==================== mdu_hilo
Fig. 1: mdu_hilo, placed cells, one colour a class
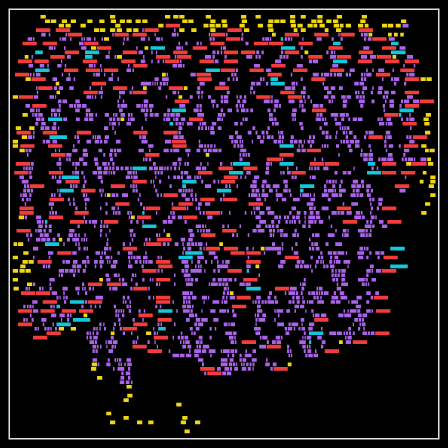

[src/rtl/mdu_pkg.sv]
// Shared encodings for the HI/LO multiply/divide unit: opcodes, FSM states, iteration count.
// Also holds the signed-magnitude helper used when operands are latched.
package mdu_pkg;

  localparam int MDU_ITER = 32;

  typedef enum logic [2:0] {
    MDU_MULT  = 3'b000,
    MDU_MULTU = 3'b001,
    MDU_DIV   = 3'b010,
    MDU_DIVU  = 3'b011,
    MDU_MTHI  = 3'b100,
    MDU_MTLO  = 3'b101
  } mdu_op_e;

  typedef enum logic [1:0] {
    ST_IDLE = 2'd0,
    ST_RUN  = 2'd1,
    ST_FIX  = 2'd2
  } mdu_state_e;

  function automatic logic [31:0] mag32(input logic [31:0] x, input logic sgn);
    return (sgn && x[31]) ? (~x + 32'd1) : x;
  endfunction

endpackage

[src/rtl/mdu_step.sv]
// One combinational iteration: shift-add for multiply, restoring shift-subtract for divide.
// Zero latency; no flow control, the caller decides when the result is registered.
module mdu_step (
  input  logic        is_div_i,
  input  logic [63:0] acc_i,
  input  logic [31:0] opnd_i,
  output logic [63:0] acc_o
);

  logic [32:0] sum;
  logic [32:0] trial;

  always_comb begin
    sum   = {1'b0, acc_i[63:32]} + (acc_i[0] ? {1'b0, opnd_i} : 33'd0);
    // Shifted partial remainder minus divisor; bit 32 set means the trial borrowed.
    trial = acc_i[63:31] - {1'b0, opnd_i};
    if (!is_div_i) begin
      acc_o = {sum, acc_i[31:1]};
    end else if (!trial[32]) begin
      acc_o = {trial[31:0], acc_i[30:0], 1'b1};
    end else begin
      acc_o = {acc_i[62:0], 1'b0};
    end
  end

endmodule

[src/rtl/mdu_hilo.sv]
// Iterative MULT/MULTU/DIV/DIVU plus MTHI/MTLO; HI/LO and DONE update ITER+1 edges after START.
// No backpressure: START is ignored while BUSY, so control must stall the pipeline on BUSY.
module mdu_hilo
  import mdu_pkg::*;
#(
  parameter int ITER = MDU_ITER
) (
  input  logic        clock,
  input  logic        reset,
  input  logic        START,
  input  logic [2:0]  OP,
  input  logic [31:0] A,
  input  logic [31:0] B,
  output logic [31:0] HI,
  output logic [31:0] LO,
  output logic        BUSY,
  output logic        DONE
);

  mdu_state_e  state_q;
  logic [5:0]  cnt_q;
  logic [63:0] acc_q;
  logic [63:0] acc_step_d;
  logic [31:0] opnd_q;
  logic [31:0] a_q;
  logic [31:0] hi_q;
  logic [31:0] lo_q;
  logic        is_div_q;
  logic        neg_q;
  logic        rneg_q;
  logic        dz_q;
  logic        busy_q;
  logic        done_q;

  logic        sgn_d;
  logic [63:0] prod_d;
  logic [31:0] quo_d;
  logic [31:0] rem_d;
  logic [31:0] fix_hi_d;
  logic [31:0] fix_lo_d;

  mdu_step u_step (
    .is_div_i (is_div_q),
    .acc_i    (acc_q),
    .opnd_i   (opnd_q),
    .acc_o    (acc_step_d)
  );

  assign sgn_d = (OP == MDU_MULT) || (OP == MDU_DIV);

  // Sign correction applied at the FIX edge; divide-by-zero bypasses the datapath result.
  always_comb begin
    prod_d   = neg_q  ? (~acc_q + 64'd1)        : acc_q;
    quo_d    = neg_q  ? (~acc_q[31:0] + 32'd1)  : acc_q[31:0];
    rem_d    = rneg_q ? (~acc_q[63:32] + 32'd1) : acc_q[63:32];
    fix_hi_d = prod_d[63:32];
    fix_lo_d = prod_d[31:0];
    if (is_div_q) begin
      fix_hi_d = dz_q ? a_q          : rem_d;
      fix_lo_d = dz_q ? 32'hFFFFFFFF : quo_d;
    end
  end

  always_ff @(posedge clock or posedge reset) begin
    if (reset) begin
      state_q  <= ST_IDLE;
      cnt_q    <= 6'd0;
      acc_q    <= 64'd0;
      opnd_q   <= 32'd0;
      a_q      <= 32'd0;
      hi_q     <= 32'd0;
      lo_q     <= 32'd0;
      is_div_q <= 1'b0;
      neg_q    <= 1'b0;
      rneg_q   <= 1'b0;
      dz_q     <= 1'b0;
      busy_q   <= 1'b0;
      done_q   <= 1'b0;
    end else begin
      done_q <= 1'b0;
      case (state_q)
        ST_IDLE: begin
          if (START) begin
            case (OP)
              MDU_MULT, MDU_MULTU, MDU_DIV, MDU_DIVU: begin
                a_q      <= A;
                is_div_q <= OP[1];
                dz_q     <= OP[1] && (B == 32'd0);
                neg_q    <= sgn_d && (A[31] ^ B[31]);
                rneg_q   <= sgn_d && OP[1] && A[31];
                // Divide shifts the dividend through acc; multiply shifts the multiplier.
                acc_q    <= {32'd0, OP[1] ? mag32(A, sgn_d) : mag32(B, sgn_d)};
                opnd_q   <= OP[1] ? mag32(B, sgn_d) : mag32(A, sgn_d);
                cnt_q    <= 6'd0;
                busy_q   <= 1'b1;
                state_q  <= ST_RUN;
              end
              MDU_MTHI: hi_q <= A;
              MDU_MTLO: lo_q <= A;
              default: ;
            endcase
          end
        end
        ST_RUN: begin
          acc_q <= acc_step_d;
          cnt_q <= cnt_q + 6'd1;
          if (cnt_q == 6'(ITER - 1)) state_q <= ST_FIX;
        end
        ST_FIX: begin
          hi_q    <= fix_hi_d;
          lo_q    <= fix_lo_d;
          done_q  <= 1'b1;
          busy_q  <= 1'b0;
          cnt_q   <= 6'd0;
          state_q <= ST_IDLE;
        end
        default: state_q <= ST_IDLE;
      endcase
    end
  end

  assign HI   = hi_q;
  assign LO   = lo_q;
  assign BUSY = busy_q;
  assign DONE = done_q;

endmodule
[config.mk]
export PLATFORM = sky130hd
export DESIGN_NAME = mdu_hilo
export DESIGN_NICKNAME = d
export VERILOG_FILES = /design/src/rtl/mdu_pkg.sv /design/src/rtl/mdu_step.sv /design/src/rtl/mdu_hilo.sv
export SDC_FILE = /design/constraint.sdc
export NUM_CORES = 1
export LEC_CHECK = 0
export CORE_UTILIZATION = 25
export CTS_CLUSTER_SIZE = 24
export DETAILED_ROUTE_END_ITERATION = 16
export PLACE_DENSITY_LB_ADDON = 0.1
export SLEW_MARGIN = 10
export SYNTH_ARGS = -nofsm -noshare
export SYNTH_HDL_FRONTEND = slang
export SYNTH_SLANG_ARGS = --single-unit
[constraint.sdc]
create_clock -name clock -period 15.6 [get_ports clock]
set_input_delay 3.12 -clock clock [delete_from_list [all_inputs] [get_ports clock]]
set_output_delay 3.12 -clock clock [all_outputs]
set_load 0.1 [all_outputs]
==================== ai_i2s_tx_serializer
--- config.mk ---
export PLATFORM = sky130hd
export DESIGN_NAME = ai_i2s_tx_serializer
export DESIGN_NICKNAME = d
export VERILOG_FILES = /design/src/rtl/ai_i2s_pkg.sv /design/src/rtl/ai_i2s_tx_sample_buffer.sv /design/src/rtl/ai_i2s_tx_serializer.sv
export SDC_FILE = /design/constraint.sdc
export NUM_CORES = 1
export LEC_CHECK = 0
export CAP_MARGIN = 20
export CORE_ASPECT_RATIO = 1.1
export CORE_MARGIN = 4
export CORE_UTILIZATION = 46
export DETAILED_ROUTE_END_ITERATION = 16
export PLACE_DENSITY_LB_ADDON = 0.15
export RECOVER_POWER = 100
export SLEW_MARGIN = 5
export SYNTH_ARGS = -nofsm -noshare
export SYNTH_HDL_FRONTEND = slang
export SYNTH_SLANG_ARGS = --single-unit
--- constraint.sdc ---
create_clock -name clk -period 6.1 [get_ports clk]
set_input_delay 1.525 -clock clk [delete_from_list [all_inputs] [get_ports clk]]
set_output_delay 1.525 -clock clk [all_outputs]
set_load 0.1 [all_outputs]
--- src/rtl/ai_i2s_pkg.sv ---
// Shared types and helpers for the I2S transmit path.
package ai_i2s_pkg;

    typedef enum logic [1:0] {
        TX_IDLE = 2'd0,
        TX_ARM  = 2'd1,
        TX_RUN  = 2'd2
    } tx_state_t;

    typedef enum logic {
        I2S_LEFT  = 1'b0,
        I2S_RIGHT = 1'b1
    } i2s_slot_t;

    localparam int unsigned I2S_MIN_BITS = 2;

    // Slot length is limited to the container width and to at least two bits.
    function automatic logic [5:0] clamp_bits(input logic [5:0] nb, input int unsigned max_bits);
        logic [5:0] r;
        r = nb;
        if ({26'd0, nb} < I2S_MIN_BITS) begin
            r = 6'(I2S_MIN_BITS);
        end else if ({26'd0, nb} > max_bits) begin
            r = 6'(max_bits);
        end
        return r;
    endfunction

endpackage

--- src/rtl/ai_i2s_tx_sample_buffer.sv ---
// One-entry stereo hold register between the sample source and the serializer.
module ai_i2s_tx_sample_buffer #(
    parameter int unsigned DATA_WIDTH = 32
) (
    input  logic                  clk,
    input  logic                  rst_n,
    input  logic                  flush,
    input  logic                  accept_en,
    input  logic                  push_valid,
    input  logic [DATA_WIDTH-1:0] push_left,
    input  logic [DATA_WIDTH-1:0] push_right,
    input  logic                  pop,
    output logic                  ready,
    output logic                  full,
    output logic [DATA_WIDTH-1:0] left_q,
    output logic [DATA_WIDTH-1:0] right_q
);

    assign ready = accept_en && !full;

    always_ff @(posedge clk or negedge rst_n) begin
        if (!rst_n) begin
            full    <= 1'b0;
            left_q  <= '0;
            right_q <= '0;
        end else if (flush) begin
            full    <= 1'b0;
            left_q  <= '0;
            right_q <= '0;
        end else if (push_valid && ready) begin
            full    <= 1'b1;
            left_q  <= push_left;
            right_q <= push_right;
        end else if (pop) begin
            full    <= 1'b0;
        end
    end

endmodule

--- src/rtl/ai_i2s_tx_serializer.sv ---
// Philips I2S transmitter: MSB first, data launched one SCK after each WS edge.
//   state   | meaning
//   TX_IDLE | disabled, outputs parked (sd=0, ws=1)
//   TX_ARM  | enabled, waiting for a buffered pair and a clk_en tick
//   TX_RUN  | streaming frames, zeros sent when the buffer is empty
module ai_i2s_tx_serializer #(
    parameter int unsigned DATA_WIDTH = 32
) (
    input  logic                  clk,
    input  logic                  rst_n,
    input  logic                  enable,
    input  logic                  clk_en,
    input  logic [5:0]            num_bits,
    input  logic [DATA_WIDTH-1:0] tx_left,
    input  logic [DATA_WIDTH-1:0] tx_right,
    input  logic                  tx_valid,
    output logic                  tx_ready,
    output logic                  sd,
    output logic                  ws,
    output logic                  frame_start,
    output logic                  underrun
);
    import ai_i2s_pkg::*;

    tx_state_t             state_q, state_d;
    i2s_slot_t             slot_q;
    logic [5:0]            nb_q, bit_cnt, align_sh;
    logic [DATA_WIDTH-1:0] shift_q, right_q, hold_left, hold_right;
    logic                  hold_full, accept_en, run_tick, last_bit, boundary, pop;

    assign align_sh = 6'(DATA_WIDTH) - nb_q;

    ai_i2s_tx_sample_buffer #(.DATA_WIDTH(DATA_WIDTH)) u_buf (
        .clk        (clk),
        .rst_n      (rst_n),
        .flush      (!enable),
        .accept_en  (accept_en),
        .push_valid (tx_valid),
        .push_left  (tx_left),
        .push_right (tx_right),
        .pop        (pop),
        .ready      (tx_ready),
        .full       (hold_full),
        .left_q     (hold_left),
        .right_q    (hold_right)
    );

    always_ff @(posedge clk or negedge rst_n) begin
        if (!rst_n) begin
            state_q <= TX_IDLE;
        end else begin
            state_q <= state_d;
        end
    end

    always_comb begin
        state_d = state_q;
        if (!enable) begin
            state_d = TX_IDLE;
        end else begin
            case (state_q)
                TX_IDLE: state_d = TX_ARM;
                TX_ARM:  if (clk_en && hold_full) state_d = TX_RUN;
                TX_RUN:  state_d = TX_RUN;
                default: state_d = TX_IDLE;
            endcase
        end
    end

    always_comb begin
        accept_en = enable && (state_q != TX_IDLE);
        last_bit  = (bit_cnt == nb_q - 6'd1);
        run_tick  = enable && clk_en && (state_q == TX_RUN);
        boundary  = enable && clk_en &&
                    (((state_q == TX_ARM) && hold_full) ||
                     ((state_q == TX_RUN) && (slot_q == I2S_RIGHT) && last_bit));
        pop       = boundary && hold_full;
    end

    always_ff @(posedge clk or negedge rst_n) begin
        if (!rst_n) begin
            nb_q        <= '0;
            bit_cnt     <= '0;
            slot_q      <= I2S_LEFT;
            shift_q     <= '0;
            right_q     <= '0;
            sd          <= 1'b0;
            ws          <= 1'b1;
            frame_start <= 1'b0;
            underrun    <= 1'b0;
        end else if (!enable) begin
            nb_q        <= '0;
            bit_cnt     <= '0;
            slot_q      <= I2S_LEFT;
            shift_q     <= '0;
            right_q     <= '0;
            sd          <= 1'b0;
            ws          <= 1'b1;
            frame_start <= 1'b0;
            underrun    <= 1'b0;
        end else begin
            frame_start <= boundary && hold_full;
            underrun    <= boundary && !hold_full;
            if (state_q == TX_IDLE) begin
                nb_q <= clamp_bits(num_bits, DATA_WIDTH);
            end
            if (run_tick) begin
                sd <= shift_q[DATA_WIDTH-1];
            end
            // Left-align the active word so the MSB always leaves from the top bit.
            if (boundary) begin
                ws      <= 1'b0;
                slot_q  <= I2S_LEFT;
                bit_cnt <= '0;
                shift_q <= hold_full ? (hold_left << align_sh) : '0;
                right_q <= hold_full ? (hold_right << align_sh) : '0;
            end else if (run_tick) begin
                if (last_bit) begin
                    ws      <= ~ws;
                    slot_q  <= I2S_RIGHT;
                    bit_cnt <= '0;
                    shift_q <= right_q;
                end else begin
                    shift_q <= shift_q << 1;
                    bit_cnt <= bit_cnt + 6'd1;
                end
            end
        end
    end

endmodule
==================== datapath_ctrl
**src/rtl/datapath_ctrl.sv**
```systemverilog
// -----------------------------------------------------------------------------
// datapath_ctrl
//
// Instruction sequencer for the microprocessor datapath. 8-bit assembly
// instructions (CLR, MOV, ADC, SBC) are accepted over a valid/ready handshake,
// buffered in a small FIFO and issued one per cycle as a registered control
// word that drives the datapath control inputs directly. Illegal instructions
// are issued as a NOP word and raise a sticky error flag.
//
// Handshake: a push happens at a rising clk edge where instr_valid_i and
// instr_ready_o are both 1. instr_ready_o depends only on registered FIFO
// occupancy (it is !full), so a pop on the same edge never frees a slot for
// a push on that edge.
//
// Ports
//   clk            in   system clock, rising edge
//   rst_n_i        in   asynchronous active-low reset
//   instr_i        in   [7:0] {op[7:6], dest[5:4], src[3:1], c[0]}
//   instr_valid_i  in   instr_i valid this cycle
//   instr_ready_o  out  FIFO not full
//   halt_i         in   1 = no pops, control word forced to NOP
//   clr_o          out  datapath clr
//   ce_o           out  [3:0] datapath clock enables (bit3 = A, bits2:0 = R2..R0)
//   w_o            out  [2:0] Rj loads A when bit j = 1, else Mj
//   sel_o          out  [1:0] B-operand register select
//   s_o            out  [2:0] ALU function
//   cin_o          out  ALU carry in
//   err_o          out  sticky illegal-instruction flag
//   idle_o         out  FIFO empty and current control word is NOP
//   exec_cnt_o     out  [CNT_W-1:0] popped-instruction count, wraps
// -----------------------------------------------------------------------------
module datapath_ctrl #(
    parameter int FIFO_DEPTH = 4,
    parameter int CNT_W      = 8
) (
    input  logic             clk,
    input  logic             rst_n_i,
    input  logic [7:0]       instr_i,
    input  logic             instr_valid_i,
    output logic             instr_ready_o,
    input  logic             halt_i,
    output logic             clr_o,
    output logic [3:0]       ce_o,
    output logic [2:0]       w_o,
    output logic [1:0]       sel_o,
    output logic [2:0]       s_o,
    output logic             cin_o,
    output logic             err_o,
    output logic             idle_o,
    output logic [CNT_W-1:0] exec_cnt_o
);

    localparam int AW = (FIFO_DEPTH > 2) ? $clog2(FIFO_DEPTH) : 1;
    localparam logic [AW:0] DEPTH_CNT = (AW + 1)'(FIFO_DEPTH);

    typedef enum logic {
        ST_IDLE  = 1'b0,
        ST_ISSUE = 1'b1
    } state_t;

    // ------------------------------------------------------------------
    // Instruction FIFO
    // ------------------------------------------------------------------
    logic [7:0]    r_mem [FIFO_DEPTH];
    logic [AW-1:0] r_wr_ptr;
    logic [AW-1:0] r_rd_ptr;
    logic [AW:0]   r_count;

    logic w_full;
    logic w_empty;
    logic w_push;
    logic w_pop;

    assign w_full  = (r_count == DEPTH_CNT);
    assign w_empty = (r_count == '0);
    assign w_push  = instr_valid_i && !w_full;
    assign w_pop   = !w_empty && !halt_i;

    assign instr_ready_o = !w_full;

    // Storage needs no reset: an entry is only read after it was written.
    always_ff @(posedge clk) begin
        if (w_push) begin
            r_mem[r_wr_ptr] <= instr_i;
        end
    end

    // Pointers wrap naturally because the depth is a power of two.
    always_ff @(posedge clk or negedge rst_n_i) begin
        if (!rst_n_i) begin
            r_wr_ptr <= '0;
            r_rd_ptr <= '0;
            r_count  <= '0;
        end else begin
            if (w_push) begin
                r_wr_ptr <= r_wr_ptr + 1'b1;
            end
            if (w_pop) begin
                r_rd_ptr <= r_rd_ptr + 1'b1;
            end
            case ({w_push, w_pop})
                2'b10:   r_count <= r_count + 1'b1;
                2'b01:   r_count <= r_count - 1'b1;
                default: r_count <= r_count;
            endcase
        end
    end

    // ------------------------------------------------------------------
    // Decoder for the FIFO head entry
    // ------------------------------------------------------------------
    logic [7:0] w_head;
    logic [1:0] w_op;
    logic [1:0] w_dest;
    logic [2:0] w_src;
    logic       w_c;
    logic [2:0] w_dest_onehot;
    logic       w_src_is_reg;

    assign w_head        = r_mem[r_rd_ptr];
    assign w_op          = w_head[7:6];
    assign w_dest        = w_head[5:4];
    assign w_src         = w_head[3:1];
    assign w_c           = w_head[0];
    assign w_dest_onehot = 3'b001 << w_dest;
    // Register sources R0..R2 are 100..110; 111 is A.
    assign w_src_is_reg  = w_src[2] && (w_src != 3'b111);

    logic       w_d_clr;
    logic [3:0] w_d_ce;
    logic [2:0] w_d_w;
    logic [1:0] w_d_sel;
    logic [2:0] w_d_s;
    logic       w_d_cin;
    logic       w_d_illegal;

    always_comb begin
        w_d_clr     = 1'b0;
        w_d_ce      = 4'b0000;
        w_d_w       = 3'b000;
        w_d_sel     = 2'b00;
        w_d_s       = 3'b000;
        w_d_cin     = 1'b0;
        w_d_illegal = 1'b0;
        case (w_op)
            2'b00: begin
                w_d_clr = 1'b1;
            end
            2'b01: begin
                if (w_dest == 2'b11) begin
                    // MOV A,Rk: pass B through the ALU into A.
                    if (w_src_is_reg) begin
                        w_d_ce  = 4'b1000;
                        w_d_sel = w_src[1:0];
                        w_d_s   = 3'b010;
                    end else begin
                        w_d_illegal = 1'b1;
                    end
                end else if (w_src == 3'b111) begin
                    // MOV Rj,A
                    w_d_ce = {1'b0, w_dest_onehot};
                    w_d_w  = w_dest_onehot;
                end else if (!w_src[2] && (w_src[1:0] == w_dest)) begin
                    // MOV Rj,Mj; dest is never 11 here so src 011 cannot match.
                    w_d_ce = {1'b0, w_dest_onehot};
                end else begin
                    w_d_illegal = 1'b1;
                end
            end
            default: begin
                // ADC (10) / SBC (11)
                if (w_src_is_reg) begin
                    w_d_ce  = 4'b1000;
                    w_d_sel = w_src[1:0];
                    w_d_s   = (w_op == 2'b11) ? 3'b001 : 3'b000;
                    w_d_cin = w_c;
                end else begin
                    w_d_illegal = 1'b1;
                end
            end
        endcase
    end

    // ------------------------------------------------------------------
    // Issue FSM with registered control word
    // ------------------------------------------------------------------
    state_t r_state;
    logic   r_word_nop;

    always_ff @(posedge clk or negedge rst_n_i) begin
        if (!rst_n_i) begin
            r_state    <= ST_IDLE;
            clr_o      <= 1'b0;
            ce_o       <= 4'b0000;
            w_o        <= 3'b000;
            sel_o      <= 2'b00;
            s_o        <= 3'b000;
            cin_o      <= 1'b0;
            r_word_nop <= 1'b1;
            err_o      <= 1'b0;
            exec_cnt_o <= '0;
        end else begin
            r_state <= w_pop ? ST_ISSUE : ST_IDLE;
            if (w_pop) begin
                // An illegal instruction decodes to all-zero fields, i.e. NOP.
                clr_o      <= w_d_clr;
                ce_o       <= w_d_ce;
                w_o        <= w_d_w;
                sel_o      <= w_d_sel;
                s_o        <= w_d_s;
                cin_o      <= w_d_cin;
                r_word_nop <= w_d_illegal;
                exec_cnt_o <= exec_cnt_o + 1'b1;
                if (w_d_illegal) begin
                    err_o <= 1'b1;
                end
            end else begin
                clr_o      <= 1'b0;
                ce_o       <= 4'b0000;
                w_o        <= 3'b000;
                sel_o      <= 2'b00;
                s_o        <= 3'b000;
                cin_o      <= 1'b0;
                r_word_nop <= 1'b1;
            end
        end
    end

    assign idle_o = w_empty && r_word_nop;

endmodule

```
**config.mk**
```make
export PLATFORM = sky130hd
export DESIGN_NAME = datapath_ctrl
export DESIGN_NICKNAME = d
export VERILOG_FILES = /design/src/rtl/datapath_ctrl.sv
export SDC_FILE = /design/constraint.sdc
export NUM_CORES = 1
export LEC_CHECK = 0
export ABC_AREA = 0
export CORE_UTILIZATION = 35
export DETAILED_ROUTE_END_ITERATION = 12
export GPL_TIMING_DRIVEN = 0
export SKIP_LAST_GASP = 1
export SLEW_MARGIN = 25
export SYNTH_ARGS = -nofsm -noshare
export SYNTH_HDL_FRONTEND = slang
export SYNTH_SLANG_ARGS = --single-unit
```
**constraint.sdc**
```tcl
create_clock -name clk -period 2.2 [get_ports clk]
set_input_delay 0.44 -clock clk [delete_from_list [all_inputs] [get_ports clk]]
set_output_delay 0.44 -clock clk [all_outputs]
set_load 0.05 [all_outputs]
```
==================== fb_write_arbiter
$ cat src/rtl/fb_write_arbiter.sv
// fb_write_arbiter: shares the framebuffer master's two write ports among N_REQ pixel-pair producers.
// Define FB_ARB_FIXED_PRIO_EN for strict lowest-index priority; the default build is round-robin.
module fb_write_arbiter #(
    parameter int N_REQ  = 3,
    parameter int ADDR_W = 19,
    parameter int DATA_W = 4
) (
    input  logic                       clock,
    input  logic                       reset,
    input  logic                       fb_resetting,
    input  logic [N_REQ-1:0]           req_valid,
    output logic [N_REQ-1:0]           req_ready,
    input  logic [N_REQ*ADDR_W-1:0]    req_addr1,
    input  logic [N_REQ*ADDR_W-1:0]    req_addr2,
    input  logic [N_REQ*DATA_W-1:0]    req_data1,
    input  logic [N_REQ*DATA_W-1:0]    req_data2,
    input  logic [N_REQ-1:0]           req_en1,
    input  logic [N_REQ-1:0]           req_en2,
    input  logic [N_REQ-1:0]           req_done,
    output logic [ADDR_W-1:0]          addr_wr1,
    output logic [ADDR_W-1:0]          addr_wr2,
    output logic [DATA_W-1:0]          data_wr1,
    output logic [DATA_W-1:0]          data_wr2,
    output logic                       wr1_en,
    output logic                       wr2_en,
    output logic [$clog2(N_REQ)-1:0]   grant_id,
    output logic                       frame_complete
);

    localparam int IDX_W = $clog2(N_REQ);

    typedef enum logic [1:0] {
        S_CLEAR,
        S_RUN,
        S_DONE
    } state_t;

    state_t             state_q, state_d;
    logic               fb_rst_q;
    logic [N_REQ-1:0]   done_q, done_d;
    logic [N_REQ-1:0]   eligible;
    logic [N_REQ-1:0]   search;
    logic [IDX_W-1:0]   winner;
    logic               any_win;
    logic               start_run;
    logic               xfer;

    logic [ADDR_W-1:0]  sel_addr1, sel_addr2;
    logic [DATA_W-1:0]  sel_data1, sel_data2;
    logic               sel_en1, sel_en2;

    // Leaving CLEAR needs a registered falling edge of the master's clear flag.
    assign start_run = (state_q == S_CLEAR) && fb_rst_q && !fb_resetting;
    assign eligible  = req_valid & ~done_q;

`ifdef FB_ARB_FIXED_PRIO_EN
    assign search = eligible;
`else
    logic [IDX_W-1:0] rr_q, rr_d;
    logic [N_REQ-1:0] hi_mask;

    // Requesters at or above the pointer take precedence; fall back to the wrapped set.
    always_comb begin
        hi_mask = '0;
        for (int i = 0; i < N_REQ; i++) begin
            hi_mask[i] = (IDX_W'(i) >= rr_q);
        end
        search = (|(eligible & hi_mask)) ? (eligible & hi_mask) : eligible;
    end

    always_comb begin
        rr_d = rr_q;
        if (start_run) begin
            rr_d = '0;
        end else if (xfer) begin
            rr_d = (winner == IDX_W'(N_REQ - 1)) ? '0 : winner + IDX_W'(1);
        end
    end

    always_ff @(posedge clock or negedge reset) begin
        if (!reset) begin
            rr_q <= '0;
        end else begin
            rr_q <= rr_d;
        end
    end
`endif

    always_comb begin
        winner  = '0;
        any_win = 1'b0;
        for (int i = N_REQ - 1; i >= 0; i--) begin
            if (search[i]) begin
                winner  = IDX_W'(i);
                any_win = 1'b1;
            end
        end
    end

    // NOTE: every variable driven here gets a default first so no path infers a latch.
    always_comb begin
        state_d   = state_q;
        done_d    = done_q;
        req_ready = '0;
        unique case (state_q)
            S_CLEAR: begin
                if (start_run) begin
                    state_d = S_RUN;
                    done_d  = '0;
                end
            end
            S_RUN: begin
                if (any_win && !fb_resetting) begin
                    req_ready[winner] = 1'b1;
                end
                done_d = done_q | req_done;
                if (&done_d) begin
                    state_d = S_DONE;
                end
            end
            S_DONE: begin
                state_d = S_DONE;
            end
            default: begin
                state_d = S_CLEAR;
            end
        endcase
        if (fb_resetting) begin
            state_d = S_CLEAR;
        end
    end

    assign xfer = |req_ready;

    // NOTE: state registers use non-blocking assignments so every flop samples pre-edge values.
    always_ff @(posedge clock or negedge reset) begin
        if (!reset) begin
            state_q  <= S_CLEAR;
            fb_rst_q <= 1'b0;
            done_q   <= '0;
        end else begin
            state_q  <= state_d;
            fb_rst_q <= fb_resetting;
            done_q   <= done_d;
        end
    end

    assign sel_addr1 = req_addr1[int'(winner)*ADDR_W +: ADDR_W];
    assign sel_addr2 = req_addr2[int'(winner)*ADDR_W +: ADDR_W];
    assign sel_data1 = req_data1[int'(winner)*DATA_W +: DATA_W];
    assign sel_data2 = req_data2[int'(winner)*DATA_W +: DATA_W];
    assign sel_en1   = req_en1[winner];
    assign sel_en2   = req_en2[winner];

    // Enables pulse once per accepted beat; address/data hold between beats.
    always_ff @(posedge clock or negedge reset) begin
        if (!reset) begin
            addr_wr1 <= '0;
            addr_wr2 <= '0;
            data_wr1 <= '0;
            data_wr2 <= '0;
            wr1_en   <= 1'b0;
            wr2_en   <= 1'b0;
            grant_id <= '0;
        end else begin
            wr1_en <= 1'b0;
            wr2_en <= 1'b0;
            if (xfer) begin
                addr_wr1 <= sel_addr1;
                addr_wr2 <= sel_addr2;
                data_wr1 <= sel_data1;
                data_wr2 <= sel_data2;
                wr1_en   <= sel_en1;
                // Both pixels on one address: port 1 wins, port 2 is suppressed.
                wr2_en   <= sel_en2 & ~(sel_en1 & (sel_addr1 == sel_addr2));
                grant_id <= winner;
            end
        end
    end

    assign frame_complete = (state_q == S_DONE);

endmodule

$ cat config.mk
export PLATFORM = sky130hd
export DESIGN_NAME = fb_write_arbiter
export DESIGN_NICKNAME = d
export VERILOG_FILES = /design/src/rtl/fb_write_arbiter.sv
export SDC_FILE = /design/constraint.sdc
export NUM_CORES = 1
export LEC_CHECK = 0
export CAP_MARGIN = 5
export CORE_ASPECT_RATIO = 0.75
export CORE_MARGIN = 1
export CORE_UTILIZATION = 35
export CTS_CLUSTER_SIZE = 16
export DETAILED_ROUTE_END_ITERATION = 8
export PLACE_DENSITY_LB_ADDON = 0.2
export SLEW_MARGIN = 20
export SYNTH_ARGS = -nofsm -noshare
export SYNTH_HDL_FRONTEND = slang
export SYNTH_SLANG_ARGS = --single-unit
$ cat constraint.sdc
create_clock -name clock -period 3.1 [get_ports clock]
set_input_delay 0.93 -clock clock [delete_from_list [all_inputs] [get_ports clock]]
set_output_delay 0.93 -clock clock [all_outputs]
set_load 0.05 [all_outputs]

==> screenshots <==
Routing congestion.
picture 1
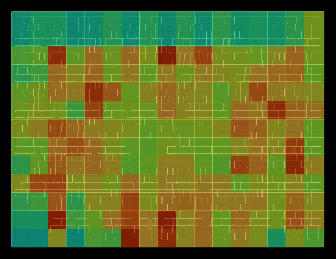
picture 2
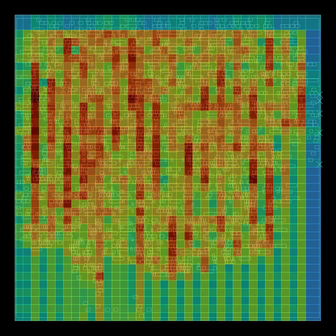
picture 3
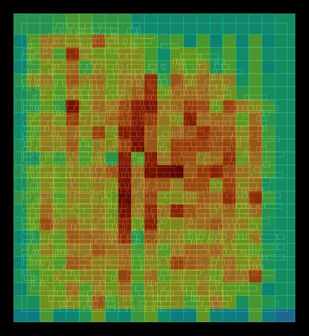
picture 4
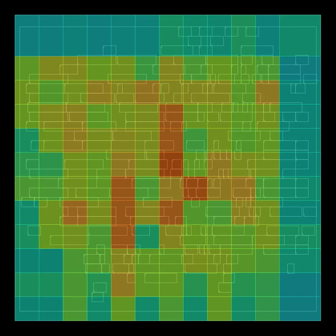
picture 2: mdu_hilo
picture 1: fb_write_arbiter
picture 4: datapath_ctrl
picture 3: ai_i2s_tx_serializer
Of these, highest utilization: picture 1
Of these, lowest utilization: picture 2

Fig. 2: datapath_ctrl, cell area per tile
Bar = 20 microns. 9 x 9 tiles, from black (low) to pale yellow (high), 0 to 100% covered.
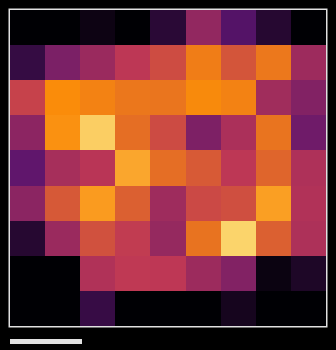
mean over tiles: 41%
emptiest ninth of the die: bottom left
fullest tile: 91%
nearly empty tiles: 16%
tiles over 75% full: 7.4%

==> flow_summary_export.csv, datapath_ctrl <==
group,metric,value,unit
status,status,"finished clean",
logic_synthesis,adder_share,0.0370,
worst_setup_path,crit_arrival,1.66,ns
grt,grt_busiest_layer,"met2",
worst_setup_path,r2r_cells,6,
layout,flop-count,62,
clock_network,cts_root_buffer,"clkbuf_8",
clock_network,clkTransAtPathRegs,0.06,ns
power_and_ir_drop,pg_seq,0.00168,W
run,tool_warnings,30,
power_and_ir_drop,p_clk_frac,0.242,
logic_synthesis,top_logic_kind,"simple AND/OR/NAND/NOR gates",
power_and_ir_drop,power-top-group,"combinational logic",
min_path,hold_class,"in -> async",
floorplanning,nWellTaps,96,
power_and_ir_drop,internal-power,0.00299,W
layout,sh_seq_area,0.524,
worst_setup_path,crit_slowest_cell,"dlygate4sd2_1",
layout,inverters,10,
## datapath_ctrl: stage by stage
| step | setup WS (ns) | setup TNS (ns) | total power (W) | hold slack [ns] |
|---|---|---|---|---|
| after floorplan | 0.00312 | 0 | 0.00309 | 0.144 |
| after global placement | -0.443 | -0.813 | 0.00359 | 0.460 |
| after detailed placement | -0.480 | -0.908 | 0.00361 | 0.468 |
| after CTS | 0.0437 | 0 | 0.00476 | 0.134 |
| after global routing | -0.0513 | -0.0513 | 0.00502 | 0.168 |
| final | 0.104 | 0 | 0.00470 | 0.125 |
## datapath_ctrl: critical path: cells and delay by family (launching register included)
kind,cells,cell delay [ns]
buf+inv,1,0.52
flops,1,0.41
simple gates,2,0.39
## datapath_ctrl: how the worst min path moves through the flow
stage / slack, ns / from / depth (start not counted) / to
6_report: 0.13 / rst_n_i / 1 / ce_o[3]
3_3_place_gp: 0.46 / exec_cnt_o[7] / 1 / exec_cnt_o[7]
3_5_place_dp: 0.47 / exec_cnt_o[7] / 1 / exec_cnt_o[7]
4_1_cts: 0.13 / rst_n_i / 1 / ce_o[3]
5_1_grt: 0.17 / rst_n_i / 1 / ce_o[0]
2_1_floorplan: 0.14 / rst_n_i / 0 / ce_o[0]
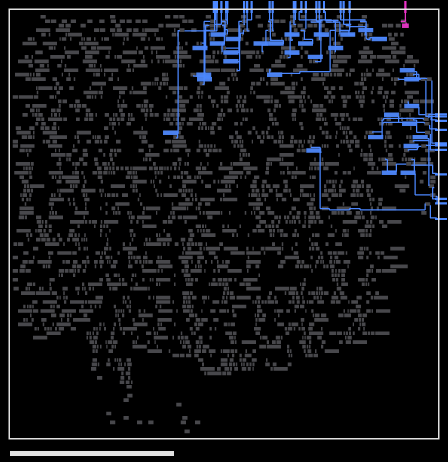
Fig. 3. Port wiring (mdu_hilo).
Bar = 100 microns.
| colour | port | bits | direction | edge | end cells | wire |
|---|---|---|---|---|---|---|
| blue | `HI` | 32 | output | 21 top, 11 right | 32 | 1390 microns |
| magenta | `reset` | 1 | input | top | 1 | 11.1 microns |

About Fig. 1:
| colour | class | cells | share of their area |
|---|---|---|---|
| cyan | clock drivers and dummy loads | 52 | 5.6% |
| yellow | other buffers and delay cells | 174 | 8.6% |
| purple | all other logic | 1778 | 59% |
| red | flip-flops | 206 | 27% |

==> flow_summary_export.csv, mdu_hilo <==
group,metric,value,unit
status,status,"complete, but fails checks",
status,violations,"DRC",
logic_synthesis,synth_cell_types,74,
logic_synthesis,mux_share,0.0585,
logic_synthesis,ys.flops,206,
logic_synthesis,top_logic_kind,"AND-OR/OR-AND gates",
drt,drcViolationCount,5,
logic_synthesis,yosysMostFrequentCell,"nand2_1",
worst_setup_path,timing.rr.end,"acc_q[62]",
clock_network,cts_tree,"built",
layout,syn2layout_area_growth,19.5,%
drt,wl_met1,33100,microns
place,gp_congestion,0.883,
power_and_ir_drop,p_comb_frac,0.622,
clock_network,postCtsResizedCells,0,
logic_synthesis,ys_sh_aoi,0.255,
worst_setup_path,critical_path.endpoint_type,"register",
logic_synthesis,yosys_warnings,0,
logic_synthesis,ys_area,16800,sq um
drt,wl,72600,microns
==> mdu_hilo: power by group through the flow <==
stage               clock [W]  sequential, W  combinational, W
CTS                  0.000766        0.00118           0.00318
floorplan                   0        0.00148           0.00193
finish               0.000750        0.00118           0.00317
detailed placement          0        0.00119           0.00316
global route         0.000788        0.00121           0.00347
global placement            0        0.00118           0.00315
==> mdu_hilo: flip-flops by register name, indices dropped and copies added, names as in the netlist, 2 cells and up <==
signal   cells
opnd_q      32
state_q      2
a_q         32
HI          32
cnt_q        6
LO          32
acc_q       64
==> mdu_hilo: final cells by class <==
class,count,area [sq um]
Clock buffer,39,833
Clock inverter,13,225
Fill cell,7169,46000
Inverter,67,259
Multi-Input combinational cell,1711,10900
Sequential cell,206,5160
Tap cell,864,1080
Timing Repair Buffer,174,1640
==> mdu_hilo: critical path, cell delays in order <==
cell and delay (ns):
clkdlybuf4s50_1 0.65, or4_1 0.66, or3_1 0.39, nor3_1 0.37, nor2b_1 0.35, nand2_1 0.15, o31ai_1 0.27, xor2_1 0.23
a211oi_1 0.10, a221o_1 0.30
Fig. 4: ai_i2s_tx_serializer, port wiring
Bar = 50 microns.
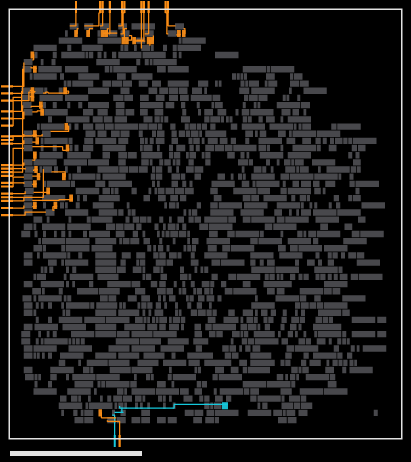
| colour | port | bits | direction | edge | end cells | wire |
|---|---|---|---|---|---|---|
| cyan | `tx_ready` | 1 | output | bottom | 1 | 57.1 microns |
| orange | `tx_left` | 32 | input | 20 left, 11 top, 1 bottom | 32 | 491 microns |

==> flow_summary_export.csv, ai_i2s_tx_serializer <==
group,metric,value,unit
status,status,"complete, but fails checks",
status,violations,"capacitance limit, slew limit",
layout,nFillCells,1987,
clock_network,cts_root_buffer,"clkbuf_16",
worst_setup_path,critPathKind,"reg -> reg",
final_timing,report.final.slew_viol_count,196,
clock_network,clock.latency.late_pin,0.43,ns
final_timing,grt_setup_unrepaired,"false",
logic_synthesis,ys_seq_frac,0.371,
min_path,hold_class,"reg -> reg",
drt,drcViolationCount,0,
grt,antenna_found_initial,0,
place,pre_cts_slack,2.01,ns
run,maxCapViolations,3,
logic_synthesis,top_cell_area_share,0.368,
logic_synthesis,synth-edff-count,0,
layout,combGateArea,5890,sq um
worst_setup_path,path_delay_family,"adder cells",
logic_synthesis,top_logic_kind,"multiplexers",
drt,antenna_left,0,
power_and_ir_drop,sw_frac_of_total,0.406,
min_path,min_from,"right_q[29]",
ai_i2s_tx_serializer: power by group through the flow:
stage | Combinational (W) | Clock, W | Sequential [W]
after floorplan | 0.00122 | 0 | 0.00116
after global placement | 0.00164 | 0 | 0.00122
after detailed placement | 0.00164 | 0 | 0.00123
after CTS | 0.00165 | 0.00110 | 0.00121
after global routing | 0.00181 | 0.00115 | 0.00123
final | 0.00168 | 0.00109 | 0.00121
ai_i2s_tx_serializer: routing by layer:
layer / GRT usage / wire length [microns] / share of wire / up-vias
li1: - / - / - / 4041
met1: 0.351 / 13200 / 0.46 / 4215
met2: 0.362 / 12900 / 0.45 / 311
met3: 0.0551 / 2040 / 0.070 / 49
met4: 0.0785 / 689 / 0.024 / 0
met5: 0 / 0 / 0 / -
ai_i2s_tx_serializer: cell type report:
cell class	instances	share of cell area
repair buffers	98	0.0805
multi-input cells	824	0.511
clock inverters	12	0.0124
inverters	6	0.00195
clock buffers	20	0.0405
well taps	290	0.0315
flip-flops and latches	148	0.322
Fig. 5: fb_write_arbiter, floorplan with the power grid
Bar = 20 microns. Pins as bars on the die edge.
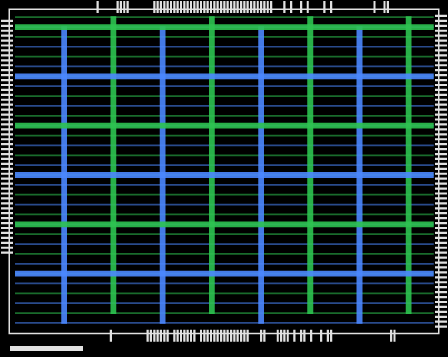
| colour | net |
|---|---|
| green | VDD |
| blue | VSS |
rows: 31
met5 straps: 6
met4 straps: 8

==> flow_summary_export.csv, fb_write_arbiter <==
group,metric,value,unit
status,status,"finished clean",
layout,fin_util,0.674,
layout,ff_latch_area,1450,sq um
run,tool_warnings,30,
power_and_ir_drop,power_density,1020,nW/um^2
layout,final_cell_mix,"199 x clkdlybuf4s50_1, 94 x nand2_1, 59 x o21ai_0",
final_timing,hold_ws,0.474,ns
power_and_ir_drop,p_comb_frac,0.658,
worst_setup_path,timing.rr.end,"wr2_en",
power_and_ir_drop,leakagePower,2.89,nW
power_and_ir_drop,power_clock,0.000991,W
worst_setup_path,cp-start-kind,"input port",
final_timing,fin_skew,0.00688,ns
layout,inverters,6,
min_path,hold_class,"reg -> reg",
power_and_ir_drop,sw_frac_of_total,0.461,
power_and_ir_drop,p_seq_frac,0.193,
worst_setup_path,critical_path.endpoint_type,"output pin",
logic_synthesis,top_logic_kind,"simple AND/OR/NAND/NOR gates",
final_timing,hold_violations,0,
logic_synthesis,ys_seq_frac,0.411,
clock_network,numCtsBuffers,9,
==> fb_write_arbiter: state kept, by name (all words and copies together) (netlist names) <==
register,flops
wr2_en,1
addr_wr2,19
grant_id,2
wr1_en,1
fb_rst_q,1
rr_q,2
data_wr1,4
done_q,3
addr_wr1,19
data_wr2,4
state_q,2
==> fb_write_arbiter: synthesized netlist by cell type, types with 2 or more instances <==
master | instances | share of area
xnor2_1 | 4 | 0.0099
a21oi_1 | 10 | 0.014
nand4_1 | 2 | 0.0035
buf_6 | 2 | 0.0064
nand3_1 | 23 | 0.033
dfrtp_1 | 58 | 0.41
o22ai_1 | 2 | 0.0035
buf_4 | 2 | 0.0042
o21ai_1 | 16 | 0.023
mux2i_1 | 19 | 0.054
mux2_4 | 6 | 0.025
nand2b_1 | 4 | 0.0071
inv_1 | 6 | 0.0064
buf_2 | 6 | 0.0085
o21ai_0 | 61 | 0.086
nor2b_1 | 3 | 0.0053
xor2_1 | 15 | 0.037
mux2i_4 | 3 | 0.019
mux2_1 | 18 | 0.057
ha_1 | 3 | 0.011
clkbuf_1 | 14 | 0.015
nand2_1 | 94 | 0.10
nor4_1 | 3 | 0.0053
nor2_1 | 9 | 0.0096
mux2i_2 | 3 | 0.012

==================== max_pool_3_engine
Fig. 6: max_pool_3_engine, routing congestion
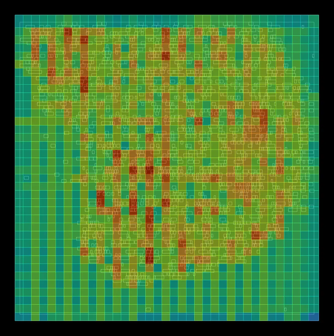

--- src/rtl/max_pool_3_pkg.sv ---
// Shared types and constants for the max_pool_3 pooling engine.
package max_pool_3_pkg;

    typedef enum logic [2:0] {
        IDLE,
        FETCH,
        CMP,
        WRITE,
        DONE
    } state_t;

    localparam int ELEM_W     = 32;
    localparam int ADDR_SHIFT = 2;

    // Pooled dimension for a 2x2 stride-2 window; an odd trailing row/column is dropped.
    function automatic int out_dim(input int n);
        return n / 2;
    endfunction

endpackage

--- src/rtl/max_pool_3_addr_gen.sv ---
// Output-pixel counters (ox fastest, then oy, then c) and the source/destination
// byte-address generation for the max_pool_3 engine.
module max_pool_3_addr_gen
    import max_pool_3_pkg::*;
#(
    parameter int          IMG_W    = 16,
    parameter int          IMG_H    = 16,
    parameter int          CHANNELS = 32,
    parameter logic [31:0] SRC_BASE = 32'h0,
    parameter logic [31:0] DST_BASE = 32'h0
) (
    input  logic        clk,
    input  logic        rst,
    input  logic        i_clr,
    input  logic        i_adv,
    input  logic [1:0]  i_k,
    output logic [31:0] o_src_addr,
    output logic [31:0] o_dst_addr,
    output logic        o_last
);

    localparam logic [31:0] W  = 32'(IMG_W);
    localparam logic [31:0] H  = 32'(IMG_H);
    localparam logic [31:0] CH = 32'(CHANNELS);
    localparam logic [31:0] OW = 32'(out_dim(IMG_W));
    localparam logic [31:0] OH = 32'(out_dim(IMG_H));

    logic [31:0] r_ox;
    logic [31:0] r_oy;
    logic [31:0] r_c;
    logic [31:0] w_x;
    logic [31:0] w_y;
    logic [31:0] w_src_idx;
    logic [31:0] w_dst_idx;

    // Step to the next output pixel; counters are held at zero while the engine idles.
    always_ff @(posedge clk) begin
        if (rst || i_clr) begin
            r_ox <= '0;
            r_oy <= '0;
            r_c  <= '0;
        end else if (i_adv) begin
            if (r_ox == OW - 32'd1) begin
                r_ox <= '0;
                if (r_oy == OH - 32'd1) begin
                    r_oy <= '0;
                    r_c  <= r_c + 32'd1;
                end else begin
                    r_oy <= r_oy + 32'd1;
                end
            end else begin
                r_ox <= r_ox + 32'd1;
            end
        end
    end

    // Window element k: bit 0 selects the right column, bit 1 the lower row.
    always_comb begin
        w_x        = {r_ox[30:0], 1'b0} + {31'b0, i_k[0]};
        w_y        = {r_oy[30:0], 1'b0} + {31'b0, i_k[1]};
        w_src_idx  = (r_c * H + w_y) * W + w_x;
        w_dst_idx  = (r_c * OH + r_oy) * OW + r_ox;
        o_src_addr = SRC_BASE + (w_src_idx << ADDR_SHIFT);
        o_dst_addr = DST_BASE + (w_dst_idx << ADDR_SHIFT);
        o_last     = (r_c == CH - 32'd1) && (r_oy == OH - 32'd1) && (r_ox == OW - 32'd1);
    end

endmodule

--- src/rtl/max_pool_3_engine.sv ---
// 2x2 stride-2 max-pooling engine: reads the conv-3 map, writes the pooled map.
// Optional build macro MAX_POOL_3_RELU_EN fuses a ReLU into the written value.
module max_pool_3_engine
    import max_pool_3_pkg::*;
#(
    parameter int          IMG_W    = 16,
    parameter int          IMG_H    = 16,
    parameter int          CHANNELS = 32,
    parameter logic [31:0] SRC_BASE = 32'h0,
    parameter logic [31:0] DST_BASE = 32'h0
) (
    input  logic                     clk,
    input  logic                     rst,
    input  logic                     start,
    output logic                     busy,
    output logic                     done,
    output logic [31:0]              src_addr,
    output logic                     src_en,
    input  logic signed [ELEM_W-1:0] src_dout,
    output logic [31:0]              dst_addr,
    output logic [ELEM_W-1:0]        dst_din,
    output logic                     dst_en,
    output logic [3:0]               dst_we
);

    function automatic logic signed [ELEM_W-1:0] smax(input logic signed [ELEM_W-1:0] a,
                                                      input logic signed [ELEM_W-1:0] b);
        return (b > a) ? b : a;
    endfunction

    function automatic logic signed [ELEM_W-1:0] relu(input logic signed [ELEM_W-1:0] v);
`ifdef MAX_POOL_3_RELU_EN
        return (v < 0) ? '0 : v;
`else
        return v;
`endif
    endfunction

    state_t                    r_state;
    logic [1:0]                r_k;
    logic                      r_last;
    logic signed [ELEM_W-1:0]  r_acc;
    logic signed [ELEM_W-1:0]  w_max;
    logic [1:0]                w_k_next;
    logic [31:0]               w_src_addr;
    logic [31:0]               w_dst_addr;
    logic                      w_last;

    assign w_max    = smax(r_acc, src_dout);
    assign w_k_next = (r_state == FETCH) ? r_k + 2'd1 : 2'd0;

    max_pool_3_addr_gen #(
        .IMG_W    (IMG_W),
        .IMG_H    (IMG_H),
        .CHANNELS (CHANNELS),
        .SRC_BASE (SRC_BASE),
        .DST_BASE (DST_BASE)
    ) u_addr_gen (
        .clk        (clk),
        .rst        (rst),
        .i_clr      (r_state == IDLE),
        .i_adv      (r_state == CMP),
        .i_k        (w_k_next),
        .o_src_addr (w_src_addr),
        .o_dst_addr (w_dst_addr),
        .o_last     (w_last)
    );

    // Control FSM with registered read/write port outputs; the pixel counters
    // advance at the CMP edge, so the WRITE->FETCH edge already sees the next pixel.
    always_ff @(posedge clk) begin
        if (rst) begin
            r_state  <= IDLE;
            r_k      <= '0;
            r_last   <= 1'b0;
            busy     <= 1'b0;
            done     <= 1'b0;
            src_en   <= 1'b0;
            src_addr <= '0;
            dst_en   <= 1'b0;
            dst_we   <= 4'h0;
            dst_addr <= '0;
            dst_din  <= '0;
        end else begin
            done   <= 1'b0;
            dst_en <= 1'b0;
            dst_we <= 4'h0;
            case (r_state)
                IDLE: begin
                    if (start) begin
                        r_state  <= FETCH;
                        r_k      <= 2'd0;
                        busy     <= 1'b1;
                        src_en   <= 1'b1;
                        src_addr <= w_src_addr;
                    end
                end
                FETCH: begin
                    if (r_k == 2'd3) begin
                        r_state <= CMP;
                        src_en  <= 1'b0;
                    end else begin
                        r_k      <= w_k_next;
                        src_addr <= w_src_addr;
                    end
                end
                CMP: begin
                    r_state  <= WRITE;
                    r_last   <= w_last;
                    dst_en   <= 1'b1;
                    dst_we   <= 4'hF;
                    dst_addr <= w_dst_addr;
                    dst_din  <= relu(w_max);
                end
                WRITE: begin
                    if (r_last) begin
                        r_state <= DONE;
                        done    <= 1'b1;
                    end else begin
                        r_state  <= FETCH;
                        r_k      <= 2'd0;
                        src_en   <= 1'b1;
                        src_addr <= w_src_addr;
                    end
                end
                DONE: begin
                    r_state <= IDLE;
                    busy    <= 1'b0;
                end
                default: r_state <= IDLE;
            endcase
        end
    end

    // Running window maximum; read k-1 data arrives while FETCH is at step k.
    always_ff @(posedge clk) begin
        if (r_state == FETCH && r_k == 2'd1) begin
            r_acc <= src_dout;
        end else if ((r_state == FETCH && r_k > 2'd1) || r_state == CMP) begin
            r_acc <= w_max;
        end
    end

endmodule

--- config.mk ---
export PLATFORM = sky130hd
export DESIGN_NAME = max_pool_3_engine
export DESIGN_NICKNAME = d
export VERILOG_FILES = /design/src/rtl/max_pool_3_pkg.sv /design/src/rtl/max_pool_3_addr_gen.sv /design/src/rtl/max_pool_3_engine.sv
export SDC_FILE = /design/constraint.sdc
export NUM_CORES = 1
export LEC_CHECK = 0
export CAP_MARGIN = 15
export CORE_AREA = 4 4 253 255
export CTS_BUF_LIST = sky130_fd_sc_hd__clkbuf_4
export DETAILED_ROUTE_END_ITERATION = 16
export DIE_AREA = 0 0 257 259
export PLACE_DENSITY = 0.38
export SYNTH_ARGS = -nofsm -noshare
export SYNTH_HDL_FRONTEND = slang
export SYNTH_SLANG_ARGS = --single-unit
--- constraint.sdc ---
create_clock -name clk -period 4.76 [get_ports clk]
set_clock_uncertainty 0.05 [all_clocks]
set_input_delay 0.476 -clock clk [delete_from_list [all_inputs] [get_ports clk]]
set_output_delay 0.476 -clock clk [all_outputs]
set_load 0.005 [all_outputs]
==================== iter_muldiv_unit
File: config.mk
export PLATFORM = sky130hd
export DESIGN_NAME = iter_muldiv_unit
export DESIGN_NICKNAME = d
export VERILOG_FILES = /design/src/rtl/iter_muldiv_unit.sv
export SDC_FILE = /design/constraint.sdc
export NUM_CORES = 1
export LEC_CHECK = 0
export ABC_CLOCK_PERIOD_IN_PS = 11900
export CAP_MARGIN = 20
export CORE_MARGIN = 1
export CORE_UTILIZATION = 30
export CTS_CLUSTER_DIAMETER = 60
export DETAILED_ROUTE_END_ITERATION = 12
export MAX_ROUTING_LAYER = met4
export PLACE_DENSITY = 0.43
export SYNTH_ARGS = -nofsm -noshare
export SYNTH_HDL_FRONTEND = slang
export SYNTH_SLANG_ARGS = --single-unit
File: constraint.sdc
create_clock -name clk -period 11.9 [get_ports clk]
set_input_delay 1.19 -clock clk [delete_from_list [all_inputs] [get_ports clk]]
set_output_delay 1.19 -clock clk [all_outputs]
set_load 0.005 [all_outputs]
File: src/rtl/iter_muldiv_unit.sv
// Iterative multiply/divide unit: one shift-add or restoring shift-subtract step per cycle.
// The start/busy/done handshake stalls the pipeline; flush squashes an in-flight operation.
module iter_muldiv_unit #(
  parameter int WIDTH        = 32,
  parameter int REG_ADDR_LEN = 5
) (
  input  logic                    clk,
  input  logic                    rst,
  input  logic                    start,
  input  logic [2:0]              cmd,
  input  logic [WIDTH-1:0]        op_a,
  input  logic [WIDTH-1:0]        op_b,
  input  logic [REG_ADDR_LEN-1:0] dest_in,
  input  logic                    flush,
  output logic                    busy,
  output logic                    done,
  output logic [WIDTH-1:0]        result,
  output logic [REG_ADDR_LEN-1:0] dest_out,
  output logic                    div_by_zero
);
  localparam int CW = $clog2(WIDTH);
  localparam logic [2:0] C_MUL = 3'b000, C_MULH = 3'b001, C_MULHU = 3'b010;
  localparam logic [2:0] C_DIV = 3'b100, C_DIVU = 3'b101, C_REM = 3'b110, C_REMU = 3'b111;

  typedef enum logic [1:0] {S_IDLE, S_RUN, S_DONE} state_e;

  state_e                  state_q, state_d;
  logic [CW-1:0]           cnt_q, cnt_d;
  logic [2:0]              cmd_q, cmd_d;
  logic [WIDTH-1:0]        hi_q, hi_d, lo_q, lo_d, mcand_q, mcand_d;
  logic                    neg_q, neg_d;
  logic [REG_ADDR_LEN-1:0] tag_q, tag_d, dest_out_q, dest_out_d;
  logic [WIDTH-1:0]        result_q, result_d;
  logic                    dbz_q, dbz_d;

  logic             accept, in_div, in_dbz, in_signed, sa, sb;
  logic [WIDTH-1:0] mag_a, mag_b;
  logic [WIDTH:0]   add_sum, rem_sh;
  logic             ge;
  logic [WIDTH-1:0] step_hi, step_lo, mulh_neg, fin;

  always_comb begin
    accept    = start && !flush && (state_q == S_IDLE || state_q == S_DONE);
    in_div    = cmd[2];
    in_dbz    = in_div && (op_b == '0);
    in_signed = (cmd == C_MULH) || (cmd == C_DIV) || (cmd == C_REM);
    sa        = in_signed && op_a[WIDTH-1];
    sb        = in_signed && op_b[WIDTH-1];
    mag_a     = sa ? -op_a : op_a;
    mag_b     = sb ? -op_b : op_b;
  end

  // hi:lo is the product (mul) or remainder:quotient-in-progress (div)
  always_comb begin
    add_sum = {1'b0, hi_q} + (lo_q[0] ? {1'b0, mcand_q} : '0);
    rem_sh  = {hi_q, lo_q[WIDTH-1]};
    ge      = rem_sh >= {1'b0, mcand_q};
    if (cmd_q[2]) begin
      step_hi = ge ? (rem_sh[WIDTH-1:0] - mcand_q) : rem_sh[WIDTH-1:0];
      step_lo = {lo_q[WIDTH-2:0], ge};
    end else begin
      step_hi = add_sum[WIDTH:1];
      step_lo = {add_sum[0], lo_q[WIDTH-1:1]};
    end
    // high word of the negated 2*WIDTH product: borrow only when the low word is zero
    mulh_neg = ~step_hi + {{(WIDTH-1){1'b0}}, (step_lo == '0)};
    case (cmd_q)
      C_MUL:         fin = step_lo;
      C_MULH:        fin = neg_q ? mulh_neg : step_hi;
      C_MULHU:       fin = step_hi;
      C_DIV, C_DIVU: fin = neg_q ? -step_lo : step_lo;
      C_REM, C_REMU: fin = neg_q ? -step_hi : step_hi;
      default:       fin = '0;
    endcase
  end

  always_ff @(posedge clk) begin
    if (rst) begin
      state_q    <= S_IDLE;
      cnt_q      <= '0;
      cmd_q      <= '0;
      hi_q       <= '0;
      lo_q       <= '0;
      mcand_q    <= '0;
      neg_q      <= 1'b0;
      tag_q      <= '0;
      result_q   <= '0;
      dest_out_q <= '0;
      dbz_q      <= 1'b0;
    end else begin
      state_q    <= state_d;
      cnt_q      <= cnt_d;
      cmd_q      <= cmd_d;
      hi_q       <= hi_d;
      lo_q       <= lo_d;
      mcand_q    <= mcand_d;
      neg_q      <= neg_d;
      tag_q      <= tag_d;
      result_q   <= result_d;
      dest_out_q <= dest_out_d;
      dbz_q      <= dbz_d;
    end
  end

  always_comb begin
    state_d = state_q;
    if (flush) state_d = S_IDLE;
    else begin
      case (state_q)
        S_IDLE, S_DONE: state_d = start ? (in_dbz ? S_DONE : S_RUN) : S_IDLE;
        S_RUN:          if (cnt_q == '0) state_d = S_DONE;
        default:        state_d = S_IDLE;
      endcase
    end
  end

  always_comb begin
    cnt_d      = cnt_q;
    cmd_d      = cmd_q;
    hi_d       = hi_q;
    lo_d       = lo_q;
    mcand_d    = mcand_q;
    neg_d      = neg_q;
    tag_d      = tag_q;
    result_d   = result_q;
    dest_out_d = dest_out_q;
    dbz_d      = dbz_q;
    if (flush) begin
      cnt_d = '0;
    end else if (accept) begin
      cmd_d   = cmd;
      tag_d   = dest_in;
      cnt_d   = CW'(WIDTH-1);
      hi_d    = '0;
      lo_d    = in_div ? mag_a : mag_b;
      mcand_d = in_div ? mag_b : mag_a;
      neg_d   = (cmd == C_REM) ? sa : (sa ^ sb);
      if (in_dbz) begin
        cnt_d      = '0;
        result_d   = cmd[1] ? op_a : '1;
        dest_out_d = dest_in;
        dbz_d      = 1'b1;
      end
    end else if (state_q == S_RUN) begin
      hi_d = step_hi;
      lo_d = step_lo;
      if (cnt_q == '0) begin
        result_d   = fin;
        dest_out_d = tag_q;
        dbz_d      = 1'b0;
      end else begin
        cnt_d = cnt_q - 1'b1;
      end
    end
  end

  always_comb begin
    busy        = (state_q == S_RUN);
    done        = (state_q == S_DONE);
    result      = result_q;
    dest_out    = dest_out_q;
    div_by_zero = dbz_q;
  end
endmodule

Fig. 7: iter_muldiv_unit, cell area per tile
Bar = 50 microns. 23 x 23 tiles, from black (low) to pale yellow (high), 0 to 100% covered.
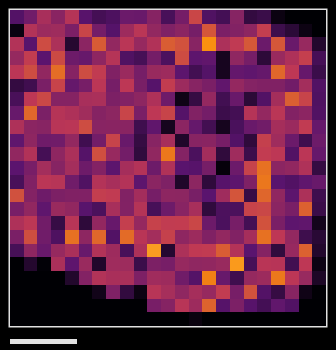
mean over tiles: 32%
nearly empty tiles: 9.8%
fullest tile: 79%

==> flow_summary_export.csv, iter_muldiv_unit <==
group,metric,value,unit
status,status,"finished clean",
floorplanning,io_pins,116,
layout,nFillCells,5768,
run,maxCapViolations,0,
layout,layout-drive-gt1-share,0.0550,
place,placed_cell_area,17900,sq um
clock_network,clkTransAtPathRegs,0.07,ns
worst_setup_path,cp.depth,15,
final_timing,fin_skew,0.0161,ns
logic_synthesis,top_cells_by_count,"269 x nand2_1, 249 x nor2_1, 231 x a21oi_1",
floorplanning,chip_area,55100,sq um
final_timing,setup_tns,0,ns
logic_synthesis,netlist_instances,2348,
clock_network,cts_max_level,4,
logic_synthesis,fp_nets,2498,
final_timing,min_period,6.07,ns
logic_synthesis,synth_cell_types,91,
power_and_ir_drop,power_clock,0.000581,W
clock_network,numCtsBuffers,17,
power_and_ir_drop,leakagePower,6.67,nW
## iter_muldiv_unit: cell type report
type	count	area, sq um	share of cell area
inverter	75	282	0.0152
clock buffer	19	443	0.0239
multi-input combinational	1949	12300	0.665
sequential	150	3010	0.163
clock inverter	13	151	0.00818
timing repair buffer	156	1450	0.0785
antenna	2	5.00	0.000271
tap	688	861	0.0465
## iter_muldiv_unit: sequential cells by signal (all words and copies together) (netlist names)
name / cells
hi_q: 32
lo_q: 32
mcand_q: 32
result: 32
cnt_q: 5
dest_out: 5
tag_q: 5
cmd_q: 3
state_q: 2
div_by_zero: 1
neg_q: 1
## iter_muldiv_unit: per-stage QoR
step            util  power, W  hold slack, ns  setup WS, ns
2_1_floorplan      -  0.000965           0.440          6.82
3_3_place_gp   0.337   0.00123           0.450          5.94
3_5_place_dp   0.337   0.00123           0.450          5.83
4_1_cts        0.348   0.00182           0.462          5.99
5_1_grt        0.348   0.00189           0.478          5.79
6_report       0.349   0.00181           0.460          5.83
## iter_muldiv_unit: metal layers
layer / track usage / up-vias / routed length, microns
li1: - / 8675 / -
met1: 0.390 / 9001 / 37000
met2: 0.471 / 731 / 37100
met3: 0.0421 / 125 / 5070
met4: 0.123 / 0 / 3260
met5: - / - / 0
Fig. 8: max_pool_3_engine, floorplan with the power grid
Bar = 100 microns. Pins as bars on the die edge.
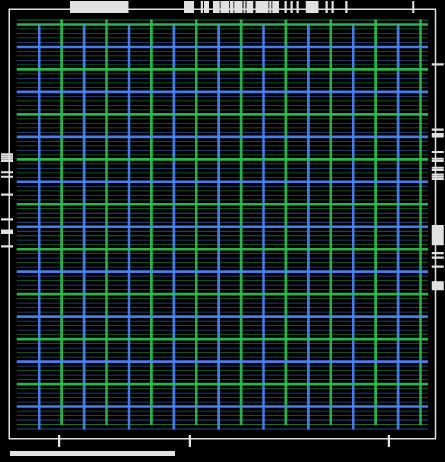
| colour | net |
|---|---|
| green | VDD |
| blue | VSS |
met5 straps: 18
met4 straps: 18
rows: 91

About Fig. 6:
met3 usage: 0.0322
GR Layer Usage met2: 0.217

==> flow_summary_export.csv, max_pool_3_engine <==
group,metric,value,unit
clock_network,cts_setup_buffers,0,
worst_setup_path,crit_required,5.31,ns
min_path,min_from,"rst",
worst_setup_path,rrSetupSlack,0.30,ns
layout,syn2layout_area_growth,23.9,%
min_path,hold_class,"in -> reg",
clock_network,cts_root_buffer,"clkbuf_4",
power_and_ir_drop,power_clock,0.00208,W
place,io_buffers,134,
run,tool_warnings,28,
layout,final_cell_mix,"192 x dfxtp_1, 151 x nor2_1, 145 x a21oi_1",
worst_setup_path,cp_cell_sequence,"ha_1, o21a_1, o211ai_1, o21ba_2, o211ai_1, and2_1, o21ai_0, a211oi_1, nor3_1, ha_1, a21o_1, a221oi_1, o21bai_1, and3_1, a2111oi_2, nand3b_1, mux2i_1, a21oi_1",
floorplanning,die-width,257,microns
logic_synthesis,top_cell_area_share,0.281,
clock_network,cts_max_level,3,
grt,antenna_found_initial,2,
final_timing,setup_tns,0,ns
status,status,"finished clean",
final_timing,slew_headroom,0.495,
final_timing,hold_ws,0.321,ns
worst_setup_path,path_delay_family,"AND-OR/OR-AND gates",
layout,final_cells,2699,
grt,grt_pass1_vias,12022,
floorplanning,chip_area,66600,sq um
logic_synthesis,ys_seq_frac,0.349,
logic_synthesis,async_reset_ff_frac,0,
-- max_pool_3_engine: path summary, 6_finish.rpt --
| check | to | cells after the start |
|---|---|---|
| setup / recovery | dst_addr[31] | 18 |
| hold / removal | dst_we[2] | 3 |
| setup reg to reg | dst_addr[31] | 18 |
| hold reg to reg | dst_addr[18] | 2 |
-- max_pool_3_engine: registers in the layout, indices dropped and copies added, names as in the netlist --
register / cells
done: 1
r_last: 1
dst_din: 32
r_k: 2
dst_addr: 30
src_addr: 29
busy: 1
src_en: 1
r_acc: 32
u_addr_gen.r_ox: 32
dst_we: 1
u_addr_gen.r_oy: 32
u_addr_gen.r_c: 32
r_state: 3
-- max_pool_3_engine: layer usage --
metal / part of all wire / track usage / vias up
li1: - / - / 6272
met1: 0.47 / 0.175 / 5824
met2: 0.46 / 0.217 / 196
met3: 0.044 / 0.0322 / 74
met4: 0.023 / 0.0414 / 0
met5: 0 / 0 / -
-- max_pool_3_engine: area by class of cell --
class,count,area [sq um]
Clock inverter,21,113
Timing Repair Buffer,164,1590
Multi-Input combinational cell,1266,8660
Tap cell,837,1050
Antenna cell,2,5.00
Fill cell,6658,44200
Sequential cell,229,4910
Clock buffer,110,826
Inverter,70,263

==================== mod_counter_updn
Fig. 9: mod_counter_updn, floorplan with the power grid
Bar = 20 microns. Pins as bars on the die edge.
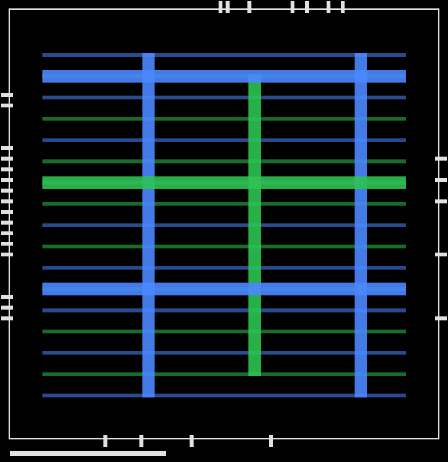

==> src/rtl/counter_pkg.sv <==
// Shared types and constants for the up/down modulo counter family.
package counter_pkg;

    // Default count register width for a fresh instance.
    localparam int unsigned CNT_WIDTH_DEF = 8;

    // Behaviour at the terminal value.
    localparam int unsigned SAT_MODE_WRAP = 0;
    localparam int unsigned SAT_MODE_SAT  = 1;

    // Per-edge action chosen by the priority mux.
    typedef enum logic [1:0] {
        OP_HOLD  = 2'd0,
        OP_CLEAR = 2'd1,
        OP_LOAD  = 2'd2,
        OP_STEP  = 2'd3
    } cnt_op_e;

    // Control strobes sampled on every rising edge.
    typedef struct packed {
        logic clr;
        logic load;
        logic en;
        logic up;
    } cnt_ctrl_t;

    // Resolve control strobes to a single action: clear beats load beats count.
    function automatic cnt_op_e cnt_op_sel(input cnt_ctrl_t ctrl);
        cnt_op_e op;
        op = OP_HOLD;
        if (ctrl.clr) begin
            op = OP_CLEAR;
        end else if (ctrl.load) begin
            op = OP_LOAD;
        end else if (ctrl.en) begin
            op = OP_STEP;
        end
        return op;
    endfunction

endpackage : counter_pkg

==> src/rtl/mod_counter_next.sv <==
// Combinational step logic: value after one enabled count and terminal detect.
module mod_counter_next
    import counter_pkg::*;
#(
    parameter int unsigned WIDTH    = CNT_WIDTH_DEF,
    parameter int unsigned SAT_MODE = SAT_MODE_WRAP
) (
    input  logic [WIDTH-1:0] q_i,
    input  logic             up_i,
    input  logic [WIDTH-1:0] limit_i,
    output logic [WIDTH-1:0] q_next_c_o,
    output logic             term_c_o
);

    localparam bit SAT = (SAT_MODE == SAT_MODE_SAT);

    // Up-count terminates at or above limit so a load past limit still wraps;
    // down-count terminates at zero and reloads limit.
    always_comb begin
        q_next_c_o = q_i;
        term_c_o   = 1'b0;
        if (up_i) begin
            term_c_o = (q_i >= limit_i);
            if (!term_c_o) begin
                q_next_c_o = q_i + WIDTH'(1);
            end else if (!SAT) begin
                q_next_c_o = '0;
            end
        end else begin
            term_c_o = (q_i == '0);
            if (!term_c_o) begin
                q_next_c_o = q_i - WIDTH'(1);
            end else if (!SAT) begin
                q_next_c_o = limit_i;
            end
        end
    end

endmodule : mod_counter_next

==> src/rtl/mod_counter_updn.sv <==
// Parametrised up/down modulo counter with clear, load, wrap/saturate and wrap pulse.
module mod_counter_updn
    import counter_pkg::*;
#(
    parameter int unsigned WIDTH    = CNT_WIDTH_DEF,
    parameter int unsigned SAT_MODE = SAT_MODE_WRAP
) (
    input  logic             clk,
    input  logic             resetb,
    input  logic             en,
    input  logic             up,
    input  logic             clr,
    input  logic             load,
    input  logic [WIDTH-1:0] load_val,
    input  logic [WIDTH-1:0] limit,
    output logic [WIDTH-1:0] q,
    output logic             tc,
    output logic             wrap
);

    logic [WIDTH-1:0] q_q;
    logic [WIDTH-1:0] q_d;
    logic             wrap_q;
    logic             wrap_d;
    logic [WIDTH-1:0] step_val;
    logic             term;
    cnt_ctrl_t        ctrl;
    cnt_op_e          op;

    assign ctrl = '{clr: clr, load: load, en: en, up: up};
    assign op   = cnt_op_sel(ctrl);

    // Next value and terminal detect for an enabled step from the current count.
    mod_counter_next #(
        .WIDTH    (WIDTH),
        .SAT_MODE (SAT_MODE)
    ) u_next (
        .q_i        (q_q),
        .up_i       (up),
        .limit_i    (limit),
        .q_next_c_o (step_val),
        .term_c_o   (term)
    );

    // Priority mux; wrap only reports a terminal step, never a clear or load.
    always_comb begin
        q_d    = q_q;
        wrap_d = 1'b0;
        case (op)
            OP_CLEAR: q_d = '0;
            OP_LOAD:  q_d = load_val;
            OP_STEP: begin
                q_d    = step_val;
                wrap_d = term;
            end
            default: q_d = q_q;
        endcase
    end

    // Count and wrap-pulse registers.
    always_ff @(posedge clk or negedge resetb) begin
        if (!resetb) begin
            q_q    <= '0;
            wrap_q <= 1'b0;
        end else begin
            q_q    <= q_d;
            wrap_q <= wrap_d;
        end
    end

    // Terminal flag is same-cycle and gated only by en.
    assign tc   = en & term;
    assign q    = q_q;
    assign wrap = wrap_q;

endmodule : mod_counter_updn

==> config.mk <==
export PLATFORM = sky130hd
export DESIGN_NAME = mod_counter_updn
export DESIGN_NICKNAME = d
export VERILOG_FILES = /design/src/rtl/counter_pkg.sv /design/src/rtl/mod_counter_next.sv /design/src/rtl/mod_counter_updn.sv
export SDC_FILE = /design/constraint.sdc
export NUM_CORES = 1
export LEC_CHECK = 0
export CORE_MARGIN = 4
export CORE_UTILIZATION = 50
export CTS_CLUSTER_DIAMETER = 60
export DETAILED_ROUTE_END_ITERATION = 7
export PLACE_DENSITY = 0.84
export SYNTH_ARGS = -nofsm -noshare
export SYNTH_HDL_FRONTEND = slang
export SYNTH_SLANG_ARGS = --single-unit
==> constraint.sdc <==
create_clock -name clk -period 4.78 [get_ports clk]
set_input_delay 0.478 -clock clk [delete_from_list [all_inputs] [get_ports clk]]
set_output_delay 0.478 -clock clk [all_outputs]
set_load 0.005 [all_outputs]
==================== lcd_refresh_ctrl_flat
<file path="config.mk">
export PLATFORM = sky130hd
export DESIGN_NAME = lcd_refresh_ctrl_flat
export DESIGN_NICKNAME = d
export VERILOG_FILES = /design/src/rtl/lcd_refresh_if.sv /design/src/rtl/lcd_refresh_ctrl.sv /design/src/flat_wrapper.sv
export SDC_FILE = /design/constraint.sdc
export NUM_CORES = 1
export LEC_CHECK = 0
export CORE_UTILIZATION = 55
export DETAILED_ROUTE_END_ITERATION = 6
export PLACE_DENSITY = 0.91
export SYNTH_ARGS = -nofsm -noshare
export SYNTH_HDL_FRONTEND = slang
export SYNTH_SLANG_ARGS = --single-unit
</file>
<file path="constraint.sdc">
create_clock -name clk -period 2.9 [get_ports clk]
set_clock_uncertainty 0.1 [all_clocks]
set_input_delay 0.58 -clock clk [delete_from_list [all_inputs] [get_ports clk]]
set_output_delay 0.58 -clock clk [all_outputs]
set_load 0.005 [all_outputs]
</file>
<file path="src/rtl/lcd_refresh_if.sv">
// rtl/lcd_refresh_if.sv - Display-list and LCD bus bundle for the refresh controller
interface lcd_refresh_if;
    logic       refresh;
    logic [7:0] char_in;
    logic [4:0] index;
    logic       lcd_e;
    logic       lcd_rs;
    logic       lcd_rw;
    logic [7:0] lcd_data;
    logic       busy;
    logic       frame_done;

    modport master (
        input  refresh, char_in,
        output index, lcd_e, lcd_rs, lcd_rw, lcd_data, busy, frame_done
    );

    modport slave (
        output refresh, char_in,
        input  index, lcd_e, lcd_rs, lcd_rw, lcd_data, busy, frame_done
    );
endinterface

</file>
<file path="src/rtl/lcd_refresh_ctrl.sv">
// rtl/lcd_refresh_ctrl.sv - HD44780-style 2x16 LCD init and frame refresh sequencer
module lcd_refresh_ctrl #(
    parameter int PWR_WAIT = 16,
    parameter int E_PULSE  = 4,
    parameter int CMD_WAIT = 8,
    parameter int CLR_WAIT = 32
) (
    input  logic          clk,
    input  logic          rst,
    lcd_refresh_if.master lcd
);
    // One counter serves the power-on wait, the enable pulse and the post-write wait,
    // so it is sized for the largest of them (it counts 0 .. N-1).
    localparam int MAX_A = (PWR_WAIT > E_PULSE) ? PWR_WAIT : E_PULSE;
    localparam int MAX_B = (CMD_WAIT > CLR_WAIT) ? CMD_WAIT : CLR_WAIT;
    localparam int MAX_W = (MAX_A > MAX_B) ? MAX_A : MAX_B;
    localparam int CW    = (MAX_W < 2) ? 1 : $clog2(MAX_W);

    localparam logic [CW-1:0] PWR_LAST = CW'(PWR_WAIT - 1);
    localparam logic [CW-1:0] E_LAST   = CW'(E_PULSE - 1);
    localparam logic [CW-1:0] CMD_LAST = CW'(CMD_WAIT - 1);
    localparam logic [CW-1:0] CLR_LAST = CW'(CLR_WAIT - 1);

    localparam logic [7:0] CMD_CLEAR = 8'h01;
    localparam logic [7:0] CMD_LINE1 = 8'h80;
    localparam logic [7:0] CMD_LINE2 = 8'hC0;

    typedef enum logic [2:0] {
        S_PWR, S_INIT, S_ADDR1, S_CHAR1, S_ADDR2, S_CHAR2, S_IDLE
    } state_t;

    typedef enum logic [2:0] {
        P_FETCH1, P_FETCH2, P_SETUP, P_PULSE, P_HOLD, P_WAIT
    } phase_t;

    state_t        state_q;
    phase_t        phase_q;
    logic [CW-1:0] cnt_q;
    logic [1:0]    init_step_q;
    logic [4:0]    index_q;
    logic          lcd_e_q;
    logic          lcd_rs_q;
    logic [7:0]    lcd_data_q;
    logic          busy_q;
    logic          frame_done_q;
    logic          pending_q;

    logic          is_clear;
    logic [CW-1:0] wait_last;
    logic          wait_none;
    logic          write_done;

    // Function-set, display, entry-mode, clear
    function automatic logic [7:0] init_cmd(input logic [1:0] step);
        case (step)
            2'd0:    init_cmd = 8'h38;
            2'd1:    init_cmd = 8'h0C;
            2'd2:    init_cmd = 8'h06;
            default: init_cmd = 8'h01;
        endcase
    endfunction

    // Decide when the current write has finished its post-write wait; only a clear
    // command (rs=0, data 0x01) gets the long wait, a 0x01 character does not.
    always_comb begin
        is_clear   = !lcd_rs_q && (lcd_data_q == CMD_CLEAR);
        wait_last  = is_clear ? CLR_LAST : CMD_LAST;
        wait_none  = is_clear ? (CLR_WAIT == 0) : (CMD_WAIT == 0);
        write_done = ((phase_q == P_HOLD) && wait_none) ||
                     ((phase_q == P_WAIT) && (cnt_q == wait_last));
    end

    // Top sequencer: power-on wait, init commands, two-line frame writes, refresh handling
    always_ff @(posedge clk) begin
        if (!rst) begin
            state_q      <= S_PWR;
            phase_q      <= P_SETUP;
            cnt_q        <= '0;
            init_step_q  <= '0;
            index_q      <= '0;
            lcd_e_q      <= 1'b0;
            lcd_rs_q     <= 1'b0;
            lcd_data_q   <= 8'h00;
            busy_q       <= 1'b1;
            frame_done_q <= 1'b0;
            pending_q    <= 1'b0;
        end else begin
            frame_done_q <= 1'b0;
            if (lcd.refresh && busy_q) begin
                pending_q <= 1'b1;
            end
            case (state_q)
                S_PWR: begin
                    if ((PWR_WAIT <= 1) || (cnt_q == PWR_LAST)) begin
                        cnt_q       <= '0;
                        state_q     <= S_INIT;
                        phase_q     <= P_SETUP;
                        init_step_q <= 2'd0;
                        lcd_rs_q    <= 1'b0;
                        lcd_data_q  <= init_cmd(2'd0);
                    end else begin
                        cnt_q <= cnt_q + 1'b1;
                    end
                end
                S_IDLE: begin
                    if (lcd.refresh || pending_q) begin
                        state_q    <= S_ADDR1;
                        phase_q    <= P_SETUP;
                        cnt_q      <= '0;
                        busy_q     <= 1'b1;
                        pending_q  <= 1'b0;
                        lcd_rs_q   <= 1'b0;
                        lcd_data_q <= CMD_LINE1;
                    end
                end
                default: begin
                    case (phase_q)
                        P_FETCH1: phase_q <= P_FETCH2;
                        P_FETCH2: begin
                            lcd_rs_q   <= 1'b1;
                            lcd_data_q <= lcd.char_in;
                            phase_q    <= P_SETUP;
                        end
                        P_SETUP: begin
                            lcd_e_q <= 1'b1;
                            cnt_q   <= '0;
                            phase_q <= P_PULSE;
                        end
                        P_PULSE: begin
                            if (cnt_q == E_LAST) begin
                                lcd_e_q <= 1'b0;
                                cnt_q   <= '0;
                                phase_q <= P_HOLD;
                            end else begin
                                cnt_q <= cnt_q + 1'b1;
                            end
                        end
                        P_HOLD: begin
                            cnt_q   <= '0;
                            phase_q <= P_WAIT;
                        end
                        default: cnt_q <= cnt_q + 1'b1;
                    endcase

                    if (write_done) begin
                        cnt_q <= '0;
                        case (state_q)
                            S_INIT: begin
                                if (init_step_q == 2'd3) begin
                                    state_q    <= S_ADDR1;
                                    phase_q    <= P_SETUP;
                                    pending_q  <= 1'b0;
                                    lcd_rs_q   <= 1'b0;
                                    lcd_data_q <= CMD_LINE1;
                                end else begin
                                    init_step_q <= init_step_q + 2'd1;
                                    phase_q     <= P_SETUP;
                                    lcd_data_q  <= init_cmd(init_step_q + 2'd1);
                                end
                            end
                            S_ADDR1: begin
                                state_q <= S_CHAR1;
                                phase_q <= P_FETCH1;
                            end
                            S_CHAR1: begin
                                index_q <= index_q + 5'd1;
                                if (index_q == 5'd15) begin
                                    state_q    <= S_ADDR2;
                                    phase_q    <= P_SETUP;
                                    lcd_rs_q   <= 1'b0;
                                    lcd_data_q <= CMD_LINE2;
                                end else begin
                                    phase_q <= P_FETCH1;
                                end
                            end
                            S_ADDR2: begin
                                state_q <= S_CHAR2;
                                phase_q <= P_FETCH1;
                            end
                            default: begin
                                // index wraps 31 -> 0 here as it enters IDLE
                                index_q <= index_q + 5'd1;
                                if (index_q == 5'd31) begin
                                    state_q      <= S_IDLE;
                                    busy_q       <= 1'b0;
                                    frame_done_q <= 1'b1;
                                end else begin
                                    phase_q <= P_FETCH1;
                                end
                            end
                        endcase
                    end
                end
            endcase
        end
    end

    assign lcd.index      = index_q;
    assign lcd.lcd_e      = lcd_e_q;
    assign lcd.lcd_rs     = lcd_rs_q;
    assign lcd.lcd_rw     = 1'b0;
    assign lcd.lcd_data   = lcd_data_q;
    assign lcd.busy       = busy_q;
    assign lcd.frame_done = frame_done_q;
endmodule

</file>
<file path="src/flat_wrapper.sv">
// flat-port wrapper written by rule: the top's interface ports become plain ports
module lcd_refresh_ctrl_flat 
#(
    parameter int PWR_WAIT = 16,
    parameter int E_PULSE  = 4,
    parameter int CMD_WAIT = 8,
    parameter int CLR_WAIT = 32
)
  (clk, rst, lcd_refresh, lcd_char_in, lcd_index, lcd_lcd_e, lcd_lcd_rs, lcd_lcd_rw, lcd_lcd_data, lcd_busy, lcd_frame_done);
  lcd_refresh_if lcd_i ();
  input  logic clk;
  input  logic rst;
  input wire logic [$bits(lcd_i.refresh)-1:0] lcd_refresh;
  input wire logic [$bits(lcd_i.char_in)-1:0] lcd_char_in;
  output wire logic [$bits(lcd_i.index)-1:0] lcd_index;
  output wire logic [$bits(lcd_i.lcd_e)-1:0] lcd_lcd_e;
  output wire logic [$bits(lcd_i.lcd_rs)-1:0] lcd_lcd_rs;
  output wire logic [$bits(lcd_i.lcd_rw)-1:0] lcd_lcd_rw;
  output wire logic [$bits(lcd_i.lcd_data)-1:0] lcd_lcd_data;
  output wire logic [$bits(lcd_i.busy)-1:0] lcd_busy;
  output wire logic [$bits(lcd_i.frame_done)-1:0] lcd_frame_done;
  assign lcd_i.refresh = lcd_refresh;
  assign lcd_i.char_in = lcd_char_in;
  assign lcd_index = lcd_i.index;
  assign lcd_lcd_e = lcd_i.lcd_e;
  assign lcd_lcd_rs = lcd_i.lcd_rs;
  assign lcd_lcd_rw = lcd_i.lcd_rw;
  assign lcd_lcd_data = lcd_i.lcd_data;
  assign lcd_busy = lcd_i.busy;
  assign lcd_frame_done = lcd_i.frame_done;
  lcd_refresh_ctrl #(.PWR_WAIT(PWR_WAIT), .E_PULSE(E_PULSE), .CMD_WAIT(CMD_WAIT), .CLR_WAIT(CLR_WAIT)) u_core (.clk(clk), .rst(rst), .lcd(lcd_i));
endmodule
</file>
Fig. 10: lcd_refresh_ctrl_flat, placed cells, one colour a class
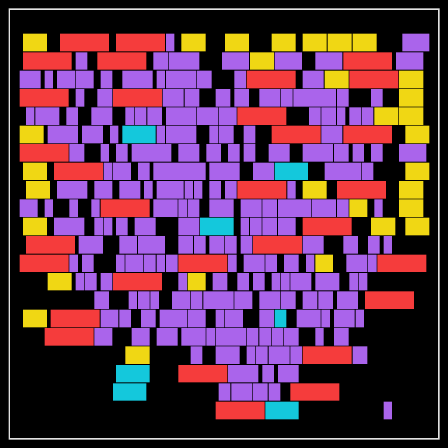
| colour | class | cells | share of their area |
|---|---|---|---|
| red | flip-flops | 31 | 26% |
| cyan | clock drivers and dummy loads | 7 | 3.7% |
| yellow | other buffers and delay cells | 30 | 12% |
| purple | all other logic | 202 | 58% |

Fig. 11: lcd_refresh_ctrl_flat, port wiring
Bar = 20 microns.
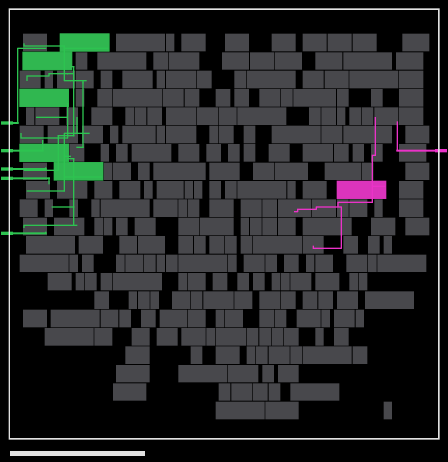
| colour | port | bits | direction | edge | end cells | wire |
|---|---|---|---|---|---|---|
| green | `lcd_index` | 5 | output | left | 5 | 167 microns |
| magenta | `lcd_lcd_rs` | 1 | output | right | 1 | 48.8 microns |

==> flow_summary_export.csv, lcd_refresh_ctrl_flat <==
group,metric,value,unit
final_timing,min_period,2.51,ns
grt,use_met1,0.388,
logic_synthesis,netlist_area,2070,sq um
clock_network,numCtsBuffers,5,
logic_synthesis,synth-edff-count,0,
power_and_ir_drop,power_density,338,nW/um^2
layout,final_cell_mix,"31 x dfxtp_1, 27 x clkdlybuf4s50_1, 19 x nor2_1",
layout,inverters,8,
power_and_ir_drop,irDropWorstVdd,0.223,mV
clock_network,cts_root_buffer,"clkbuf_8",
clock_network,cts_max_path_buffers,2,
final_timing,setup_violations,0,
floorplanning,die-width,63.3,microns
status,status,"finished clean",
drt,wl_met1,2370,microns
worst_setup_path,critPathKind,"reg -> reg",
grt,overflow,0,
grt,antenna_found_initial,0,
logic_synthesis,ys.flops,31,
place,placed_cells,309,
final_timing,fin_crit_sh,0.867,
floorplanning,core-area,3470,sq um
logic_synthesis,ys_cells,248,
place,hpwlAfterDp,3760,microns
final_timing,grt_setup_unrepaired,"false",
floorplanning,chip_area,4010,sq um
min_path,min_from,"u_core.lcd.lcd_e",
logic_synthesis,yosysMostFrequentCell,"dfxtp_1",
worst_setup_path,r2r_cells,5,
logic_synthesis,flop_cell,"dfxtp_1",
-- lcd_refresh_ctrl_flat: how the worst max path moves through the flow --
stage / from / endpoint / slack (ns)
finish: u_core.lcd.lcd_data[0] / u_core.phase_q[0] / 0.39
global route: u_core.lcd.lcd_data[0] / u_core.state_q[2] / 0.15
global placement: lcd_refresh / u_core.phase_q[1] / 0.53
CTS: u_core.lcd.lcd_data[0] / u_core.lcd.lcd_data[7] / 0.45
detailed placement: u_core.lcd.lcd_data[0] / u_core.lcd.lcd_data[7] / 0.46
floorplan: u_core.cnt_q[0] / u_core.phase_q[1] / 0.66
-- lcd_refresh_ctrl_flat: report_power, final --
group / leakage (nW) / switching [W] / internal, W / total, W
clock network: 0.0470 / 0.000164 / 0.000186 / 0.000350
registers: 0.251 / 0.00000485 / 0.000430 / 0.000435
logic: 0.595 / 0.0000191 / 0.0000216 / 0.0000407
-- lcd_refresh_ctrl_flat: cell families after synthesis --
group	count (synthesis)	share of synthesized area
AND-OR/OR-AND	70	0.256
buffers and inverters	23	0.0442
other	1	0.00181
flip-flops	31	0.300
multiplexers	13	0.0672
AND/OR/NAND/NOR	93	0.239
adder cells (fa/ha/maj)	11	0.0666
XOR/XNOR	6	0.0254
Fig. 12: mod_counter_updn, placed cells, one colour a class
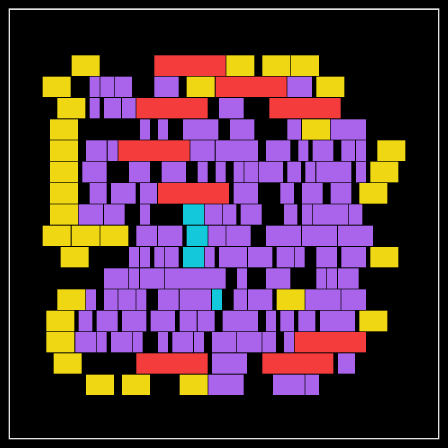
| colour | class | cells | share of their area |
|---|---|---|---|
| red | flip-flops | 9 | 16% |
| purple | all other logic | 117 | 60% |
| yellow | other buffers and delay cells | 31 | 22% |
| cyan | clock drivers and dummy loads | 4 | 1.9% |

## Picture notes: Fig. 9
| colour | net |
|---|---|
| green | VDD |
| blue | VSS |
met4 straps: 3
rows: 16
met5 straps: 3
signal pins: 32

==> flow_summary_export.csv, mod_counter_updn <==
group,metric,value,unit
worst_setup_path,crit_arrival,2.76,ns
layout,final-nonclk-buf-share,0.218,
clock_network,cts_setup_buffers,0,
run,tool_warnings,28,
layout,sh_seq_area,0.158,
layout,signal_buffers,31,
clock_network,ctsHoldBuffers,0,
logic_synthesis,synth-edff-count,0,
worst_setup_path,r2r_cells,6,
power_and_ir_drop,power_density,207,nW/um^2
worst_setup_path,r2r_start,"q[0]",
worst_setup_path,critical_path.endpoint_type,"output pin",
grt,grt_pass1_vias,1120,
final_timing,fin_skew,0.00231,ns
floorplanning,nWellTaps,27,
logic_synthesis,async_reset_ff_frac,1.00,
worst_setup_path,crit_required,4.30,ns
floorplanning,fp-utilization,0.540,
worst_setup_path,critPathLaunch,"q[0]",
grt,grt_pass1_wl,5020,microns
place,gp_congestion,0.953,
clock_network,clkTransAtPathRegs,0.07,ns
worst_setup_path,worst-path-buf-inv,2,
clock_network,cts_root_buffer,"clkbuf_4",
layout,n_antenna_cell,0,
status,status,"finished clean",
[mod_counter_updn: through the flow]
step           total power (W)  hold slack (ns)
3_5_place_dp          0.000233            0.707
4_1_cts               0.000294            0.544
2_1_floorplan         0.000180            0.182
3_3_place_gp          0.000227            0.693
5_1_grt               0.000311            0.564
6_report              0.000295            0.528
[mod_counter_updn: placed cells by master, fill, tap and decap left out, drive strengths merged, types with 6 or more instances in the layout]
cell,n
dfrtp,9
nand2,14
inv,13
a21oi,6
o221ai,7
clkdlybuf4s50,31
ha,11
[mod_counter_updn: metal layers]
| metal | up-vias | share of wire | wire [microns] | GRT usage |
|---|---|---|---|---|
| li1 | 545 | - | - | - |
| met1 | 529 | 0.44 | 1400 | 0.300 |
| met2 | 67 | 0.46 | 1470 | 0.392 |
| met3 | 14 | 0.065 | 208 | 0.0136 |
| met4 | 0 | 0.031 | 97 | 0.112 |
| met5 | - | 0 | 0 | 0 |
[mod_counter_updn: report_power, final]
part,switching (W),internal [W]
Sequential,0.0000189,0.0000817
Combinational,0.0000639,0.0000691
Clock,0.0000292,0.0000321
Total,0.000112,0.000183
[mod_counter_updn: state kept, by name (all words and copies together), names as in the netlist]
signal,flops
q,8
wrap,1

==================== fu_dispatch_arbiter
Fig. 13: fu_dispatch_arbiter, cell area per tile
Bar = 100 microns. 29 x 29 tiles, from black (low) to pale yellow (high), 0 to 100% covered.
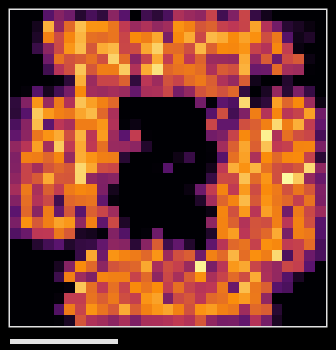

<file path="config.mk">
export PLATFORM = sky130hd
export DESIGN_NAME = fu_dispatch_arbiter
export DESIGN_NICKNAME = d
export VERILOG_FILES = /design/src/rtl/fu_dispatch_arbiter_pkg.sv /design/src/rtl/fu_dispatch_fifo.sv /design/src/rtl/fu_dispatch_arbiter.sv
export SDC_FILE = /design/constraint.sdc
export NUM_CORES = 1
export LEC_CHECK = 0
export CORE_MARGIN = 2
export CORE_UTILIZATION = 35
export CTS_CLUSTER_DIAMETER = 80
export DETAILED_ROUTE_END_ITERATION = 10
export GPL_TIMING_DRIVEN = 0
export PLACE_DENSITY = 0.61
export RECOVER_POWER = 100
export SLEW_MARGIN = 20
export SYNTH_ARGS = -nofsm -noshare
export SYNTH_HDL_FRONTEND = slang
export SYNTH_SLANG_ARGS = --single-unit
</file>
<file path="constraint.sdc">
create_clock -name clk_i -period 2.85 [get_ports clk_i]
set_clock_uncertainty 0.15 [all_clocks]
set_input_delay 0.4275 -clock clk_i [delete_from_list [all_inputs] [get_ports clk_i]]
set_output_delay 0.4275 -clock clk_i [all_outputs]
set_load 0.01 [all_outputs]
</file>
<file path="src/rtl/fu_dispatch_arbiter_pkg.sv">
// Shared types and constants for the dispatch stage between issue_table and
// the functional units.
package fu_dispatch_arbiter_pkg;

  // Number of functional units, each with its own dispatch queue.
  localparam int NUM_FU    = 4;
  localparam int FU_IDX_W  = (NUM_FU > 1) ? $clog2(NUM_FU) : 1;

  // Default entries per dispatch queue.
  localparam int DISPATCH_DEPTH = 4;

  // Instruction as registered by issue_table.
  typedef struct packed {
    logic [31:0]         pc;
    logic [7:0]          opcode;
    logic [4:0]          rd;
    logic [FU_IDX_W-1:0] func_unit;
  } issued_instruction_t;

  // Circular-buffer pointer increment with an explicit wrap at depth-1, so
  // depths that are not a power of two wrap correctly.
  function automatic int unsigned wrap_inc(input int unsigned ptr,
                                           input int unsigned depth);
    return (ptr == depth - 1) ? 0 : ptr + 1;
  endfunction

endpackage

</file>
<file path="src/rtl/fu_dispatch_fifo.sv">
// One per-FU dispatch queue: circular buffer with valid/ready head, a
// two-slot credit for the registered issue path, and a drop pulse when an
// enqueue hits a full queue without a same-cycle dequeue.
// DEPTH_P must be at least 2 for the credit to be meaningful.
module fu_dispatch_fifo
  import fu_dispatch_arbiter_pkg::*;
#(
  parameter int DEPTH_P = DISPATCH_DEPTH
) (
  input  logic                clk_i,
  input  logic                reset_i,
  input  logic                flush_i,
  input  logic                enq,
  input  logic                deq,
  input  issued_instruction_t wr_data,
  output issued_instruction_t rd_data,
  output logic                valid,
  output logic                credit,
  output logic                drop
);

  localparam int PW = (DEPTH_P > 1) ? $clog2(DEPTH_P) : 1;
  localparam int CW = PW + 1;
  localparam logic [CW-1:0] FULL_CNT   = CW'(DEPTH_P);
  localparam logic [CW-1:0] CREDIT_MAX = CW'(DEPTH_P - 2);

  issued_instruction_t mem [DEPTH_P];
  logic [PW-1:0]       head;
  logic [PW-1:0]       tail;
  logic [CW-1:0]       count;

  logic deq_fire;
  logic full;
  logic enq_ok;

  // Handshake qualification: a full queue still accepts when its head
  // leaves in the same cycle; flush discards any arriving instruction.
  always_comb begin
    deq_fire = deq && (count != '0);
    full     = (count == FULL_CNT);
    enq_ok   = enq && !flush_i && (!full || deq_fire);
    drop     = enq && !flush_i && full && !deq_fire;
  end

  // Pointer and occupancy update; reset and flush empty the queue alike.
  always_ff @(posedge clk_i) begin
    if (reset_i || flush_i) begin
      head  <= '0;
      tail  <= '0;
      count <= '0;
    end else begin
      if (enq_ok) begin
        tail <= PW'(wrap_inc(32'(tail), DEPTH_P));
      end
      if (deq_fire) begin
        head <= PW'(wrap_inc(32'(head), DEPTH_P));
      end
      if (enq_ok && !deq_fire) begin
        count <= count + 1'b1;
      end else if (!enq_ok && deq_fire) begin
        count <= count - 1'b1;
      end
    end
  end

  // Entry storage; contents past the valid window are don't-care, so no reset.
  always_ff @(posedge clk_i) begin
    if (enq_ok) begin
      mem[tail] <= wr_data;
    end
  end

  // Head is presented straight from storage; credit looks only at count.
  always_comb begin
    rd_data = mem[head];
    valid   = (count != '0);
    credit  = (count <= CREDIT_MAX);
  end

endmodule

</file>
<file path="src/rtl/fu_dispatch_arbiter.sv">
// Dispatch buffering between issue_table and the functional units: one queue
// per FU, per-FU credit back to issue, flush of all in-flight work and a
// sticky overflow flag for enqueues dropped at a full queue.
module fu_dispatch_arbiter
  import fu_dispatch_arbiter_pkg::*;
#(
  parameter int DEPTH_P = DISPATCH_DEPTH
) (
  input  logic                             clk_i,
  input  logic                             reset_i,
  input  issued_instruction_t              instruction_i,
  input  logic [NUM_FU-1:0]                valid_i,
  output logic [NUM_FU-1:0]                fu_ready_o,
  input  logic                             flush_i,
  output issued_instruction_t [NUM_FU-1:0] fu_instruction_o,
  output logic [NUM_FU-1:0]                fu_valid_o,
  input  logic [NUM_FU-1:0]                fu_ready_i,
  output logic                             overflow_o
);

  logic [NUM_FU-1:0] drop;

  for (genvar f = 0; f < NUM_FU; f++) begin : g_fu
    fu_dispatch_fifo #(
      .DEPTH_P (DEPTH_P)
    ) u_fifo (
      .clk_i   (clk_i),
      .reset_i (reset_i),
      .flush_i (flush_i),
      .enq     (valid_i[f]),
      .deq     (fu_ready_i[f]),
      .wr_data (instruction_i),
      .rd_data (fu_instruction_o[f]),
      .valid   (fu_valid_o[f]),
      .credit  (fu_ready_o[f]),
      .drop    (drop[f])
    );
  end

  // Sticky overflow: any queue dropping an enqueue sets it; only reset clears.
  always_ff @(posedge clk_i) begin
    if (reset_i) begin
      overflow_o <= 1'b0;
    end else if (|drop) begin
      overflow_o <= 1'b1;
    end
  end

endmodule

</file>
==================== ram_dump_reader
File: src/rtl/sap_pkg.sv
// Shared SAP-1 definitions: RAM word width and the dump sequencer's state encoding.
package sap_pkg;

  localparam int SAP_WORD_WIDTH = 16;
  localparam int SAP_BYTE_WIDTH = 8;

  typedef enum logic [2:0] {
    DUMP_IDLE,
    DUMP_ISSUE,
    DUMP_WAIT,
    DUMP_SEND_A,
    DUMP_SEND_B,
    DUMP_FINISH
  } dump_state_e;

endpackage

File: src/rtl/word_byte_serializer.sv
// Holds one RAM word and presents it as two bytes on a valid/ready interface.
module word_byte_serializer
  import sap_pkg::*;
#(
  parameter int HI_FIRST = 1
) (
  input  logic                      i_clock,
  input  logic                      i_reset,
  input  logic                      i_load,
  input  logic [SAP_WORD_WIDTH-1:0] i_word,
  input  logic                      i_clear,
  input  logic                      i_ready,
  output logic [SAP_BYTE_WIDTH-1:0] o_byte,
  output logic                      o_valid,
  output logic                      o_done
);

  logic [SAP_WORD_WIDTH-1:0] word_q, word_d;
  logic                      valid_q, valid_d;
  logic                      second_q, second_d;
  logic                      handshake;
  logic                      hi_sel;

  assign handshake = valid_q & i_ready;

  always_comb begin
    word_d   = word_q;
    valid_d  = valid_q;
    second_d = second_q;
    if (i_clear) begin
      valid_d  = 1'b0;
      second_d = 1'b0;
    end else if (i_load) begin
      word_d   = i_word;
      valid_d  = 1'b1;
      second_d = 1'b0;
    end else if (handshake) begin
      if (second_q) begin
        valid_d  = 1'b0;
        second_d = 1'b0;
      end else begin
        second_d = 1'b1;
      end
    end
  end

  always_ff @(posedge i_clock) begin
    if (i_reset) begin
      word_q   <= '0;
      valid_q  <= 1'b0;
      second_q <= 1'b0;
    end else begin
      word_q   <= word_d;
      valid_q  <= valid_d;
      second_q <= second_d;
    end
  end

  // second_q selects the byte; HI_FIRST decides which half goes out first.
  assign hi_sel  = (HI_FIRST != 0) ? ~second_q : second_q;
  assign o_byte  = hi_sel ? word_q[15:8] : word_q[7:0];
  assign o_valid = valid_q;
  assign o_done  = handshake & second_q & ~i_clear;

endmodule

File: src/rtl/ram_dump_reader.sv
// Walks an inclusive RAM address range through the program-mode port and streams each word as two bytes.
//
// state   | meaning
// IDLE    | RAM released, waiting for i_start
// ISSUE   | one-cycle read strobe at the current address
// WAIT    | counting read latency; word captured on the last cycle
// SEND_A  | first byte offered to the sink
// SEND_B  | second byte offered; advances address and word count on handshake
// FINISH  | one-cycle o_done, then back to IDLE
module ram_dump_reader
  import sap_pkg::*;
#(
  parameter int ADDR_WIDTH   = 8,
  parameter int READ_LATENCY = 1,
  parameter int HI_FIRST     = 1
) (
  input  logic                      i_clock,
  input  logic                      i_reset,
  input  logic                      i_start,
  input  logic [ADDR_WIDTH-1:0]     i_first_address,
  input  logic [ADDR_WIDTH-1:0]     i_last_address,
  input  logic                      i_abort,
  output logic                      o_program_mode,
  output logic [ADDR_WIDTH-1:0]     o_ram_address,
  output logic                      o_read_enable,
  input  logic [SAP_WORD_WIDTH-1:0] i_ram_data,
  output logic [SAP_BYTE_WIDTH-1:0] o_byte,
  output logic                      o_valid,
  input  logic                      i_ready,
  output logic                      o_busy,
  output logic                      o_done
);

  localparam int CNT_W = ADDR_WIDTH + 1;
  localparam int LAT_W = 2;

  dump_state_e             state_q, state_d;
  logic [ADDR_WIDTH-1:0]   addr_q, addr_d;
  logic [CNT_W-1:0]        words_q, words_d;
  logic [LAT_W-1:0]        lat_q, lat_d;
  logic [ADDR_WIDTH-1:0]   span;
  logic                    busy;
  logic                    ser_load;
  logic                    ser_clear;
  logic                    ser_valid;
  logic                    ser_done;

  // The extra count bit lets last == first-1 express a full 2**AW-word sweep.
  assign span = i_last_address - i_first_address;
  assign busy = (state_q == DUMP_ISSUE) || (state_q == DUMP_WAIT) ||
                (state_q == DUMP_SEND_A) || (state_q == DUMP_SEND_B);
  assign ser_clear = i_abort & busy;

  always_comb begin
    state_d  = state_q;
    addr_d   = addr_q;
    words_d  = words_q;
    lat_d    = lat_q;
    ser_load = 1'b0;
    case (state_q)
      DUMP_IDLE: begin
        if (i_start && !i_abort) begin
          addr_d  = i_first_address;
          words_d = {1'b0, span} + CNT_W'(1);
          state_d = DUMP_ISSUE;
        end
      end
      DUMP_ISSUE: begin
        if (i_abort) begin
          state_d = DUMP_FINISH;
        end else begin
          lat_d   = LAT_W'(READ_LATENCY - 1);
          state_d = DUMP_WAIT;
        end
      end
      DUMP_WAIT: begin
        if (i_abort) begin
          state_d = DUMP_FINISH;
        end else if (lat_q == '0) begin
          ser_load = 1'b1;
          state_d  = DUMP_SEND_A;
        end else begin
          lat_d = lat_q - LAT_W'(1);
        end
      end
      DUMP_SEND_A: begin
        if (i_abort) begin
          state_d = DUMP_FINISH;
        end else if (ser_valid && i_ready) begin
          state_d = DUMP_SEND_B;
        end
      end
      DUMP_SEND_B: begin
        if (i_abort) begin
          state_d = DUMP_FINISH;
        end else if (ser_done) begin
          words_d = words_q - CNT_W'(1);
          addr_d  = addr_q + ADDR_WIDTH'(1);
          state_d = (words_q == CNT_W'(1)) ? DUMP_FINISH : DUMP_ISSUE;
        end
      end
      DUMP_FINISH: state_d = DUMP_IDLE;
      default:     state_d = DUMP_IDLE;
    endcase
  end

  always_ff @(posedge i_clock) begin
    if (i_reset) begin
      state_q <= DUMP_IDLE;
      addr_q  <= '0;
      words_q <= '0;
      lat_q   <= '0;
    end else begin
      state_q <= state_d;
      addr_q  <= addr_d;
      words_q <= words_d;
      lat_q   <= lat_d;
    end
  end

  word_byte_serializer #(
    .HI_FIRST (HI_FIRST)
  ) u_serializer (
    .i_clock (i_clock),
    .i_reset (i_reset),
    .i_load  (ser_load),
    .i_word  (i_ram_data),
    .i_clear (ser_clear),
    .i_ready (i_ready),
    .o_byte  (o_byte),
    .o_valid (ser_valid),
    .o_done  (ser_done)
  );

  assign o_valid        = ser_valid;
  assign o_busy         = busy;
  assign o_program_mode = busy;
  assign o_read_enable  = (state_q == DUMP_ISSUE);
  assign o_ram_address  = addr_q;
  assign o_done         = (state_q == DUMP_FINISH);

endmodule

File: config.mk
export PLATFORM = sky130hd
export DESIGN_NAME = ram_dump_reader
export DESIGN_NICKNAME = d
export VERILOG_FILES = /design/src/rtl/sap_pkg.sv /design/src/rtl/word_byte_serializer.sv /design/src/rtl/ram_dump_reader.sv
export SDC_FILE = /design/constraint.sdc
export NUM_CORES = 1
export LEC_CHECK = 0
export CORE_ASPECT_RATIO = 0.8
export CORE_UTILIZATION = 45
export CTS_CLUSTER_SIZE = 24
export DETAILED_ROUTE_END_ITERATION = 12
export GPL_ROUTABILITY_DRIVEN = 0
export PLACE_DENSITY = 0.76
export SLEW_MARGIN = 15
export SYNTH_ARGS = -nofsm -noshare
export SYNTH_HDL_FRONTEND = slang
export SYNTH_SLANG_ARGS = --single-unit
File: constraint.sdc
create_clock -name i_clock -period 7.15 [get_ports i_clock]
set_input_delay 1.43 -clock i_clock [delete_from_list [all_inputs] [get_ports i_clock]]
set_output_delay 1.43 -clock i_clock [all_outputs]
set_load 0.005 [all_outputs]
==================== adc_sample_scheduler
### src/rtl/adc_sample_scheduler.sv
// ADC sample scheduler: paced adc_start pulses, driver handshake with per-state timeout,
// FWFT result FIFO. Define ADC_SCHED_AVG_EN to store the mean of every 4 conversions.
module adc_sample_scheduler #(
  parameter int FIFO_DEPTH = 8,
  parameter int TIMEOUT    = 255
) (
  input  logic        clk,
  input  logic        rst,
  input  logic        run,
  input  logic [15:0] period,
  input  logic [7:0]  burst_len,
  output logic        adc_start,
  input  logic        adc_idle,
  input  logic [15:0] adc_data,
  input  logic        rd_en,
  output logic [15:0] rd_data,
  output logic        fifo_empty,
  output logic        fifo_full,
  output logic        overflow,
  output logic        timeout_err,
  input  logic        clr_err,
  output logic        busy
);
  localparam int AW = $clog2(FIFO_DEPTH);
  localparam int TW = $clog2(TIMEOUT + 1);
  localparam logic [TW-1:0] TO_LAST  = TW'(TIMEOUT - 1);
  localparam logic [TW-1:0] WAIT_ONE = TW'(1);
  localparam logic [AW:0]   PTR_ONE  = (AW+1)'(1);

  typedef enum logic [2:0] {IDLE, START, WAIT_BUSY, WAIT_DONE, STORE, HOLD} state_t;
  typedef struct packed {
    logic        vld;
    logic [15:0] data;
  } wr_req_t;

  state_t        state, next;
  logic [15:0]   period_cnt;
  logic [7:0]    sample_cnt, cfg_burst;
  logic [TW-1:0] wait_cnt;
  logic          to_evt, burst_done;
  wr_req_t       word;
  logic          pop, push, ovf_evt;
  logic [AW:0]   wr_ptr, rd_ptr;
  logic [15:0]   mem [FIFO_DEPTH];

  assign burst_done = word.vld && (cfg_burst != 8'd0) && ((sample_cnt + 8'd1) == cfg_burst);

  always_comb begin
    next   = state;
    to_evt = 1'b0;
    case (state)
      IDLE:      if (run) next = START;
      START:     next = WAIT_BUSY;
      WAIT_BUSY: begin
        if (!adc_idle) next = WAIT_DONE;
        else if (wait_cnt == TO_LAST) begin
          next   = IDLE;
          to_evt = 1'b1;
        end
      end
      WAIT_DONE: begin
        if (adc_idle) next = STORE;
        else if (wait_cnt == TO_LAST) begin
          next   = IDLE;
          to_evt = 1'b1;
        end
      end
      STORE:     next = (burst_done || !run) ? IDLE : HOLD;
      // Leave one cycle early so START lands exactly period cycles after the previous one.
      HOLD: begin
        if (!run) next = IDLE;
        else if (period_cnt <= 16'd1) next = START;
      end
      default:   next = IDLE;
    endcase
  end

  always_ff @(posedge clk or negedge rst) begin
    if (!rst) begin
      state      <= IDLE;
      period_cnt <= '0;
      sample_cnt <= '0;
      cfg_burst  <= '0;
      wait_cnt   <= '0;
    end else begin
      state <= next;
      if ((state == WAIT_BUSY || state == WAIT_DONE) && next == state) wait_cnt <= wait_cnt + WAIT_ONE;
      else wait_cnt <= '0;
      case (state)
        IDLE: begin
          period_cnt <= '0;
          sample_cnt <= '0;
          cfg_burst  <= burst_len;
        end
        START: begin
          period_cnt <= (period == 16'd0) ? 16'd0 : period - 16'd1;
          cfg_burst  <= burst_len;
        end
        default: if (period_cnt != 16'd0) period_cnt <= period_cnt - 16'd1;
      endcase
      if (word.vld) sample_cnt <= sample_cnt + 8'd1;
    end
  end

`ifdef ADC_SCHED_AVG_EN
  logic [17:0] acc, acc_sum;
  logic [1:0]  avg_cnt;

  assign acc_sum = acc + {2'b00, adc_data};
  assign word    = {(state == STORE) && (avg_cnt == 2'd3), acc_sum[17:2]};

  // Partial sums never survive a trip through IDLE or a timeout.
  always_ff @(posedge clk or negedge rst) begin
    if (!rst) begin
      acc     <= '0;
      avg_cnt <= '0;
    end else if (state == IDLE || to_evt || word.vld) begin
      acc     <= '0;
      avg_cnt <= '0;
    end else if (state == STORE) begin
      acc     <= acc_sum;
      avg_cnt <= avg_cnt + 2'd1;
    end
  end
`else
  assign word = {state == STORE, adc_data};
`endif

  assign fifo_empty = (wr_ptr == rd_ptr);
  assign fifo_full  = (wr_ptr[AW] != rd_ptr[AW]) && (wr_ptr[AW-1:0] == rd_ptr[AW-1:0]);
  assign pop        = rd_en && !fifo_empty;
  assign push       = word.vld && (!fifo_full || pop);
  assign ovf_evt    = word.vld && fifo_full && !pop;
  assign rd_data    = fifo_empty ? 16'd0 : mem[rd_ptr[AW-1:0]];

  always_ff @(posedge clk or negedge rst) begin
    if (!rst) begin
      wr_ptr <= '0;
      rd_ptr <= '0;
    end else begin
      if (push) wr_ptr <= wr_ptr + PTR_ONE;
      if (pop)  rd_ptr <= rd_ptr + PTR_ONE;
    end
  end

  always_ff @(posedge clk) begin
    if (push) mem[wr_ptr[AW-1:0]] <= word.data;
  end

  always_ff @(posedge clk or negedge rst) begin
    if (!rst) begin
      overflow    <= 1'b0;
      timeout_err <= 1'b0;
    end else begin
      if (ovf_evt) overflow <= 1'b1;
      else if (clr_err) overflow <= 1'b0;
      if (to_evt) timeout_err <= 1'b1;
      else if (clr_err) timeout_err <= 1'b0;
    end
  end

  assign adc_start = (state == START);
  assign busy      = (state != IDLE);

endmodule
### config.mk
export PLATFORM = sky130hd
export DESIGN_NAME = adc_sample_scheduler
export DESIGN_NICKNAME = d
export VERILOG_FILES = /design/src/rtl/adc_sample_scheduler.sv
export SDC_FILE = /design/constraint.sdc
export NUM_CORES = 1
export LEC_CHECK = 0
export CAP_MARGIN = 20
export CELL_PAD_IN_SITES_DETAIL_PLACEMENT = 1
export CELL_PAD_IN_SITES_GLOBAL_PLACEMENT = 1
export CORE_MARGIN = 2
export CORE_UTILIZATION = 50
export CTS_BUF_LIST = sky130_fd_sc_hd__clkbuf_2
export DETAILED_ROUTE_END_ITERATION = 8
export PLACE_DENSITY_LB_ADDON = 0.08
export REMOVE_ABC_BUFFERS = 1
export SETUP_SLACK_MARGIN = 0.15
export SLEW_MARGIN = 10
export SYNTH_ARGS = -nofsm -noshare
export SYNTH_HDL_FRONTEND = slang
export SYNTH_SLANG_ARGS = --single-unit
### constraint.sdc
create_clock -name clk -period 3.66 [get_ports clk]
set_clock_uncertainty 0.05 [all_clocks]
set_input_delay 1.098 -clock clk [delete_from_list [all_inputs] [get_ports clk]]
set_output_delay 1.098 -clock clk [all_outputs]
set_load 0.005 [all_outputs]

## Gallery

Routing congestion.
(a)
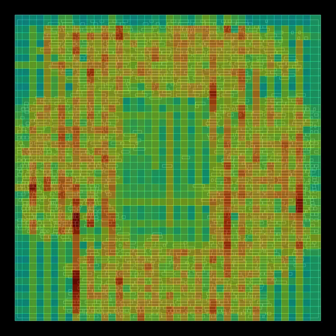
(b)
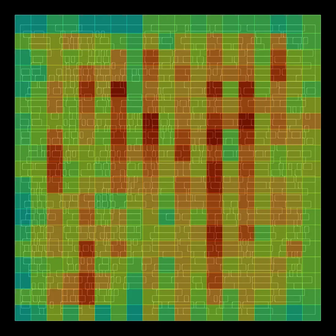
(c)
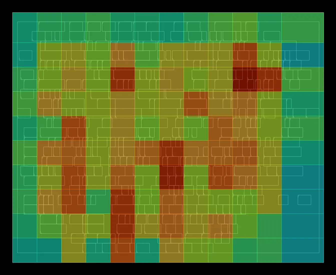
Of these, lowest track usage: (a)
(c): ram_dump_reader
(a): fu_dispatch_arbiter
(b): adc_sample_scheduler

Fig. 14: ram_dump_reader, placed cells, one colour a class
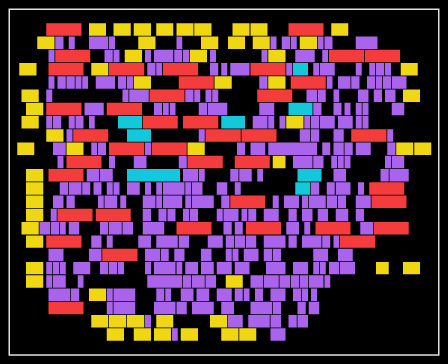
| colour | class | cells | share of their area |
|---|---|---|---|
| yellow | other buffers and delay cells | 59 | 18% |
| purple | all other logic | 289 | 54% |
| red | flip-flops | 40 | 24% |
| cyan | clock drivers and dummy loads | 8 | 3.6% |

==> flow_summary_export.csv, ram_dump_reader <==
group,metric,value,unit
status,status,"finished clean",
final_timing,report.final.slew_viol_count,0,
worst_setup_path,cp-start-kind,"input port",
logic_synthesis,synth-edff-count,0,
layout,signal_buffers,59,
floorplanning,num_rows,24,
worst_setup_path,r2r_cells,6,
layout,logic_gate_count,270,
final_timing,slew_headroom,0.439,
worst_setup_path,crit_end,"words_q[5]",
drt,firstDrtPassIters,7,
worst_setup_path,worstPathMaxFanout,6,
place,io_buffers,57,
logic_synthesis,synth_cell_types,63,
worst_setup_path,rrSetupSlack,4.76,ns
logic_synthesis,yosysMostFrequentCell,"nand2_1",
clock_network,cts_max_level,2,
layout,layout_top_cell,"clkdlybuf4s50_1",
layout,combGateArea,1700,sq um
floorplanning,chip_area,6200,sq um
logic_synthesis,ys_area,2650,sq um
layout,clkCellAreaFrac,0.0345,
final_timing,setup_violations,0,
clock_network,postCtsResizedCells,0,
floorplanning,io_pins,58,
-- ram_dump_reader: per-stage QoR --
step / std cells / cell area [sq um] / total power, W / worst slack (ns) / util
floorplan: 350 / 2650 / 0.000364 / 3.80 / -
global placement: 466 / 3260 / 0.000422 / 3.22 / 0.586
detailed placement: 466 / 3260 / 0.000427 / 3.18 / 0.586
CTS: 474 / 3370 / 0.000617 / 3.47 / 0.607
global route: 474 / 3370 / 0.000644 / 3.33 / 0.607
finish: 474 / 3370 / 0.000614 / 3.45 / 0.607
-- ram_dump_reader: worst max-delay path, stage by stage --
cell	delay, ns
clkdlybuf4s50_1	0.49
ha_1	0.18
inv_1	0.06
fa_1	0.41
a211oi_2	0.32
or2_2	0.21
nand2_4	0.07
o31a_1	0.31
or3_1	0.37
nand3_1	0.08
-- ram_dump_reader: where the power goes --
group | internal [W] | total, W | switching (W)
sequential | 0.000234 | 0.000251 | 0.0000168
clock | 0.000105 | 0.000189 | 0.0000842
combinational | 0.0000834 | 0.000173 | 0.0000898
-- ram_dump_reader: metal layers --
layer,vias up,track usage,share of wire
met3,6,0.0408,0.063
met5,-,0,0
met1,1270,0.316,0.48
met4,0,0.0474,0.0096
met2,99,0.364,0.45
li1,1344,-,-
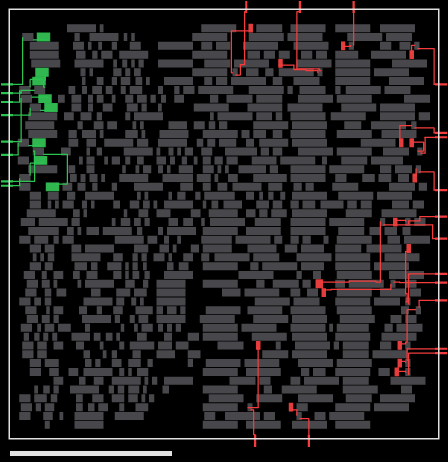
Fig. 15. Port wiring (adc_sample_scheduler).
Bar = 50 microns.
| colour | port | bits | direction | edge | end cells | wire |
|---|---|---|---|---|---|---|
| green | `burst_len` | 8 | input | left | 8 | 140 microns |
| red | `rd_data` | 16 | output | 11 right, 3 top, 2 bottom | 16 | 410 microns |

==> flow_summary_export.csv, adc_sample_scheduler <==
group,metric,value,unit
layout,fin_util,0.620,
clock_network,postCtsResizedCells,92,
layout,layout.nets,737,
final_timing,grt_setup_unrepaired,"true",
drt,drcViolationCount,0,
worst_setup_path,cp_cell_sequence,"buf_8, buf_6, mux4_2, mux2i_2, nor2_1, buf_2",
power_and_ir_drop,power_density,682,nW/um^2
final_timing,hold_ws,0.250,ns
status,status,"complete, but fails checks",
drt,top_layer,"met4",
clock_network,cts_tree,"built",
drt,route.met2.wl,10100,microns
power_and_ir_drop,pg_seq,0.00273,W
worst_setup_path,critPathKind,"reg -> out",
logic_synthesis,ys_seq_frac,0.630,
worst_setup_path,rrSetupSlack,0.82,ns
logic_synthesis,netlist_area,8200,sq um
clock_network,cts_root_buffer,"clkbuf_2",
status,violations,"setup timing",
final_timing,setup_ws,-0.0394,ns
final_timing,setup_violations,3,
power_and_ir_drop,irDropWorstVdd,0.331,mV
[adc_sample_scheduler: sequential cells by signal, indices dropped and copies added, names as in the netlist]
register / cells
overflow: 1
timeout_err: 1
period_cnt: 16
cfg_burst: 8
mem: 128
state: 3
wait_cnt: 8
sample_cnt: 8
wr_ptr: 4
rd_ptr: 4
[adc_sample_scheduler: placed cells by master, fill, tap and decap left out, drive strengths merged, types with 4 or more instances in the layout]
cell type	synthesis	layout
xor2	18	18
a21oi	12	12
ha	9	9
clkinv	0	5
mux2i	22	22
clkdlybuf4s50	0	48
nand3b	4	4
mux2	12	12
inv	12	22
dfrtp	53	53
a31oi	4	4
nand2	22	22
clkbuf	16	19
mux4	32	32
nor4	12	12
buf	11	77
o22ai	13	13
nand2b	6	6
nand3	18	18
nor3	18	18
o21ai	17	17
edfxtp	128	128
xnor2	27	27
nor2	50	50
or3	4	4
[adc_sample_scheduler: final cells by class]
cell class | count | area share
flip-flops and latches | 181 | 0.524
multi-input cells | 342 | 0.300
repair buffers | 128 | 0.121
well taps | 216 | 0.0273
clock inverters | 15 | 0.0153
clock buffers | 17 | 0.00860
inverters | 12 | 0.00455
Fig. 16: fu_dispatch_arbiter, floorplan with the power grid
Bar = 100 microns. Pins as bars on the die edge.
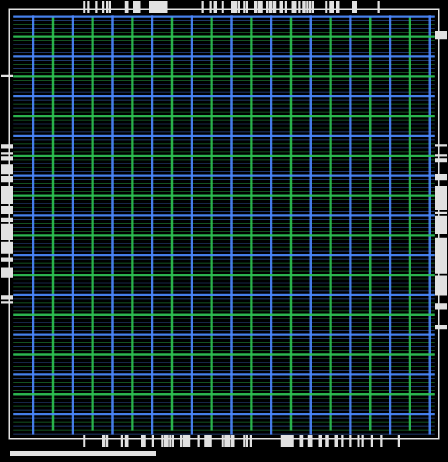
| colour | net |
|---|---|
| blue | VSS |
| green | VDD |
met5 straps: 21
rows: 105
met1 rails: 106

## Picture notes: Fig. 13
fullest tile: 99%
emptiest ninth of the die: middle
nearly empty tiles: 23%
mean over tiles: 41%

==> flow_summary_export.csv, fu_dispatch_arbiter <==
group,metric,value,unit
logic_synthesis,ys.flops,789,
layout,sh_comb_area,0.149,
grt,grt_pass1_vias,14412,
final_timing,hold_ws,0.0941,ns
final_timing,slew_headroom,0.378,
logic_synthesis,syn_area_per_cell,24.6,sq um
power_and_ir_drop,comb_power,0.00136,W
layout,nClkBuffers,104,
power_and_ir_drop,p_comb_frac,0.054,
clock_network,ctsHoldBuffers,0,
worst_setup_path,crit_required,2.27,ns
layout,combGateArea,5410,sq um
worst_setup_path,critPathKind,"reg -> out",
floorplanning,die_h,293,microns
logic_synthesis,yosys.area_share.simple,0.0177,
final_timing,grt_setup_unrepaired,"false",
logic_synthesis,ys_seq_frac,0.798,
worst_setup_path,r2r_cells,4,
layout,syn2layout_area_growth,23.9,%
status,status,"finished clean",
layout,nFillCells,7031,
layout,fin_area,36200,sq um
grt,grt_pass1_wl,97500,microns
final_timing,setup_violations,0,
drt,routedWlPerCell,24.8,microns
run,maxCapViolations,0,
min_path,hold_end,"overflow_o",
## fu_dispatch_arbiter: per-layer routing
layer	up-vias	GRT usage	routed length, microns
li1	5789	-	-
met1	7322	0.214	29000
met2	373	0.258	33400
met3	89	0.0332	3600
met4	0	0.0419	1330
met5	-	0	0
## fu_dispatch_arbiter: synthesized netlist by cell type, drive strengths merged
library cell | instances | area, sq um
and2 | 16 | 100
nor3b | 4 | 75.1
nand3 | 5 | 25.0
mux4 | 188 | 4230
clkbuf | 4 | 15.0
inv | 13 | 48.8
fa | 4 | 80.1
dfxtp | 37 | 741
ha | 24 | 300
a22o | 1 | 8.76
edfxtp | 752 | 22600
a21oi | 16 | 87.6
nand2 | 13 | 63.8
or3 | 12 | 95.1
nor4b | 4 | 77.6
nor2 | 20 | 75.1
a31oi | 2 | 12.5
o21ai | 4 | 20.0
or2 | 1 | 6.26
xor2 | 8 | 70.1
mux2i | 12 | 120
buf | 48 | 375
## fu_dispatch_arbiter: sequential cells by signal, indices dropped and copies added, names as in the netlist, named ones only
register and flops:
overflow_o 1, g_fu.u_fifo.tail 8, g_fu.u_fifo.count 12, g_fu.u_fifo.head 8, g_fu.u_fifo.mem 752


==> gallery <==
Routing congestion.
image #1
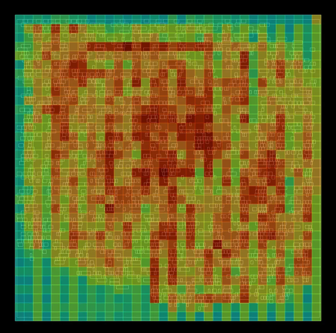
image #2
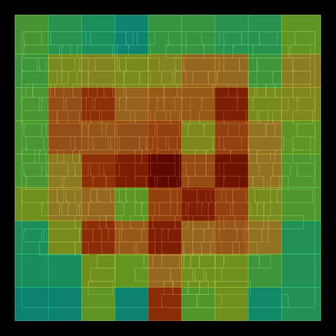
image #3
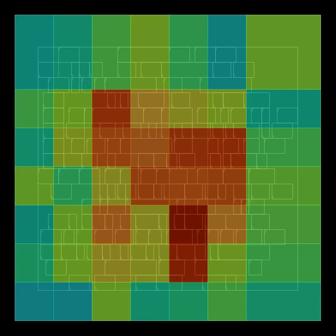
Image #1 comes from iter_muldiv_unit.
Image #3 comes from mod_counter_updn.
Image #2 comes from lcd_refresh_ctrl_flat.


## Gallery

Placed cells, one colour a class.
panel A
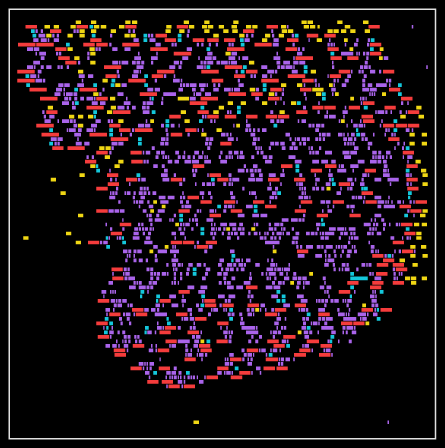
panel B
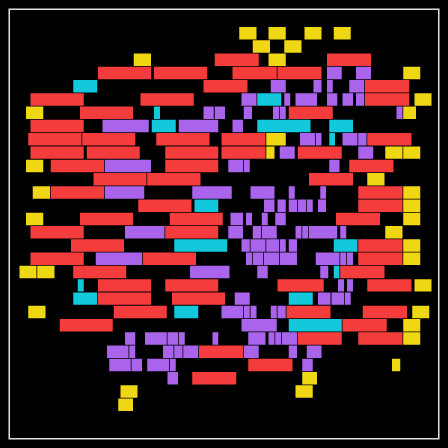
panel C
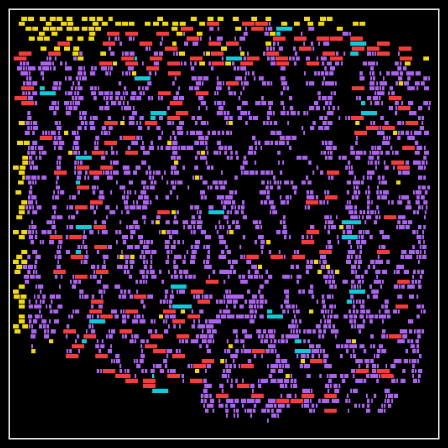
panel D
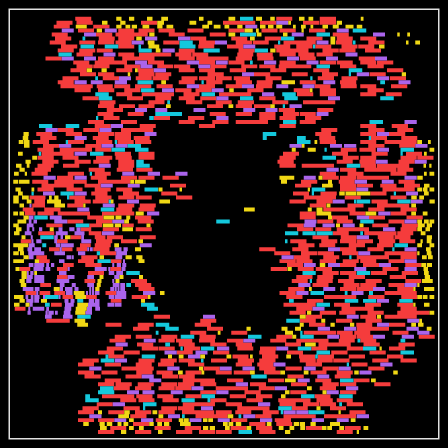
panel E
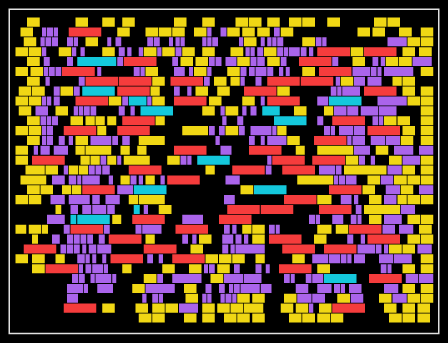
panel F
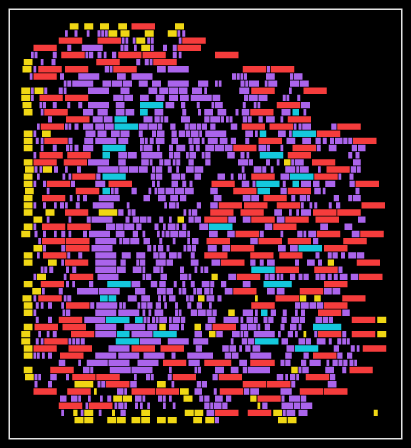
- highest utilization: panel E
- fewest cells: panel B
panel C -> iter_muldiv_unit
panel A -> max_pool_3_engine
panel E -> fb_write_arbiter
panel F -> ai_i2s_tx_serializer
panel D -> fu_dispatch_arbiter
panel B -> datapath_ctrl

Power is estimated from default activity; no workload was simulated.
